=== block 1 ===
==> block_1/clock_nets.png <==
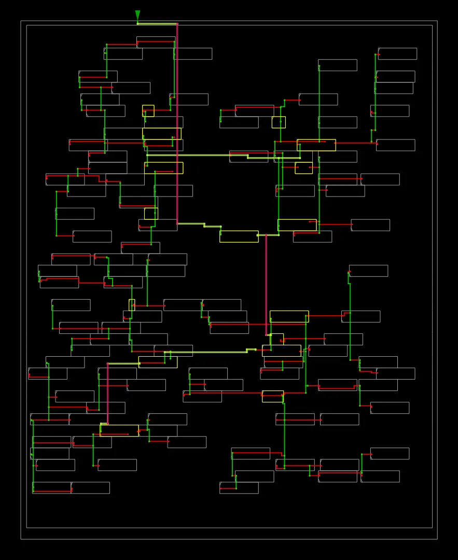

`config.mk`:
```
export PLATFORM = sky130hd
export DESIGN_NAME = unidade_acesso_memoria
export DESIGN_NICKNAME = d
export VERILOG_FILES = /design/src/rtl/unidade_acesso_memoria.sv
export SDC_FILE = /design/constraint.sdc
export NUM_CORES = 1
export LEC_CHECK = 0
export CAP_MARGIN = 40
export CORE_ASPECT_RATIO = 1.25
export CORE_UTILIZATION = 45
export DETAILED_ROUTE_END_ITERATION = 6
export PLACE_DENSITY = 0.79
export SLEW_MARGIN = 20
export SYNTH_ARGS = -nofsm -noshare
export SYNTH_HDL_FRONTEND = slang
export SYNTH_SLANG_ARGS = --single-unit
export TNS_END_PERCENT = 5
```
`constraint.sdc`:
```
create_clock -name clk -period 3.9 [get_ports clk]
set_clock_uncertainty 0.05 [all_clocks]
set_input_delay 0.78 -clock clk [delete_from_list [all_inputs] [get_ports clk]]
set_output_delay 0.78 -clock clk [all_outputs]
set_load 0.01 [all_outputs]
```
`src/rtl/unidade_acesso_memoria.sv`:
```
// Memory-access unit: converts byte-addressed byte/half/word loads and stores into
// word accesses on a word-addressed data memory, using read-modify-write for sub-word stores.
module unidade_acesso_memoria #(
  parameter int RAM_SIZE = 150
) (
  input  logic        clk,
  input  logic        reset,
  input  logic        req,
  input  logic        we,
  input  logic [1:0]  size,
  input  logic        sign_ext,
  input  logic [31:0] addr,
  input  logic [31:0] wdata,
  output logic [31:0] rdata,
  output logic        busy,
  output logic        done,
  output logic        err,
  output logic        mem_we,
  output logic [31:0] mem_addr,
  output logic [31:0] mem_datain,
  input  logic [31:0] mem_dataout
);

  typedef enum logic [1:0] {S_IDLE, S_RD, S_WR} state_t;

  localparam logic [1:0] SZ_BYTE = 2'b00;
  localparam logic [1:0] SZ_HALF = 2'b01;
  localparam logic [1:0] SZ_WORD = 2'b10;
  localparam logic [1:0] SZ_ILL  = 2'b11;

  state_t      r_state, w_next;
  logic        r_we, r_sign, r_done, r_err;
  logic [1:0]  r_size, r_off;
  logic [31:0] r_addr, r_wreg, r_rdata;

  logic [31:0] w_word;
  logic        w_bad, w_accept;
  logic [31:0] w_load, w_merge;
  logic [7:0]  w_byte;
  logic [15:0] w_half;

  assign w_word   = {2'b00, addr[31:2]};
  assign w_bad    = (size == SZ_ILL)
                 || (size == SZ_HALF && addr[0])
                 || (size == SZ_WORD && addr[1:0] != 2'b00)
                 || (w_word >= 32'(RAM_SIZE));
  assign w_accept = (r_state == S_IDLE) && req && !w_bad;

  assign busy       = (r_state != S_IDLE);
  assign mem_we     = (r_state == S_WR);
  assign mem_addr   = r_addr;
  assign mem_datain = r_wreg;
  assign rdata      = r_rdata;
  assign done       = r_done;
  assign err        = r_err;

  // NOTE: sequential state uses non-blocking assignments so every register samples pre-edge values.
  always_ff @(posedge clk or posedge reset) begin
    if (reset) r_state <= S_IDLE;
    else       r_state <= w_next;
  end

  // NOTE: every always_comb output gets a default first so no path leaves it unassigned (no latch).
  always_comb begin
    w_next = r_state;
    case (r_state)
      S_IDLE: if (w_accept) w_next = (we && size == SZ_WORD) ? S_WR : S_RD;
      S_RD:   w_next = r_we ? S_WR : S_IDLE;
      S_WR:   w_next = S_IDLE;
      default: w_next = S_IDLE;
    endcase
  end

  // Big-endian lane selection: offset 0 is the most significant byte.
  always_comb begin
    w_byte  = mem_dataout[7:0];
    w_half  = r_off[1] ? mem_dataout[15:0] : mem_dataout[31:16];
    w_load  = mem_dataout;
    w_merge = mem_dataout;
    case (r_off)
      2'd0: begin w_byte = mem_dataout[31:24]; w_merge[31:24] = r_wreg[7:0]; end
      2'd1: begin w_byte = mem_dataout[23:16]; w_merge[23:16] = r_wreg[7:0]; end
      2'd2: begin w_byte = mem_dataout[15:8];  w_merge[15:8]  = r_wreg[7:0]; end
      default: begin w_byte = mem_dataout[7:0]; w_merge[7:0] = r_wreg[7:0]; end
    endcase
    if (r_size == SZ_HALF) begin
      w_merge = mem_dataout;
      if (r_off[1]) w_merge[15:0]  = r_wreg[15:0];
      else          w_merge[31:16] = r_wreg[15:0];
      w_load = {{16{r_sign & w_half[15]}}, w_half};
    end else if (r_size == SZ_BYTE) begin
      w_load = {{24{r_sign & w_byte[7]}}, w_byte};
    end
  end

  always_ff @(posedge clk or posedge reset) begin
    if (reset) begin
      r_we    <= 1'b0;
      r_sign  <= 1'b0;
      r_size  <= SZ_BYTE;
      r_off   <= 2'b00;
      r_addr  <= '0;
      r_wreg  <= '0;
      r_rdata <= '0;
      r_done  <= 1'b0;
      r_err   <= 1'b0;
    end else begin
      r_done <= 1'b0;
      case (r_state)
        S_IDLE: begin
          if (req && w_bad) begin
            r_done <= 1'b1;
            r_err  <= 1'b1;
          end else if (req) begin
            r_err  <= 1'b0;
            r_we   <= we;
            r_size <= size;
            r_sign <= sign_ext;
            r_off  <= addr[1:0];
            r_addr <= w_word;
            r_wreg <= wdata;
          end
        end
        S_RD: begin
          if (r_we) r_wreg <= w_merge;
          else begin
            r_rdata <= w_load;
            r_done  <= 1'b1;
          end
        end
        S_WR: r_done <= 1'b1;
        default: r_done <= 1'b0;
      endcase
    end
  end

endmodule

```
=== block 2 ===
## src/rtl/bo_2oper_if.sv

```systemverilog
// Bus between the microprogrammed control unit and the bo_2oper datapath.
// The master drives the control word and operands.
// The slave returns the branch conditions and results.
interface bo_2oper_if #(
  parameter int N = 4
);
  logic [10:1]    y;
  logic [N-1:0]   a;
  logic [N-1:0]   b;
  logic [2:0]     x;
  logic [N-1:0]   rr;
  logic [2*N-1:0] product;
  logic [1:0]     rpr;

  modport master (
    output y, a, b,
    input  x, rr, product, rpr
  );

  modport slave (
    input  y, a, b,
    output x, rr, product, rpr
  );
endinterface

```

## src/rtl/bo_2oper.sv

```systemverilog
// Operation block of the two-operand add/multiply processor.
// Each clock it executes the micro-operations selected by y[10:1]:
//   - ones'-complement add, or Booth add/subtract;
//   - operand load, shift, clear and result-flag capture.
// It returns the branch conditions x[2:0] to the control unit.
module bo_2oper #(
  parameter int N = 4
) (
  input logic        clk,
  input logic        set,
  bo_2oper_if.slave  bus
);

  logic [N-1:0] ra_r;
  logic [N-1:0] rb_r;
  logic         q_r;
  logic [N:0]   rr_r;
  logic         ovf_r;
  logic [1:0]   rpr_r;

  logic [N-1:0] op2_s;
  logic [N:0]   sum_c_s;
  logic [N-1:0] s_s;
  logic [N:0]   ra_ext_s;
  logic [N:0]   booth_s;
  logic [N:0]   adder_s;
  logic         add_ovf_s;

  // Result classification.
  // Overflow wins; both zero encodings (+0 and ones'-complement -0) count as zero.
  function automatic logic [1:0] rpr_flag(input logic ovf, input logic [N-1:0] r);
    logic [1:0] f;
    if (ovf) begin
      f = 2'b11;
    end else if ((r == {N{1'b0}}) || (r == {N{1'b1}})) begin
      f = 2'b00;
    end else if (r[N-1]) begin
      f = 2'b10;
    end else begin
      f = 2'b01;
    end
    return f;
  endfunction

  // Second adder operand: RA, its ones' complement, or zero.
  always_comb begin
    op2_s = {N{1'b0}};
    if (bus.y[4]) begin
      op2_s = ra_r;
    end else if (bus.y[5]) begin
      op2_s = ~ra_r;
    end else begin
      op2_s = {N{1'b0}};
    end
  end

  // Ones'-complement adder with end-around carry.
  // Booth adder works on the N+1-bit RR.
  always_comb begin
    sum_c_s  = {1'b0, rb_r} + {1'b0, op2_s};
    s_s      = sum_c_s[N-1:0] + {{(N-1){1'b0}}, sum_c_s[N]};
    ra_ext_s = {ra_r[N-1], ra_r};
    booth_s  = rr_r;
    if (bus.y[4]) begin
      booth_s = rr_r + ra_ext_s;
    end else if (bus.y[5]) begin
      booth_s = rr_r - ra_ext_s;
    end else begin
      booth_s = rr_r;
    end
    if (bus.y[9]) begin
      adder_s   = booth_s;
      add_ovf_s = 1'b0;
    end else begin
      adder_s   = {s_s[N-1], s_s};
      add_ovf_s = (rb_r[N-1] == op2_s[N-1]) & (s_s[N-1] != rb_r[N-1]);
    end
  end

  // Register file update.
  // Reset overrides every micro-operation.
  // The adder always sees the pre-edge RA, even when y1 loads RA in the same word.
  always_ff @(posedge clk) begin
    if (set) begin
      ra_r  <= {N{1'b0}};
      rb_r  <= {N{1'b0}};
      q_r   <= 1'b0;
      rr_r  <= {(N+1){1'b0}};
      ovf_r <= 1'b0;
      rpr_r <= 2'b00;
    end else begin
      if (bus.y[1]) begin
        ra_r <= bus.a;
      end
      if (bus.y[2]) begin
        rb_r <= bus.b;
        q_r  <= 1'b0;
      end else if (bus.y[3]) begin
        rb_r <= {rr_r[0], rb_r[N-1:1]};
        q_r  <= rb_r[0];
      end
      if (bus.y[7]) begin
        if (bus.y[8]) begin
          rr_r <= {(N+1){1'b0}};
        end else if (bus.y[6]) begin
          rr_r  <= adder_s;
          ovf_r <= add_ovf_s;
        end else if (bus.y[3]) begin
          rr_r <= {rr_r[N], rr_r[N:1]};
        end
      end
      if (bus.y[10]) begin
        rpr_r <= rpr_flag(ovf_r, rr_r[N-1:0]);
      end
    end
  end

  assign bus.x       = {&rr_r[N-1:0], q_r, rb_r[0]};
  assign bus.rr      = rr_r[N-1:0];
  assign bus.product = {rr_r[N-1:0], rb_r};
  assign bus.rpr     = rpr_r;

endmodule

```

## src/flat_wrapper.sv

```systemverilog
// flat-port wrapper written by rule: the top's interface ports become plain ports
module bo_2oper_flat 
#(
  parameter int N = 4
)
  (clk, set, bus_y, bus_a, bus_b, bus_x, bus_rr, bus_product, bus_rpr);
  bo_2oper_if #(.N(N)) bus_i ();
  input logic clk;
  input logic set;
  input wire logic [$bits(bus_i.y)-1:0] bus_y;
  input wire logic [$bits(bus_i.a)-1:0] bus_a;
  input wire logic [$bits(bus_i.b)-1:0] bus_b;
  output wire logic [$bits(bus_i.x)-1:0] bus_x;
  output wire logic [$bits(bus_i.rr)-1:0] bus_rr;
  output wire logic [$bits(bus_i.product)-1:0] bus_product;
  output wire logic [$bits(bus_i.rpr)-1:0] bus_rpr;
  assign bus_i.y = bus_y;
  assign bus_i.a = bus_a;
  assign bus_i.b = bus_b;
  assign bus_x = bus_i.x;
  assign bus_rr = bus_i.rr;
  assign bus_product = bus_i.product;
  assign bus_rpr = bus_i.rpr;
  bo_2oper #(.N(N)) u_core (.clk(clk), .set(set), .bus(bus_i));
endmodule
```

## config.mk

```make
export PLATFORM = sky130hd
export DESIGN_NAME = bo_2oper_flat
export DESIGN_NICKNAME = d
export VERILOG_FILES = /design/src/rtl/bo_2oper_if.sv /design/src/rtl/bo_2oper.sv /design/src/flat_wrapper.sv
export SDC_FILE = /design/constraint.sdc
export NUM_CORES = 1
export LEC_CHECK = 0
export CAP_MARGIN = 20
export CORE_ASPECT_RATIO = 0.5
export CORE_MARGIN = 2
export CORE_UTILIZATION = 54
export CTS_BUF_LIST = sky130_fd_sc_hd__clkbuf_8
export CTS_CLUSTER_DIAMETER = 60
export DETAILED_ROUTE_END_ITERATION = 6
export PLACE_DENSITY = 0.88
export REMOVE_ABC_BUFFERS = 1
export SYNTH_ARGS = -nofsm -noshare
export SYNTH_HDL_FRONTEND = slang
export SYNTH_SLANG_ARGS = --single-unit
```

## constraint.sdc

```tcl
create_clock -name clk -period 9.2 [get_ports clk]
set_input_delay 2.3 -clock clk [delete_from_list [all_inputs] [get_ports clk]]
set_output_delay 2.3 -clock clk [all_outputs]
set_load 0.03 [all_outputs]
```

=== block 3 ===
**src/rtl/perceptron_train_ctrl.sv**
```systemverilog
// ---------------------------------------------------------------------------
// perceptron_train_ctrl
//
// Sequencer and trainer for an N_IN-input binary perceptron. A sample (binary
// feature vector, target label, train flag) is accepted in IDLE. The signed
// weights of the set inputs are then summed serially, one input per cycle. The
// sum is compared against a signed threshold and the result is reported. In
// train mode a wrong answer triggers the perceptron learning rule (step 1,
// saturating) on the internal weight file.
//
// Handshake: a sample transfers on any rising edge where s_valid && s_ready.
// s_ready is high only in IDLE while clear_w is low. The controller never
// stalls on the result side: r_valid is a single-cycle strobe with no ready.
//
// Ports
//   clk        in   rising-edge clock
//   reset      in   asynchronous, active-high reset
//   s_valid    in   sample valid
//   s_ready    out  controller can accept a sample
//   s_in       in   binary feature vector [N_IN]
//   s_label    in   target output (used in train mode)
//   s_train    in   1 = infer and update on error, 0 = infer only
//   threshold  in   signed threshold, sampled in DECIDE
//   clear_w    in   zero weights and err_count (IDLE only)
//   r_valid    out  one-cycle result strobe
//   r_result   out  perceptron output, held until the next r_valid
//   r_error    out  training mismatch flag, held until the next r_valid
//   err_count  out  saturating count of training errors
//   busy       out  controller is not in IDLE
//   w_sel      in   weight readback index
//   w_rd       out  w[w_sel], or 0 when w_sel is out of range
// ---------------------------------------------------------------------------
module perceptron_train_ctrl #(
    parameter int N_IN      = 8,
    parameter int W_WIDTH   = 8,
    parameter int ACC_WIDTH = 12
) (
    input  logic               clk,
    input  logic               reset,
    input  logic               s_valid,
    output logic               s_ready,
    input  logic [N_IN-1:0]    s_in,
    input  logic               s_label,
    input  logic               s_train,
    input  logic [W_WIDTH-1:0] threshold,
    input  logic               clear_w,
    output logic               r_valid,
    output logic               r_result,
    output logic               r_error,
    output logic [7:0]         err_count,
    output logic               busy,
    input  logic [2:0]         w_sel,
    output logic [W_WIDTH-1:0] w_rd
);

    localparam int IDX_W = (N_IN > 1) ? $clog2(N_IN) : 1;

    localparam logic [1:0] IDLE   = 2'd0;
    localparam logic [1:0] ACCUM  = 2'd1;
    localparam logic [1:0] DECIDE = 2'd2;
    localparam logic [1:0] UPDATE = 2'd3;

    localparam logic signed [W_WIDTH-1:0] W_MAX = {1'b0, {(W_WIDTH-1){1'b1}}};
    localparam logic signed [W_WIDTH-1:0] W_MIN = {1'b1, {(W_WIDTH-1){1'b0}}};
    localparam logic signed [W_WIDTH-1:0] W_ONE = W_WIDTH'(1);

    // FSM state; readable hierarchically by checkers
    logic [1:0]                  state;

    logic [N_IN-1:0]             in_q;
    logic                        label_q;
    logic                        train_q;
    logic signed [ACC_WIDTH-1:0] acc;
    logic [IDX_W-1:0]            idx;
    logic signed [W_WIDTH-1:0]   w [N_IN];
    logic                        result_q;
    logic                        error_q;
    logic [7:0]                  err_cnt_q;

    logic                        take;
    logic                        do_clear;
    logic                        decide_result;
    logic                        decide_error;
    logic signed [ACC_WIDTH-1:0] thr_ext;
    logic signed [ACC_WIDTH-1:0] w_ext;

    // ------------------------------------------------------------------
    // Combinational control
    // ------------------------------------------------------------------
    // clear_w wins over a simultaneous s_valid by dropping s_ready
    assign s_ready  = (state == IDLE) && !clear_w;
    assign take     = s_valid && s_ready;
    assign do_clear = (state == IDLE) && clear_w;
    assign busy     = (state != IDLE);
    assign r_valid  = (state == DECIDE);

    assign thr_ext = {{(ACC_WIDTH-W_WIDTH){threshold[W_WIDTH-1]}}, threshold};
    assign w_ext   = {{(ACC_WIDTH-W_WIDTH){w[idx][W_WIDTH-1]}}, w[idx]};

    assign decide_result = (acc >= thr_ext);
    assign decide_error  = train_q && (decide_result != label_q);

    // During DECIDE the live decision is shown so that it lines up with the
    // r_valid strobe; afterwards the copy registered on the exit edge is held.
    assign r_result  = (state == DECIDE) ? decide_result : result_q;
    assign r_error   = (state == DECIDE) ? decide_error  : error_q;
    assign err_count = err_cnt_q;

    always_comb begin
        w_rd = '0;
        for (int i = 0; i < N_IN; i++) begin
            if (int'(w_sel) == i) begin
                w_rd = w[i];
            end
        end
    end

    // ------------------------------------------------------------------
    // Sequencer: state, captured sample, accumulator, result, error count
    // ------------------------------------------------------------------
    always_ff @(posedge clk or posedge reset) begin
        if (reset) begin
            state     <= IDLE;
            in_q      <= '0;
            label_q   <= 1'b0;
            train_q   <= 1'b0;
            acc       <= '0;
            idx       <= '0;
            result_q  <= 1'b0;
            error_q   <= 1'b0;
            err_cnt_q <= '0;
        end else begin
            case (state)
                IDLE: begin
                    if (do_clear) begin
                        err_cnt_q <= '0;
                    end else if (take) begin
                        in_q    <= s_in;
                        label_q <= s_label;
                        train_q <= s_train;
                        acc     <= '0;
                        idx     <= '0;
                        state   <= ACCUM;
                    end
                end
                ACCUM: begin
                    if (in_q[idx]) begin
                        acc <= acc + w_ext;
                    end
                    if (idx == IDX_W'(N_IN-1)) begin
                        idx   <= '0;
                        state <= DECIDE;
                    end else begin
                        idx <= idx + 1'b1;
                    end
                end
                DECIDE: begin
                    result_q <= decide_result;
                    error_q  <= decide_error;
                    state    <= decide_error ? UPDATE : IDLE;
                end
                UPDATE: begin
                    if (err_cnt_q != 8'hFF) begin
                        err_cnt_q <= err_cnt_q + 8'd1;
                    end
                    state <= IDLE;
                end
                default: state <= IDLE;
            endcase
        end
    end

    // ------------------------------------------------------------------
    // Weight file: cleared on request, stepped only in UPDATE
    // ------------------------------------------------------------------
    always_ff @(posedge clk or posedge reset) begin
        if (reset) begin
            for (int i = 0; i < N_IN; i++) begin
                w[i] <= '0;
            end
        end else if (do_clear) begin
            for (int i = 0; i < N_IN; i++) begin
                w[i] <= '0;
            end
        end else if (state == UPDATE) begin
            for (int i = 0; i < N_IN; i++) begin
                if (in_q[i]) begin
                    // step toward the label, pinned at the signed range limits
                    if (label_q) begin
                        if (w[i] != W_MAX) begin
                            w[i] <= w[i] + W_ONE;
                        end
                    end else begin
                        if (w[i] != W_MIN) begin
                            w[i] <= w[i] - W_ONE;
                        end
                    end
                end
            end
        end
    end

endmodule

```
**config.mk**
```make
export PLATFORM = sky130hd
export DESIGN_NAME = perceptron_train_ctrl
export DESIGN_NICKNAME = d
export VERILOG_FILES = /design/src/rtl/perceptron_train_ctrl.sv
export SDC_FILE = /design/constraint.sdc
export NUM_CORES = 1
export LEC_CHECK = 0
export CAP_MARGIN = 15
export CELL_PAD_IN_SITES_DETAIL_PLACEMENT = 1
export CELL_PAD_IN_SITES_GLOBAL_PLACEMENT = 1
export CORE_ASPECT_RATIO = 1.75
export CORE_MARGIN = 2
export CORE_UTILIZATION = 45
export CTS_BUF_LIST = sky130_fd_sc_hd__clkbuf_4
export DETAILED_ROUTE_END_ITERATION = 10
export PLACE_DENSITY_LB_ADDON = 0.3
export SLEW_MARGIN = 20
export SYNTH_ARGS = -nofsm -noshare
export SYNTH_HDL_FRONTEND = slang
export SYNTH_SLANG_ARGS = --single-unit
export TNS_END_PERCENT = 5
```
**constraint.sdc**
```tcl
create_clock -name clk -period 4.5 [get_ports clk]
set_input_delay 0.45 -clock clk [delete_from_list [all_inputs] [get_ports clk]]
set_output_delay 0.45 -clock clk [all_outputs]
set_load 0.03 [all_outputs]
```
=== block 4 ===
`src/rtl/mips_defs_pkg.sv`:
```
// Shared definitions for the multicycle MIPS instruction-memory slice:
// default word width, default NOP encoding, control state encoding and
// the registered fetch-response flags.
package mips_defs;

  localparam int          MIPS_DATA_W   = 32;
  localparam logic [31:0] MIPS_NOP_WORD = 32'h0000_0000;

  // LOAD accepts program words, RUN serves fetches; never both.
  typedef enum logic {
    ST_LOAD = 1'b0,
    ST_RUN  = 1'b1
  } imem_state_e;

  // Decoded outcome of an accepted fetch, captured alongside the RAM read.
  typedef struct packed {
    logic hit;  // slot is in range, aligned and loaded: use RAM data
    logic err;  // misaligned or beyond DEPTH
  } fetch_rsp_t;

endpackage

```
`src/rtl/instr_mem_array.sv`:
```
// Single-write-port, single-registered-read-port RAM, DEPTH x DATA_W.
// No reset anywhere so the storage and read register map onto block RAM.
module instr_mem_array #(
  parameter int DATA_W = 32,
  parameter int DEPTH  = 64,
  parameter int AW     = $clog2(DEPTH)
) (
  input  logic              clk,
  input  logic              we,
  input  logic [AW-1:0]     waddr,
  input  logic [DATA_W-1:0] wdata,
  input  logic              re,
  input  logic [AW-1:0]     raddr,
  output logic [DATA_W-1:0] rdata
);

  logic [DATA_W-1:0] mem [DEPTH];

  // Write port; rdata only moves on a read so it holds between fetches.
  always_ff @(posedge clk) begin
    if (we) mem[waddr] <= wdata;
    if (re) rdata <= mem[raddr];
  end

endmodule

```
`src/rtl/instr_mem_loadable.sv`:
```
// Loadable instruction memory: word-serial program load in LOAD state,
// 1-cycle registered fetch with alignment/range checks in RUN state.
module instr_mem_loadable
  import mips_defs::*;
#(
  parameter int                DATA_W   = MIPS_DATA_W,
  parameter int                DEPTH    = 64,
  parameter int                ADDR_W   = 32,
  parameter logic [DATA_W-1:0] NOP_WORD = DATA_W'(MIPS_NOP_WORD),
  localparam int               PL_W     = $clog2(DEPTH + 1)
) (
  input  logic              clk,
  input  logic              rst_n,
  input  logic              load_valid,
  input  logic [DATA_W-1:0] load_data,
  input  logic              load_last,
  output logic              load_ready,
  input  logic              restart,
  input  logic              fetch_req,
  input  logic [ADDR_W-1:0] fetch_addr,
  output logic              fetch_ready,
  output logic              fetch_valid,
  output logic [DATA_W-1:0] fetch_instr,
  output logic              fetch_err,
  output logic [PL_W-1:0]   prog_len,
  output logic              running
);

  localparam int MA_W   = $clog2(DEPTH);
  localparam int STAGES = 1;

  imem_state_e       state;
  logic [PL_W-1:0]   wptr;
  logic [PL_W-1:0]   wptr_inc;
  logic [STAGES-1:0] vld_pipe;
  fetch_rsp_t        rsp_d, rsp_q;
  logic [ADDR_W-1:0] idx;
  logic              load_fire, fetch_fire, last_beat;
  logic [DATA_W-1:0] rdata;

  // restart wins over both handshakes on the same cycle.
  assign load_fire  = load_valid && load_ready && !restart;
  assign fetch_fire = fetch_req && fetch_ready && !restart;
  assign wptr_inc   = wptr + PL_W'(1);
  assign last_beat  = load_last || (wptr_inc == PL_W'(DEPTH));

  // Classify the requested address against alignment, DEPTH and loaded length.
  always_comb begin
    idx       = fetch_addr >> 2;
    rsp_d.err = (fetch_addr[1:0] != 2'b00) || (idx >= ADDR_W'(DEPTH));
    rsp_d.hit = !rsp_d.err && (idx < ADDR_W'(wptr));
  end

  instr_mem_array #(
    .DATA_W (DATA_W),
    .DEPTH  (DEPTH),
    .AW     (MA_W)
  ) u_array (
    .clk   (clk),
    .we    (load_fire),
    .waddr (wptr[MA_W-1:0]),
    .wdata (load_data),
    .re    (fetch_fire && rsp_d.hit),
    .raddr (idx[MA_W-1:0]),
    .rdata (rdata)
  );

  // Control FSM with registered handshake outputs and fetch-valid pipe.
  always_ff @(posedge clk) begin
    if (!rst_n || restart) begin
      state       <= ST_LOAD;
      wptr        <= '0;
      load_ready  <= 1'b1;
      fetch_ready <= 1'b0;
      vld_pipe    <= '0;
      if (!rst_n) rsp_q <= '0;
    end else begin
      vld_pipe[0] <= fetch_fire;
      if (fetch_fire) rsp_q <= rsp_d;
      unique case (state)
        ST_LOAD: begin
          if (load_fire) begin
            wptr <= wptr_inc;
            if (last_beat) begin
              state       <= ST_RUN;
              load_ready  <= 1'b0;
              fetch_ready <= 1'b1;
            end
          end
        end
        ST_RUN: ;
        default: state <= ST_LOAD;
      endcase
    end
  end

  assign running     = (state == ST_RUN);
  assign prog_len    = wptr;
  assign fetch_valid = vld_pipe[STAGES-1];
  assign fetch_instr = rsp_q.hit ? rdata : NOP_WORD;
  assign fetch_err   = rsp_q.err;

endmodule

```
`config.mk`:
```
export PLATFORM = sky130hd
export DESIGN_NAME = instr_mem_loadable
export DESIGN_NICKNAME = d
export VERILOG_FILES = /design/src/rtl/mips_defs_pkg.sv /design/src/rtl/instr_mem_array.sv /design/src/rtl/instr_mem_loadable.sv
export SDC_FILE = /design/constraint.sdc
export NUM_CORES = 2
export LEC_CHECK = 0
export ABC_CLOCK_PERIOD_IN_PS = 14800
export CAP_MARGIN = 20
export CORE_MARGIN = 2
export CORE_UTILIZATION = 45
export DETAILED_ROUTE_END_ITERATION = 16
export HOLD_SLACK_MARGIN = 0.02
export RECOVER_POWER = 50
export SLEW_MARGIN = 25
export SYNTH_ARGS = -nofsm -noshare
export SYNTH_HDL_FRONTEND = slang
export SYNTH_SLANG_ARGS = --single-unit
```
`constraint.sdc`:
```
create_clock -name clk -period 14.8 [get_ports clk]
set_input_delay 2.96 -clock clk [delete_from_list [all_inputs] [get_ports clk]]
set_output_delay 2.96 -clock clk [all_outputs]
set_load 0.01 [all_outputs]
```
==> block_2/clock_wires.png <==
The bar under the picture is 20 um long.
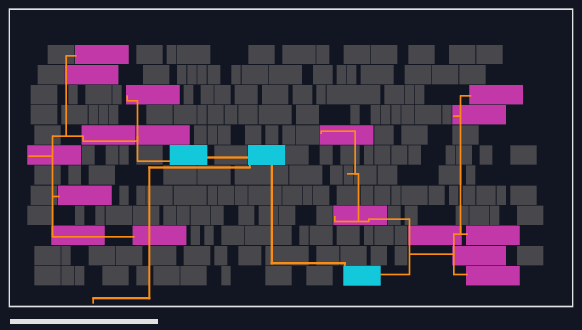
[orange] clock wires | length: 233 um
[cyan] clock-net drivers | count: 3
[magenta] flip-flops | count: 17
routed clock nets	4

==> block_2/ff_map.png <==
Other sequential cells in the stronger gray, the rest of the logic in the fainter gray.
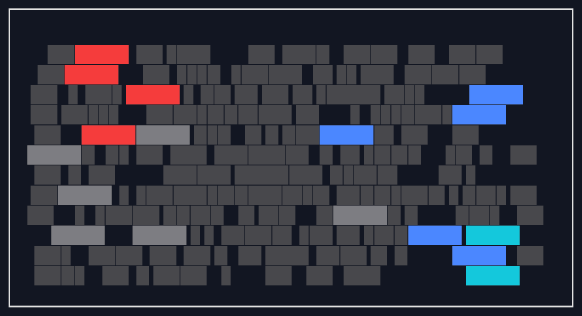
color	netlist name	sequential cells
cyan	`u_core.bus.rpr`	2
blue	`u_core.rr_r`	5
red	`u_core.ra_r`	4
not colored	6

==> out/qor.log, block 2 <==
qor: logic_synthesis.logic_family AND-OR/OR-AND gates
qor: routing.drtIter0Drc 105
qor: floorplanning.dieWidth 76.0 um
qor: floorplanning.design.portCount 37
qor: layout.flop-count 17
qor: grt.grt_max_degree 19
qor: layout.most_common_cell_after_layout_fill_and_taps_aside sky130_fd_sc_hd__clkdlybuf4s50_1
qor: critical_path.beginning_of_the_worst_register_to_register_path u_core.ra_r[0]
qor: logic_synthesis.synthTopCellsByArea sky130_fd_sc_hd__dfxtp_1 (24%), sky130_fd_sc_hd__ha_1 (9.8%), sky130_fd_sc_hd__mux2i_1 (8.6%)
qor: status.outcome completed
qor: clock_network.clock_buffer_count_from_cts 3
qor: logic_synthesis.post_synth_and_or_nand_nor_area_fraction 17.4%
qor: routing.dr_wl_met3 181 um
qor: critical_path.crit_buf_inv 2
qor: layout.flow.area_growth_from_synthesis 24.6%
qor: routing.dr_total_vias 1279
qor: logic_synthesis.yosysWarningCount 0
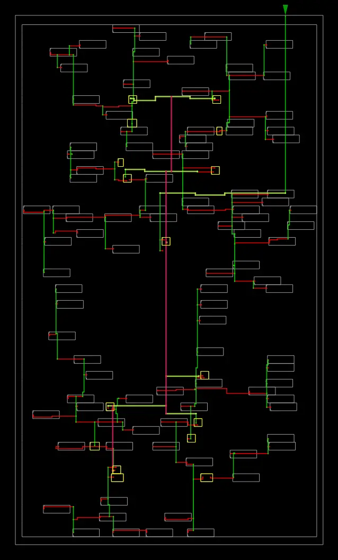
(block_3/clock_nets.png)
clock buffer count from CTS: 9
worst-skew pair later-pin latency: 510 ps
CTS sink count: 101
sequential cell count: 101
worst clock skew: 23.1 ps

==> out/qor.log, block 3 <==
qor: status.outcome completed
qor: grt.number_of_global_route_vias_before_repair 7496
qor: critical_path.worst_r2r_path_depth 11
qor: floorplanning.well_tap_count 234
qor: routing.drt-wirelength-per-cell 20.3 um
qor: worst_hold_path.min_path_type in2async
qor: power_and_ir_drop.netSwitchingFraction 50.4%
qor: power_and_ir_drop.ir_drop 0.000332 V
qor: routing.dr_total_vias 7095
qor: critical_path.reg2reg_to acc[10]
qor: grt.globalRouteMet1Util 28.9%
qor: layout.logic_gates 714
qor: routing.first_pass_iters 5
qor: layout.final_cell_mix sky130_fd_sc_hd__nor2_1 (103), sky130_fd_sc_hd__dfrtp_1 (101), sky130_fd_sc_hd__ha_1 (74), sky130_fd_sc_hd__a21oi_1 (61), sky130_fd_sc_hd__nand2_1 (57)
qor: power_and_ir_drop.power.density_cell_area 747 mW/mm^2
qor: clock_network.cts_tree yes
qor: power_and_ir_drop.combPwrFrac 62.3%
qor: critical_path.critical_path.cell_chain inv_1 > ha_1 > nand2b_1 > a21o_1 > a211oi_2 > nor4_1 > o41ai_2 > xnor2_1 > o22ai_1 > clkdlybuf4s50_1
qor: routing.detail_route.wirelength.met1 9140 um
qor: logic_synthesis.synthTopCellsByArea sky130_fd_sc_hd__dfrtp_1 (31%), sky130_fd_sc_hd__ha_1 (11%), sky130_fd_sc_hd__mux4_2 (4.9%)
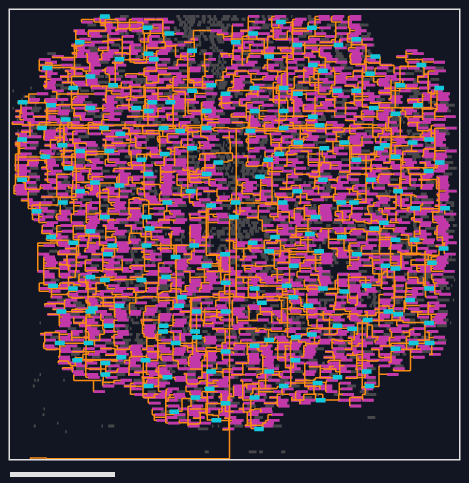
(block_4/clock_wires.png)
The bar under the picture is 100 um long.
[magenta] flip-flops | count: 2093
[orange] clock wires | length: 23.0 mm
[cyan] clock-net drivers | count: 205
flops lie	widely spread

==> block_4/class_map.png <==
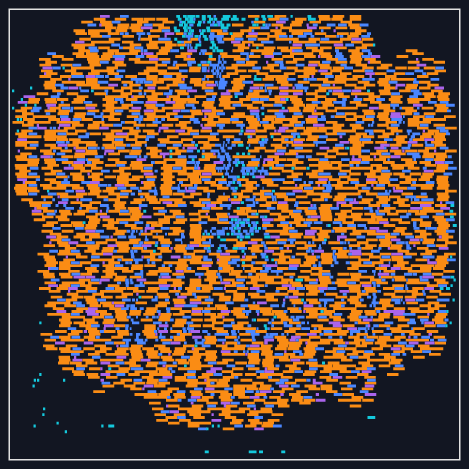
color	class	cells	share of their area
blue	remaining logic cells	1284	19%
purple	clock drivers and dummy loads	372	7.5%
cyan	remaining buffers and delay cells	227	2.1%
orange	registers	2093	71%

==> out/qor.log, block 4 <==
qor: status.outcome complete, but fails checks
qor: status.failed_checks capacitance limit, slew limit
qor: grt.globalRouteMet1Util 32.0%
qor: logic_synthesis.synth_dominant_cell_count sky130_fd_sc_hd__edfxtp_1
qor: layout.layout.non_clock_inverters 12
qor: job.warning_total_across_the_stage_logs 31
qor: layout.combinational_area 0.0168 mm^2
qor: routing.detail_route.wirelength.met1 85600 um
qor: logic_synthesis.ys_async_sr_fraction 0%
qor: critical_path.critical_path.cell_chain dlygate4sd3_1 > and3b_1 > and3_1 > inv_1 > nor2_4 > clkbuf_1
qor: layout.logic_gates 1272
qor: logic_synthesis.mux_area_share 15.6%
qor: clock_network.cts_tree yes
qor: placement.dp.final_hpwl 115000 um
qor: job.timing.max_cap.violations 33
qor: layout.largest_class flip-flops and latches
qor: critical_path.crit_path_max_incr_delay 2550 ps
qor: power_and_ir_drop.power.leakage 28.2 nW
qor: critical_path.path_class in2reg
qor: logic_synthesis.yosysWarningCount 0
qor: layout.seqAreaFraction 69.0%
qor: power_and_ir_drop.p_clk 5.09 mW
qor: grt.antenna_found_initial 9
qor: worst_hold_path.min_path_type reg2reg
qor: final_timing.slew_viol_final 2090
qor: layout.largest_register_ffs 2048
qor: final_timing.finalWorstSetupSlack 8000 ps
==> block_1/m4.png <==
Cells faint in the background.
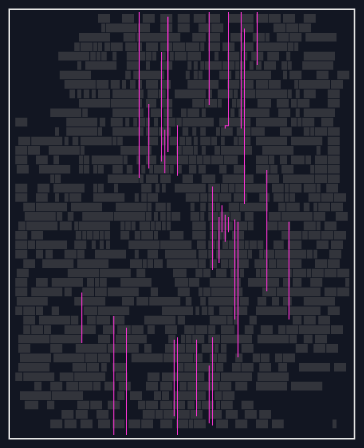
nets with wire on the layer	27
longest straight run	50.3 um

## Picture notes: block_1/clock_nets.png
power consumed by the clock network: 885 uW
sequential cell count: 104
CTS sink count: 104
clock buffer count: 11

==> out/qor.log, block 1 <==
qor: floorplanning.well_tap_count 138
qor: status.outcome completed
qor: clock_network.clock_tree.root_cell sky130_fd_sc_hd__clkbuf_16
qor: critical_path.path_class in2reg
qor: grt.gr-usage-met2 46.4%
qor: final_timing.fin_crit 3000 ps
qor: critical_path.crit_buf_inv 1
qor: grt.antenna_found_initial 0
qor: final_timing.final_hold_viol_count 0
qor: floorplanning.chip_area 0.0122 mm^2
qor: logic_synthesis.synth-xor-area-share 0%
qor: grt.gr-total-overflow 0
qor: routing.ant_nets 0
qor: logic_synthesis.logic_family simple AND/OR/NAND/NOR gates
qor: placement.placedCellCount 856
qor: routing.first_pass_iters 5
qor: worst_hold_path.hold-path-cell-count 1
qor: layout.most_common_cell_after_layout_fill_and_taps_aside sky130_fd_sc_hd__clkdlybuf4s50_1
qor: logic_synthesis.mux_area_share 12.7%
qor: final_timing.period_used_share 77.0%
qor: final_timing.maxSlewHeadroom 44.2%
qor: final_timing.achievable-frequency 0.333 GHz
qor: layout.combinational_area 0.00254 mm^2
qor: final_timing.worst_slew_pin_slew 833 ps
qor: power_and_ir_drop.ir_drop 0.000222 V
qor: critical_path.beginning_of_the_worst_register_to_register_path r_off[1]
qor: logic_synthesis.synth_top_cell_by_area sky130_fd_sc_hd__dfrtp_1
qor: layout.final_cell_area 0.00773 mm^2
qor: floorplanning.design.portCount 203

=== block 5 ===
==> block_5/class_map.png <==
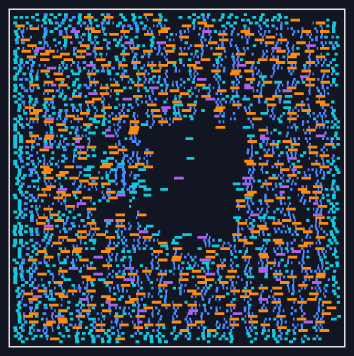

--- src/rtl/cache_bus_arbiter.sv ---
// cache_bus_arbiter: round-robin arbiter putting icache/dcache line requests
// onto one memory bus; owner-only response routing, BUSY watchdog abort.
//
// Ports:
//   clk, clr            clock, asynchronous active-low reset
//   ic_bus_* / dc_bus_* cache-side request (en/wr/addr/write) and
//                       response (r/read/err) ports, one set per cache
//   mem_bus_*           registered memory request, memory completion/data
//   owner               00 idle, 01 icache, 10 dcache
module cache_bus_arbiter #(
  parameter int ADDR_WIDTH     = 16,
  parameter int DATA_WIDTH     = 128,
  parameter int TIMEOUT_CYCLES = 64
) (
  input  logic                  clk,
  input  logic                  clr,
  input  logic                  ic_bus_en,
  input  logic                  ic_bus_wr,
  input  logic [ADDR_WIDTH-1:0] ic_bus_addr,
  input  logic [DATA_WIDTH-1:0] ic_bus_write,
  output logic                  ic_bus_r,
  output logic [DATA_WIDTH-1:0] ic_bus_read,
  output logic                  ic_bus_err,
  input  logic                  dc_bus_en,
  input  logic                  dc_bus_wr,
  input  logic [ADDR_WIDTH-1:0] dc_bus_addr,
  input  logic [DATA_WIDTH-1:0] dc_bus_write,
  output logic                  dc_bus_r,
  output logic [DATA_WIDTH-1:0] dc_bus_read,
  output logic                  dc_bus_err,
  output logic                  mem_bus_en,
  output logic                  mem_bus_wr,
  output logic [ADDR_WIDTH-1:0] mem_bus_addr,
  output logic [DATA_WIDTH-1:0] mem_bus_write,
  input  logic                  mem_bus_r,
  input  logic [DATA_WIDTH-1:0] mem_bus_read,
  output logic [1:0]            owner
);

  typedef enum logic [1:0] {
    IDLE = 2'd0,
    BUSY = 2'd1,
    RESP = 2'd2
  } state_t;

  localparam logic [7:0] TMO    = 8'(TIMEOUT_CYCLES);
  localparam logic [1:0] OWN_IC = 2'b01;
  localparam logic [1:0] OWN_DC = 2'b10;

  state_t                state;
  logic [7:0]            cnt;
  logic [7:0]            cnt_inc;
  logic                  last_dc;
  logic                  pick_ic;
  logic                  pick_dc;
  logic                  timeout;
  logic [DATA_WIDTH-1:0] rsp_data;

  // Tie goes to whoever was not granted last; a lone
  // requester always wins.
  always_comb begin
    pick_dc  = dc_bus_en & (~ic_bus_en | ~last_dc);
    pick_ic  = ic_bus_en & ~pick_dc;
    cnt_inc  = cnt + 8'd1;
    timeout  = (cnt_inc >= TMO);
    rsp_data = mem_bus_wr ? '0 : mem_bus_read;
  end

  always_ff @(posedge clk or negedge clr) begin
    if (!clr) begin
      state         <= IDLE;
      cnt           <= '0;
      last_dc       <= 1'b0;
      owner         <= '0;
      mem_bus_en    <= 1'b0;
      mem_bus_wr    <= 1'b0;
      mem_bus_addr  <= '0;
      mem_bus_write <= '0;
      ic_bus_r      <= 1'b0;
      ic_bus_read   <= '0;
      ic_bus_err    <= 1'b0;
      dc_bus_r      <= 1'b0;
      dc_bus_read   <= '0;
      dc_bus_err    <= 1'b0;
    end else begin
      unique case (state)
        IDLE: begin
          cnt <= '0;
          unique case (1'b1)
            pick_dc: begin
              state         <= BUSY;
              owner         <= OWN_DC;
              last_dc       <= 1'b1;
              mem_bus_en    <= 1'b1;
              mem_bus_wr    <= dc_bus_wr;
              mem_bus_addr  <= dc_bus_addr;
              mem_bus_write <= dc_bus_write;
            end
            pick_ic: begin
              state         <= BUSY;
              owner         <= OWN_IC;
              last_dc       <= 1'b0;
              mem_bus_en    <= 1'b1;
              mem_bus_wr    <= ic_bus_wr;
              mem_bus_addr  <= ic_bus_addr;
              mem_bus_write <= ic_bus_write;
            end
            default: begin
              state <= IDLE;
            end
          endcase
        end
        BUSY: begin
          cnt <= cnt_inc;
          // A completion on the timeout edge still counts as normal.
          if (mem_bus_r || timeout) begin
            state       <= RESP;
            mem_bus_en  <= 1'b0;
            ic_bus_r    <= owner[0];
            dc_bus_r    <= owner[1];
            ic_bus_err  <= owner[0] & ~mem_bus_r;
            dc_bus_err  <= owner[1] & ~mem_bus_r;
            ic_bus_read <= (owner[0] && mem_bus_r) ? rsp_data : '0;
            dc_bus_read <= (owner[1] && mem_bus_r) ? rsp_data : '0;
          end
        end
        RESP: begin
          state       <= IDLE;
          owner       <= '0;
          cnt         <= '0;
          ic_bus_r    <= 1'b0;
          ic_bus_read <= '0;
          ic_bus_err  <= 1'b0;
          dc_bus_r    <= 1'b0;
          dc_bus_read <= '0;
          dc_bus_err  <= 1'b0;
        end
        default: begin
          state <= IDLE;
        end
      endcase
    end
  end

endmodule
--- config.mk ---
export PLATFORM = sky130hd
export DESIGN_NAME = cache_bus_arbiter
export DESIGN_NICKNAME = d
export VERILOG_FILES = /design/src/rtl/cache_bus_arbiter.sv
export SDC_FILE = /design/constraint.sdc
export NUM_CORES = 1
export LEC_CHECK = 0
export CELL_PAD_IN_SITES_DETAIL_PLACEMENT = 2
export CELL_PAD_IN_SITES_GLOBAL_PLACEMENT = 2
export CORE_AREA = 2 2 320 322
export DETAILED_ROUTE_END_ITERATION = 10
export DIE_AREA = 0 0 322 324
export PLACE_DENSITY_LB_ADDON = 0.1
export SYNTH_ARGS = -nofsm -noshare
export SYNTH_HDL_FRONTEND = slang
export SYNTH_SLANG_ARGS = --single-unit
--- constraint.sdc ---
create_clock -name clk -period 2.3 [get_ports clk]
set_input_delay 0.69 -clock clk [delete_from_list [all_inputs] [get_ports clk]]
set_output_delay 0.69 -clock clk [all_outputs]
set_load 0.03 [all_outputs]
=== block 6 ===
`config.mk`:
```
export PLATFORM = sky130hd
export DESIGN_NAME = restoring_divider_param
export DESIGN_NICKNAME = d
export VERILOG_FILES = /design/src/rtl/div_pkg.sv /design/src/rtl/div_step.sv /design/src/rtl/restoring_divider_param.sv
export SDC_FILE = /design/constraint.sdc
export NUM_CORES = 1
export LEC_CHECK = 0
export ABC_AREA = 1
export CORE_MARGIN = 2
export CORE_UTILIZATION = 48
export DETAILED_ROUTE_END_ITERATION = 12
export PLACE_DENSITY = 0.78
export SYNTH_ARGS = -nofsm -noshare
export SYNTH_HDL_FRONTEND = slang
export SYNTH_SLANG_ARGS = --single-unit
```
`constraint.sdc`:
```
create_clock -name clk -period 1.7 [get_ports clk]
set_input_delay 0.34 -clock clk [delete_from_list [all_inputs] [get_ports clk]]
set_output_delay 0.34 -clock clk [all_outputs]
set_load 0.05 [all_outputs]
```
`src/rtl/div_pkg.sv`:
```
// Shared definitions for the restoring divider: controller states and the
// iteration-counter width helper.
package div_pkg;

    typedef enum logic [1:0] {
        IDLE = 2'd0,
        CALC = 2'd1,
        DONE = 2'd2
    } state_t;

    // Bits needed to count WIDTH iterations (0 .. WIDTH-1).
    function automatic int count_w(input int width);
        return (width < 2) ? 1 : $clog2(width);
    endfunction

endpackage

```
`src/rtl/div_step.sv`:
```
// One combinational restoring-division iteration: shift the next dividend bit
// into the partial remainder, try subtracting the divisor, keep the result
// only if it stays non-negative.
module div_step #(
    parameter int WIDTH = 8
) (
    input  logic [WIDTH:0]   r_in,
    input  logic             q_msb,
    input  logic [WIDTH-1:0] d,
    output logic [WIDTH:0]   r_out,
    output logic             q_bit
);

    logic [WIDTH:0] shifted_s;
    logic [WIDTH:0] trial_s;
    logic           unused_s;

    // The partial remainder is always below the divisor, so its top bit is
    // never needed in the shift.
    assign unused_s = r_in[WIDTH];

    // Trial subtraction and restore decision.
    always_comb begin
        shifted_s = {r_in[WIDTH-1:0], q_msb};
        trial_s   = shifted_s - {1'b0, d};
        if (trial_s[WIDTH]) begin
            r_out = shifted_s;
            q_bit = 1'b0;
        end else begin
            r_out = trial_s;
            q_bit = 1'b1;
        end
    end

endmodule

```
`src/rtl/restoring_divider_param.sv`:
```
// Parametrised multi-cycle restoring divider, one quotient bit per clock,
// with a start/done handshake and registered results.
// Optional feature macro: SIGNED_DIV_EN (two's complement operands,
// truncating division). Default build is unsigned.
module restoring_divider_param
    import div_pkg::*;
#(
    parameter int WIDTH = 8
) (
    input  logic             clk,
    input  logic             resetn,
    input  logic             start,
    input  logic [WIDTH-1:0] dividend,
    input  logic [WIDTH-1:0] divisor,
    output logic             busy,
    output logic             done,
    output logic [WIDTH-1:0] quotient,
    output logic [WIDTH-1:0] remainder,
    output logic             div_by_zero
);

    localparam int COUNT_W = count_w(WIDTH);

    state_t               state_r;
    state_t               state_s;
    logic [WIDTH:0]       r_r;
    logic [WIDTH-1:0]     q_r;
    logic [WIDTH-1:0]     d_r;
    logic [COUNT_W-1:0]   cnt_r;

    logic [WIDTH:0]       r_step_s;
    logic                 q_bit_s;
    logic [WIDTH-1:0]     q_next_s;
    logic                 last_s;
    logic [WIDTH-1:0]     dvd_mag_s;
    logic [WIDTH-1:0]     dvs_mag_s;
    logic [WIDTH-1:0]     zq_s;
    logic [WIDTH-1:0]     q_fix_s;
    logic [WIDTH-1:0]     r_fix_s;
    logic                 unused_s;

`ifdef SIGNED_DIV_EN
    logic                 sn_r;
    logic                 sd_r;
`endif

    div_step #(.WIDTH(WIDTH)) u_step (
        .r_in  (r_r),
        .q_msb (q_r[WIDTH-1]),
        .d     (d_r),
        .r_out (r_step_s),
        .q_bit (q_bit_s)
    );

    assign q_next_s = {q_r[WIDTH-2:0], q_bit_s};
    assign last_s   = (cnt_r == COUNT_W'(WIDTH - 1));
    // Remainder sign bits are structurally zero once a step completes.
    assign unused_s = r_step_s[WIDTH];

    // Operand magnitudes, divide-by-zero quotient and final sign correction.
    always_comb begin
`ifdef SIGNED_DIV_EN
        dvd_mag_s = dividend[WIDTH-1] ? -dividend : dividend;
        dvs_mag_s = divisor[WIDTH-1]  ? -divisor  : divisor;
        zq_s      = dividend[WIDTH-1] ? WIDTH'(1) : {WIDTH{1'b1}};
        q_fix_s   = (sn_r ^ sd_r) ? -q_next_s : q_next_s;
        r_fix_s   = sn_r ? -r_step_s[WIDTH-1:0] : r_step_s[WIDTH-1:0];
`else
        dvd_mag_s = dividend;
        dvs_mag_s = divisor;
        zq_s      = {WIDTH{1'b1}};
        q_fix_s   = q_next_s;
        r_fix_s   = r_step_s[WIDTH-1:0];
`endif
    end

    // Controller next-state decision.
    always_comb begin
        state_s = state_r;
        case (state_r)
            IDLE: begin
                if (start) begin
                    state_s = (divisor == '0) ? DONE : CALC;
                end else begin
                    state_s = IDLE;
                end
            end
            CALC: begin
                if (last_s) begin
                    state_s = DONE;
                end else begin
                    state_s = CALC;
                end
            end
            DONE:    state_s = IDLE;
            default: state_s = IDLE;
        endcase
    end

    // State, datapath and result registers with synchronous active-low reset.
    always_ff @(posedge clk) begin
        if (!resetn) begin
            state_r     <= IDLE;
            r_r         <= '0;
            q_r         <= '0;
            d_r         <= '0;
            cnt_r       <= '0;
            busy        <= 1'b0;
            done        <= 1'b0;
            quotient    <= '0;
            remainder   <= '0;
            div_by_zero <= 1'b0;
`ifdef SIGNED_DIV_EN
            sn_r        <= 1'b0;
            sd_r        <= 1'b0;
`endif
        end else begin
            state_r <= state_s;
            busy    <= (state_s != IDLE);
            done    <= (state_s == DONE);
            case (state_r)
                IDLE: begin
                    if (start) begin
                        if (divisor == '0) begin
                            quotient    <= zq_s;
                            remainder   <= dividend;
                            div_by_zero <= 1'b1;
                        end else begin
                            d_r   <= dvs_mag_s;
                            q_r   <= dvd_mag_s;
                            r_r   <= '0;
                            cnt_r <= '0;
`ifdef SIGNED_DIV_EN
                            sn_r  <= dividend[WIDTH-1];
                            sd_r  <= divisor[WIDTH-1];
`endif
                        end
                    end
                end
                CALC: begin
                    r_r   <= r_step_s;
                    q_r   <= q_next_s;
                    cnt_r <= cnt_r + COUNT_W'(1);
                    if (last_s) begin
                        quotient    <= q_fix_s;
                        remainder   <= r_fix_s;
                        div_by_zero <= 1'b0;
                    end
                end
                default: begin
                end
            endcase
        end
    end

endmodule
```
=== block 7 ===
### src/rtl/student_fir_sched_pkg.sv
// -----------------------------------------------------------------------------
// student_fir_sched_pkg
// Shared types and helpers for the student FIR lane sequencer.
//   sched_state_t : sequencer FSM states
//   OVF_W/OVF_MAX : width and saturation value of the dropped-sample counter
//   lane_lsb()    : bit offset of lane k inside a packed per-lane vector
// -----------------------------------------------------------------------------
package student_fir_sched_pkg;

  typedef enum logic [1:0] {
    IDLE  = 2'd0,
    ISSUE = 2'd1,
    WAIT  = 2'd2,
    OUT   = 2'd3
  } sched_state_t;

  localparam int unsigned OVF_W = 16;
  localparam logic [OVF_W-1:0] OVF_MAX = 16'hFFFF;

  // Lane k occupies [k*width +: width] in every packed per-lane vector.
  function automatic int unsigned lane_lsb(input int unsigned lane, input int unsigned width);
    return lane * width;
  endfunction

endpackage

### src/rtl/student_fir_sched_fifo.sv
// -----------------------------------------------------------------------------
// student_fir_sched_fifo
// Synchronous show-ahead FIFO with registered full/empty flags.
// A push while full is dropped regardless of a same-cycle pop, so the flags
// only ever depend on registered state.
// Ports:
//   clk_i, rst_i   clock, async active-high reset
//   push_i, data_i write request and data (ignored while full)
//   pop_i          read request (ignored while empty)
//   data_o         current head entry
//   full_o/empty_o registered occupancy flags
// -----------------------------------------------------------------------------
module student_fir_sched_fifo
  import student_fir_sched_pkg::*;
#(
  parameter int unsigned WIDTH = 16,
  parameter int unsigned DEPTH = 8
) (
  input  logic             clk_i,
  input  logic             rst_i,
  input  logic             push_i,
  input  logic             pop_i,
  input  logic [WIDTH-1:0] data_i,
  output logic [WIDTH-1:0] data_o,
  output logic             full_o,
  output logic             empty_o
);

  localparam int unsigned AW = $clog2(DEPTH);
  localparam int unsigned CW = $clog2(DEPTH + 1);
  localparam logic [AW-1:0] PTR_ONE = AW'(1'b1);
  localparam logic [CW-1:0] CNT_ONE = CW'(1'b1);
  localparam logic [CW-1:0] CNT_FULL = CW'(DEPTH);

  logic [WIDTH-1:0] mem_r [DEPTH];
  logic [AW-1:0]    wr_ptr_r;
  logic [AW-1:0]    rd_ptr_r;
  logic [CW-1:0]    cnt_r;
  logic [CW-1:0]    cnt_next_s;
  logic             full_r;
  logic             empty_r;
  logic             push_ok_s;
  logic             pop_ok_s;

  assign push_ok_s = push_i && !full_r;
  assign pop_ok_s  = pop_i && !empty_r;

  // Next occupancy; a simultaneous push and pop leaves it unchanged.
  always_comb begin
    cnt_next_s = cnt_r;
    case ({push_ok_s, pop_ok_s})
      2'b10:   cnt_next_s = cnt_r + CNT_ONE;
      2'b01:   cnt_next_s = cnt_r - CNT_ONE;
      default: cnt_next_s = cnt_r;
    endcase
  end

  // Pointers, occupancy and registered flags.
  always_ff @(posedge clk_i or posedge rst_i) begin
    if (rst_i) begin
      wr_ptr_r <= {AW{1'b0}};
      rd_ptr_r <= {AW{1'b0}};
      cnt_r    <= {CW{1'b0}};
      full_r   <= 1'b0;
      empty_r  <= 1'b1;
    end else begin
      if (push_ok_s) begin
        wr_ptr_r <= wr_ptr_r + PTR_ONE;
      end
      if (pop_ok_s) begin
        rd_ptr_r <= rd_ptr_r + PTR_ONE;
      end
      cnt_r   <= cnt_next_s;
      full_r  <= (cnt_next_s == CNT_FULL);
      empty_r <= (cnt_next_s == {CW{1'b0}});
    end
  end

  // Storage array; contents need no reset because empty_r guards reads.
  always_ff @(posedge clk_i) begin
    if (push_ok_s) begin
      mem_r[wr_ptr_r] <= data_i;
    end
  end

  assign data_o  = mem_r[rd_ptr_r];
  assign full_o  = full_r;
  assign empty_o = empty_r;

endmodule

### src/rtl/student_fir_sched.sv
// -----------------------------------------------------------------------------
// student_fir_sched
// Sequencer in front of NUM_LANES student FIR cores sharing one sample stream.
// Samples are buffered in a FIFO, broadcast to all lanes with a one-cycle
// strobe, and the per-lane results are collected until every lane is done or
// the watchdog expires; then one aligned result vector is emitted.
// Ports:
//   clk_i, rst_i          clock, async active-high reset
//   enable_i              permit issuing new samples
//   clear_err_i           clear err_timeout_o and ovf_cnt_o
//   smp_valid_i, smp_i    upstream sample, smp_ready_o = FIFO not full
//   fir_strobe_o/sample_o broadcast to the lanes
//   fir_done_i, fir_y_i   per-lane completion pulses and results
//   out_valid_o, out_y_o  aligned result pulse and vector
//   out_miss_o            lanes that timed out
//   busy_o, err_timeout_o, ovf_cnt_o  status
// -----------------------------------------------------------------------------
module student_fir_sched
  import student_fir_sched_pkg::*;
#(
  parameter int unsigned NUM_LANES      = 4,
  parameter int unsigned DATA_SIZE      = 16,
  parameter int unsigned DATA_SIZE_OUT  = 32,
  parameter int unsigned FIFO_DEPTH     = 8,
  parameter int unsigned TIMEOUT_CYCLES = 2048
) (
  input  logic                               clk_i,
  input  logic                               rst_i,
  input  logic                               enable_i,
  input  logic                               clear_err_i,
  input  logic                               smp_valid_i,
  input  logic [DATA_SIZE-1:0]               smp_i,
  output logic                               smp_ready_o,
  output logic                               fir_strobe_o,
  output logic [DATA_SIZE-1:0]               fir_sample_o,
  input  logic [NUM_LANES-1:0]               fir_done_i,
  input  logic [NUM_LANES*DATA_SIZE_OUT-1:0] fir_y_i,
  output logic                               out_valid_o,
  output logic [NUM_LANES*DATA_SIZE_OUT-1:0] out_y_o,
  output logic [NUM_LANES-1:0]               out_miss_o,
  output logic                               busy_o,
  output logic                               err_timeout_o,
  output logic [15:0]                        ovf_cnt_o
);

  localparam int unsigned LANE_W = NUM_LANES * DATA_SIZE_OUT;
  localparam int unsigned WD_W   = $clog2(TIMEOUT_CYCLES);
  localparam logic [WD_W-1:0] WD_LAST = WD_W'(TIMEOUT_CYCLES - 1);
  localparam logic [WD_W-1:0] WD_MAX  = {WD_W{1'b1}};
  localparam logic [WD_W-1:0] WD_ONE  = WD_W'(1'b1);

  sched_state_t             state_r;
  logic                     fifo_full_s;
  logic                     fifo_empty_s;
  logic [DATA_SIZE-1:0]     fifo_head_s;
  logic                     start_s;
  logic                     ovf_evt_s;
  logic                     timeout_evt_s;
  logic                     all_done_s;
  logic                     wd_exp_s;
  logic [NUM_LANES-1:0]     new_done_s;
  logic [NUM_LANES-1:0]     done_all_s;
  logic [NUM_LANES-1:0]     done_r;
  logic [LANE_W-1:0]        cap_r;
  logic [LANE_W-1:0]        cap_next_s;
  logic [LANE_W-1:0]        res_s;
  logic [WD_W-1:0]          wd_cnt_r;
  logic                     fir_strobe_r;
  logic [DATA_SIZE-1:0]     fir_sample_r;
  logic                     out_valid_r;
  logic [LANE_W-1:0]        out_y_r;
  logic [NUM_LANES-1:0]     out_miss_r;
  logic                     busy_r;
  logic                     err_r;
  logic [OVF_W-1:0]         ovf_r;

  // The FIFO head is popped in the same cycle the FSM commits to ISSUE.
  assign start_s   = (state_r == IDLE) && !fifo_empty_s && enable_i;
  assign ovf_evt_s = smp_valid_i && fifo_full_s;

  student_fir_sched_fifo #(
    .WIDTH (DATA_SIZE),
    .DEPTH (FIFO_DEPTH)
  ) u_fifo (
    .clk_i   (clk_i),
    .rst_i   (rst_i),
    .push_i  (smp_valid_i),
    .pop_i   (start_s),
    .data_i  (smp_i),
    .data_o  (fifo_head_s),
    .full_o  (fifo_full_s),
    .empty_o (fifo_empty_s)
  );

  // Done/capture bookkeeping: only first pulses in ISSUE or WAIT count.
  always_comb begin
    new_done_s = {NUM_LANES{1'b0}};
    if ((state_r == ISSUE) || (state_r == WAIT)) begin
      new_done_s = fir_done_i & ~done_r;
    end else begin
      new_done_s = {NUM_LANES{1'b0}};
    end
    done_all_s = done_r | new_done_s;
    cap_next_s = cap_r;
    res_s      = {LANE_W{1'b0}};
    for (int k = 0; k < NUM_LANES; k++) begin
      if (new_done_s[k]) begin
        cap_next_s[lane_lsb(k, DATA_SIZE_OUT) +: DATA_SIZE_OUT] =
          fir_y_i[lane_lsb(k, DATA_SIZE_OUT) +: DATA_SIZE_OUT];
      end else begin
        cap_next_s[lane_lsb(k, DATA_SIZE_OUT) +: DATA_SIZE_OUT] =
          cap_r[lane_lsb(k, DATA_SIZE_OUT) +: DATA_SIZE_OUT];
      end
      // Missing lanes report zero rather than a stale capture.
      if (done_all_s[k]) begin
        res_s[lane_lsb(k, DATA_SIZE_OUT) +: DATA_SIZE_OUT] =
          cap_next_s[lane_lsb(k, DATA_SIZE_OUT) +: DATA_SIZE_OUT];
      end else begin
        res_s[lane_lsb(k, DATA_SIZE_OUT) +: DATA_SIZE_OUT] = {DATA_SIZE_OUT{1'b0}};
      end
    end
  end

  assign all_done_s    = &done_all_s;
  assign wd_exp_s      = (wd_cnt_r == WD_LAST);
  assign timeout_evt_s = (state_r == WAIT) && wd_exp_s && !all_done_s;

  // Sequencer FSM with registered lane and result outputs.
  always_ff @(posedge clk_i or posedge rst_i) begin
    if (rst_i) begin
      state_r      <= IDLE;
      fir_strobe_r <= 1'b0;
      fir_sample_r <= {DATA_SIZE{1'b0}};
      out_valid_r  <= 1'b0;
      out_y_r      <= {LANE_W{1'b0}};
      out_miss_r   <= {NUM_LANES{1'b0}};
      busy_r       <= 1'b0;
      done_r       <= {NUM_LANES{1'b0}};
      cap_r        <= {LANE_W{1'b0}};
      wd_cnt_r     <= {WD_W{1'b0}};
    end else begin
      fir_strobe_r <= 1'b0;
      out_valid_r  <= 1'b0;
      case (state_r)
        IDLE: begin
          if (start_s) begin
            state_r      <= ISSUE;
            fir_strobe_r <= 1'b1;
            fir_sample_r <= fifo_head_s;
            busy_r       <= 1'b1;
            done_r       <= {NUM_LANES{1'b0}};
            cap_r        <= {LANE_W{1'b0}};
            wd_cnt_r     <= {WD_W{1'b0}};
          end else begin
            busy_r <= 1'b0;
          end
        end
        ISSUE: begin
          state_r <= WAIT;
          busy_r  <= 1'b1;
          done_r  <= done_all_s;
          cap_r   <= cap_next_s;
        end
        WAIT: begin
          busy_r <= 1'b1;
          done_r <= done_all_s;
          cap_r  <= cap_next_s;
          // Saturate so a stuck state can never wrap back below the limit.
          if (wd_cnt_r != WD_MAX) begin
            wd_cnt_r <= wd_cnt_r + WD_ONE;
          end
          if (all_done_s || wd_exp_s) begin
            state_r     <= OUT;
            out_valid_r <= 1'b1;
            out_y_r     <= res_s;
            out_miss_r  <= ~done_all_s;
          end
        end
        OUT: begin
          state_r <= IDLE;
          busy_r  <= 1'b0;
        end
        default: begin
          state_r <= IDLE;
          busy_r  <= 1'b0;
        end
      endcase
    end
  end

  // Sticky timeout flag and saturating drop counter; set/increment beats clear.
  always_ff @(posedge clk_i or posedge rst_i) begin
    if (rst_i) begin
      err_r <= 1'b0;
      ovf_r <= {OVF_W{1'b0}};
    end else begin
      if (timeout_evt_s) begin
        err_r <= 1'b1;
      end else if (clear_err_i) begin
        err_r <= 1'b0;
      end
      if (ovf_evt_s) begin
        if (ovf_r != OVF_MAX) begin
          ovf_r <= ovf_r + 16'h0001;
        end
      end else if (clear_err_i) begin
        ovf_r <= {OVF_W{1'b0}};
      end
    end
  end

  assign smp_ready_o   = ~fifo_full_s;
  assign fir_strobe_o  = fir_strobe_r;
  assign fir_sample_o  = fir_sample_r;
  assign out_valid_o   = out_valid_r;
  assign out_y_o       = out_y_r;
  assign out_miss_o    = out_miss_r;
  assign busy_o        = busy_r;
  assign err_timeout_o = err_r;
  assign ovf_cnt_o     = ovf_r;

endmodule

### config.mk
export PLATFORM = sky130hd
export DESIGN_NAME = student_fir_sched
export DESIGN_NICKNAME = d
export VERILOG_FILES = /design/src/rtl/student_fir_sched_pkg.sv /design/src/rtl/student_fir_sched_fifo.sv /design/src/rtl/student_fir_sched.sv
export SDC_FILE = /design/constraint.sdc
export NUM_CORES = 1
export LEC_CHECK = 0
export CORE_UTILIZATION = 50
export DETAILED_ROUTE_END_ITERATION = 16
export GPL_ROUTABILITY_DRIVEN = 1
export PLACE_DENSITY = 0.75
export SLEW_MARGIN = 30
export SYNTH_ARGS = -nofsm -noshare
export SYNTH_HDL_FRONTEND = slang
export SYNTH_HIERARCHICAL = 1
export SYNTH_SLANG_ARGS = --single-unit
### constraint.sdc
create_clock -name clk_i -period 14.36 [get_ports clk_i]
set_clock_uncertainty 0.2 [all_clocks]
set_input_delay 3.59 -clock clk_i [delete_from_list [all_inputs] [get_ports clk_i]]
set_output_delay 3.59 -clock clk_i [all_outputs]
set_load 0.01 [all_outputs]

==> layout pictures side by side <==
M4 wires.
Cells faint in the background.
panel A
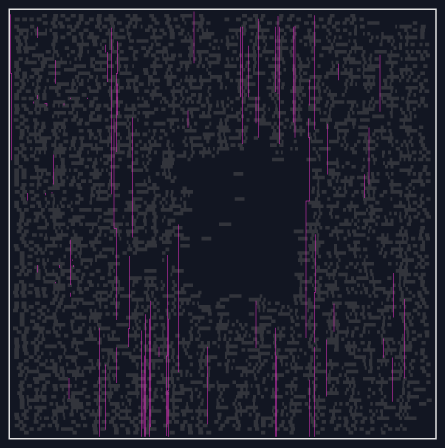
panel B
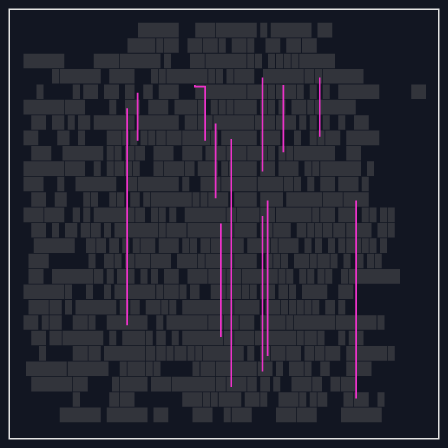
panel C
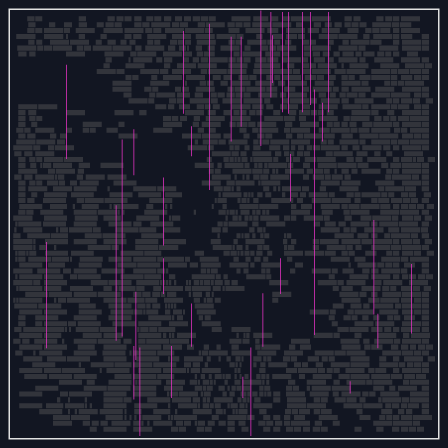
block 5: panel A
block 7: panel C
block 6: panel B

==> block_7/route_heat.png <==
40 x 40 tiles, from dark blue (low) to red (high), scaled to the fullest tile. Values are wire area over tile area, all layers added.
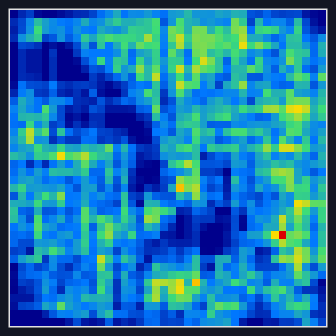
emptiest ninth of the die	upper left
fullest tile	0.66
nearly empty tiles	6.0%
tiles over half the peak	11%
mean over tiles	0.19

==> block_7/clock_wires.png <==
The bar under the picture is 50 um long.
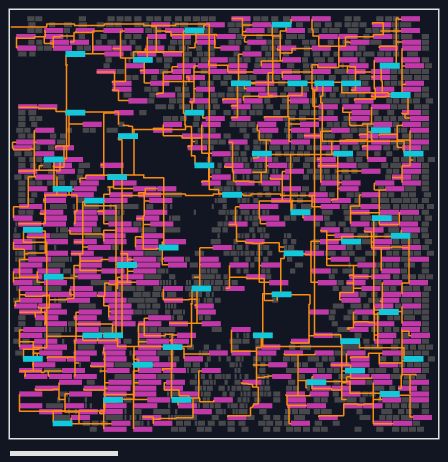
[magenta] flip-flops | count: 453
[orange] clock wires | length: 5560 um
[cyan] clock-net drivers | count: 49
flops lie	widely spread
routed clock nets	50

==> out/qor.log, block 7 <==
qor: status.outcome completed
qor: final_timing.worst_slew_pin_slew 934 ps
qor: grt.antenna_found_initial 3
qor: routing.drtIter0Drc 689
qor: layout.num-nonclk-buffers 344
qor: logic_synthesis.yosysTopAreaCellShare 42.0%
qor: worst_hold_path.min_path_type reg2reg
qor: layout.sh_comb_area 27.7%
qor: worst_hold_path.whs_endpoint fir_sample_o[0]
qor: clock_network.post-cts-setup-buffers 0
qor: power_and_ir_drop.clockPowerShare 24.3%
qor: logic_synthesis.synth-xor-area-share 0.317%
qor: logic_synthesis.synth_compound_gate_area_share 14.5%
qor: critical_path.cp_data_required_time 14610 ps
qor: logic_synthesis.yosys_area 0.0193 mm^2
qor: layout.n_clock_buffer 72
qor: layout.most_common_cell_after_layout_fill_and_taps_aside sky130_fd_sc_hd__dfrtp_1
qor: clock_network.cts_max_level 2
qor: floorplanning.chip_area 0.0394 mm^2
qor: critical_path.path_class in2reg
qor: layout.final-seq-area 0.0120 mm^2
qor: clock_network.clock_tree.root_cell sky130_fd_sc_hd__clkbuf_16
qor: layout.flop-count 453
qor: critical_path.crit_family buffers and inverters
qor: final_timing.grt_setup_unrepaired no
qor: logic_synthesis.post_synth_num_cell_types 64
qor: routing.drt-wirelength-per-cell 21.9 um
qor: logic_synthesis.ys_seq_share 62.0%
qor: floorplanning.well_tap_count 511
qor: worst_hold_path.hold-path-cell-count 2
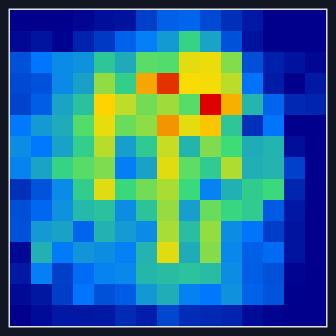
(block_6/route_heat.png)
15 x 15 tiles, from dark blue (low) to red (high), scaled to the fullest tile. Values are wire area over tile area, all layers added.
tiles over half the peak	19%
emptiest ninth of the die	lower right
nearly empty tiles	14%
mean over tiles	0.21
fullest tile	0.71

==> block_6/class_map.png <==
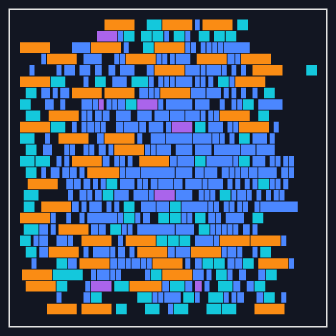
color	class	cells	share of their area
cyan	remaining buffers and delay cells	77	19%
purple	clock drivers and dummy loads	7	2.3%
blue	remaining logic cells	303	51%
orange	registers	48	28%

==> out/qor.log, block 6 <==
qor: power_and_ir_drop.sequentialPowerShare 39.2%
qor: final_timing.finalSetupTns -2740 ps
qor: status.outcome complete, but fails checks
qor: power_and_ir_drop.ir_drop 0.000675 V
qor: layout.num-nonclk-buffers 77
qor: layout.insertedDiodeCount 0
qor: routing.drtIter0Drc 147
qor: final_timing.slew_viol_final 0
qor: clock_network.clockBufferDepth 2
qor: critical_path.crit_path_frequent_cell sky130_fd_sc_hd__nand2_4
qor: final_timing.finalWorstSetupSlack -178 ps
qor: layout.clock_cell_area_share 2.19%
qor: final_timing.maxSlewHeadroom 72.4%
qor: final_timing.finalSetupViolations 18
qor: power_and_ir_drop.seq-power 1.27 mW
qor: grt.grt_max_degree 27
qor: layout.n_clock_buffer 6
qor: logic_synthesis.synth-xor-area-share 1.07%
qor: routing.drt-vias-per-instance 5.28
qor: layout.flop-count 48
qor: critical_path.path_class reg2reg
qor: status.failed_checks setup timing
qor: floorplanning.well_tap_count 70
qor: worst_hold_path.hold-path-cell-count 2
==> block_5/clock_nets.png <==
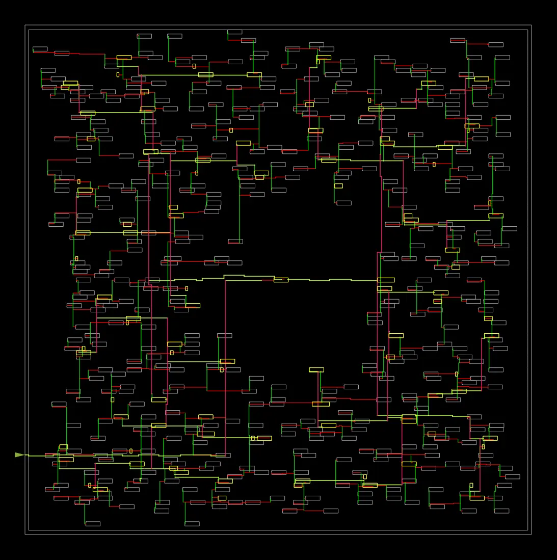
CTS sink count: 419
power consumed by the clock network: 9.19 mW
sequential cell count: 419

==> block_5/route_heat.png <==
32 x 32 tiles, from dark blue (low) to red (high), scaled to the fullest tile. Values are wire area over tile area, all layers added.
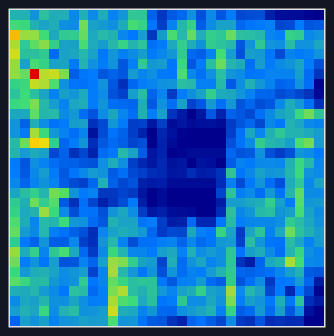
densest ninth of the die	upper left
nearly empty tiles	3.8%
tiles over half the peak	6.7%
emptiest ninth of the die	center
mean over tiles	0.18
fullest tile	0.62

## Picture notes: block_5/class_map.png
color	class	cells	share of their area
blue	remaining logic cells	1655	30%
cyan	remaining buffers and delay cells	993	31%
orange	registers	419	33%
purple	clock drivers and dummy loads	104	6.0%

==> out/qor.log, block 5 <==
qor: status.outcome completed
qor: layout.buf_share 29.5%
qor: layout.final_cell_area 0.0334 mm^2
qor: clock_network.post_cts_hold_buffer_count 1
qor: logic_synthesis.synth_top_cell_by_area sky130_fd_sc_hd__dfrtp_1
qor: critical_path.cp_data_arrival_time 1540 ps
qor: critical_path.crit_fanout 3
qor: layout.design.final.nets 3549
qor: floorplanning.fp_util 20.8%
qor: critical_path.worst_setup_path_start_kind register
qor: worst_hold_path.min_path_type reg2reg
qor: power_and_ir_drop.ir_drop 0.000776 V
qor: power_and_ir_drop.dominant_power_group combinational logic
qor: layout.seqAreaFraction 31.5%
qor: final_timing.finalHoldWorstSlack 477 ps
qor: grt.grt.met3_usage 5.24%
qor: logic_synthesis.logic_family simple AND/OR/NAND/NOR gates
qor: layout.reg_top3 dc_bus_read x128, ic_bus_read x128, mem_bus_write x128
qor: critical_path.worst_r2r_path_depth 7
qor: final_timing.slew_viol_final 0
qor: floorplanning.design.portCount 831
qor: logic_synthesis.synthTopCellsByCount sky130_fd_sc_hd__dfrtp_1 (419), sky130_fd_sc_hd__nand2_1 (409), sky130_fd_sc_hd__a21oi_1 (262), sky130_fd_sc_hd__and3_1 (257), sky130_fd_sc_hd__o22ai_1 (256)
qor: grt.gr-usage-met2 37.9%
qor: power_and_ir_drop.sequentialPowerShare 27.8%
qor: routing.dr_total_vias 21700
qor: critical_path.cp_data_required_time 1610 ps
qor: critical_path.cp-endpoint ic_bus_read[72]
qor: placement.port-buffer-count 830
qor: logic_synthesis.yosysWarningCount 0


## Gallery

The clock network.
Plate I
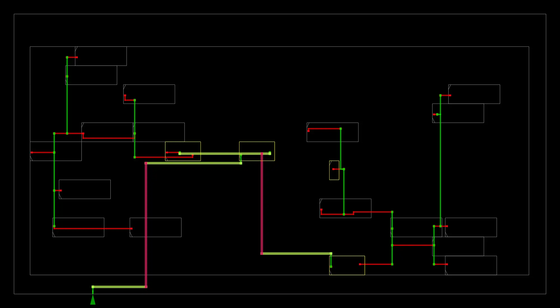
Plate II
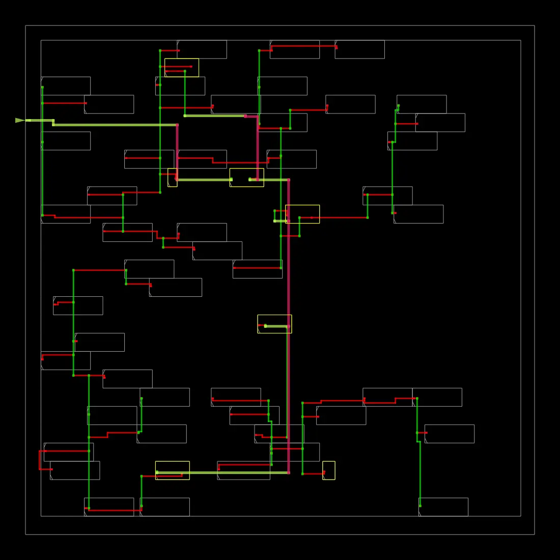
Plate III
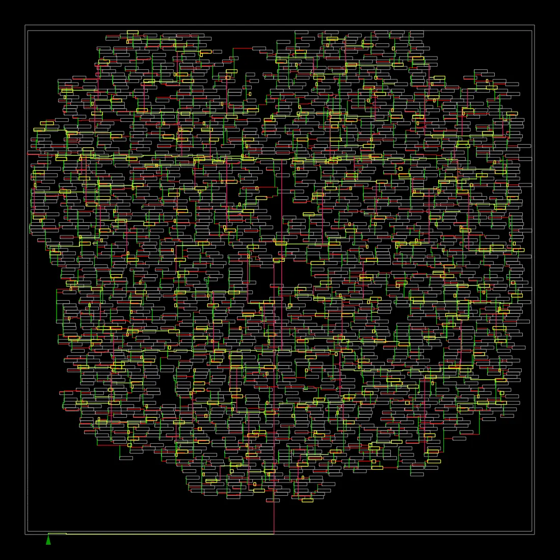
Plate IV
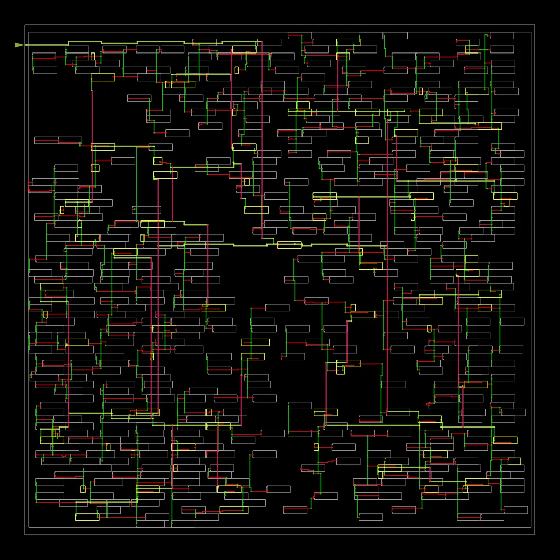
block 4 -> Plate III
block 2 -> Plate I
block 6 -> Plate II
block 7 -> Plate IV
Of these, fewest clock buffers: Plate I
Of these, fewest sequential cells: Plate I


==> layout pictures side by side <==
Clock network drawn from the DEF.
image #1
The bar under the picture is 20 um long.
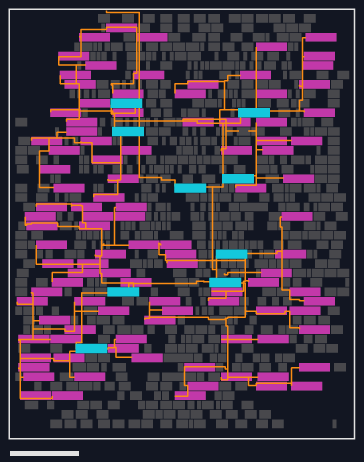
image #2
The bar under the picture is 100 um long.
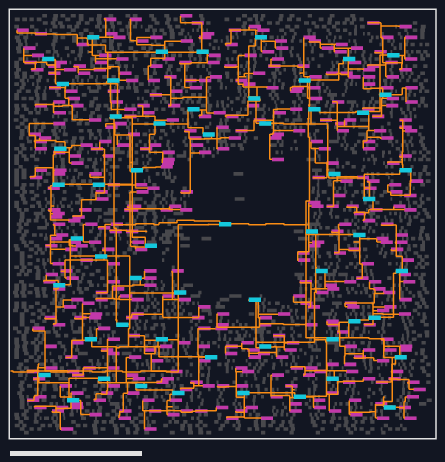
image #3
The bar under the picture is 20 um long.
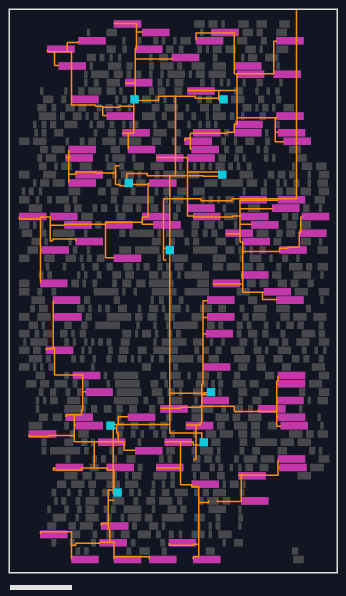
image #4
The bar under the picture is 20 um long.
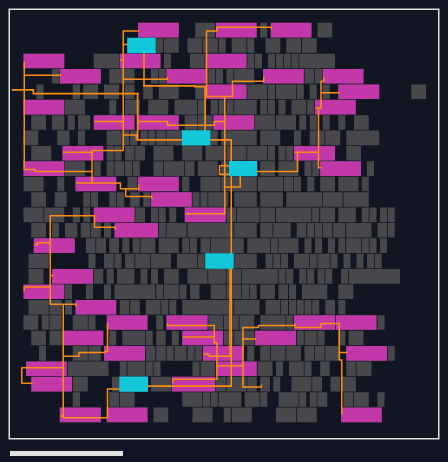
block 3 -> image #3
block 5 -> image #2
block 6 -> image #4
block 1 -> image #1
The one with the largest die is image #2.
The one with the most sequential cells is image #2.

Power figures rest on the tool's default switching activity, not on a simulated workload.
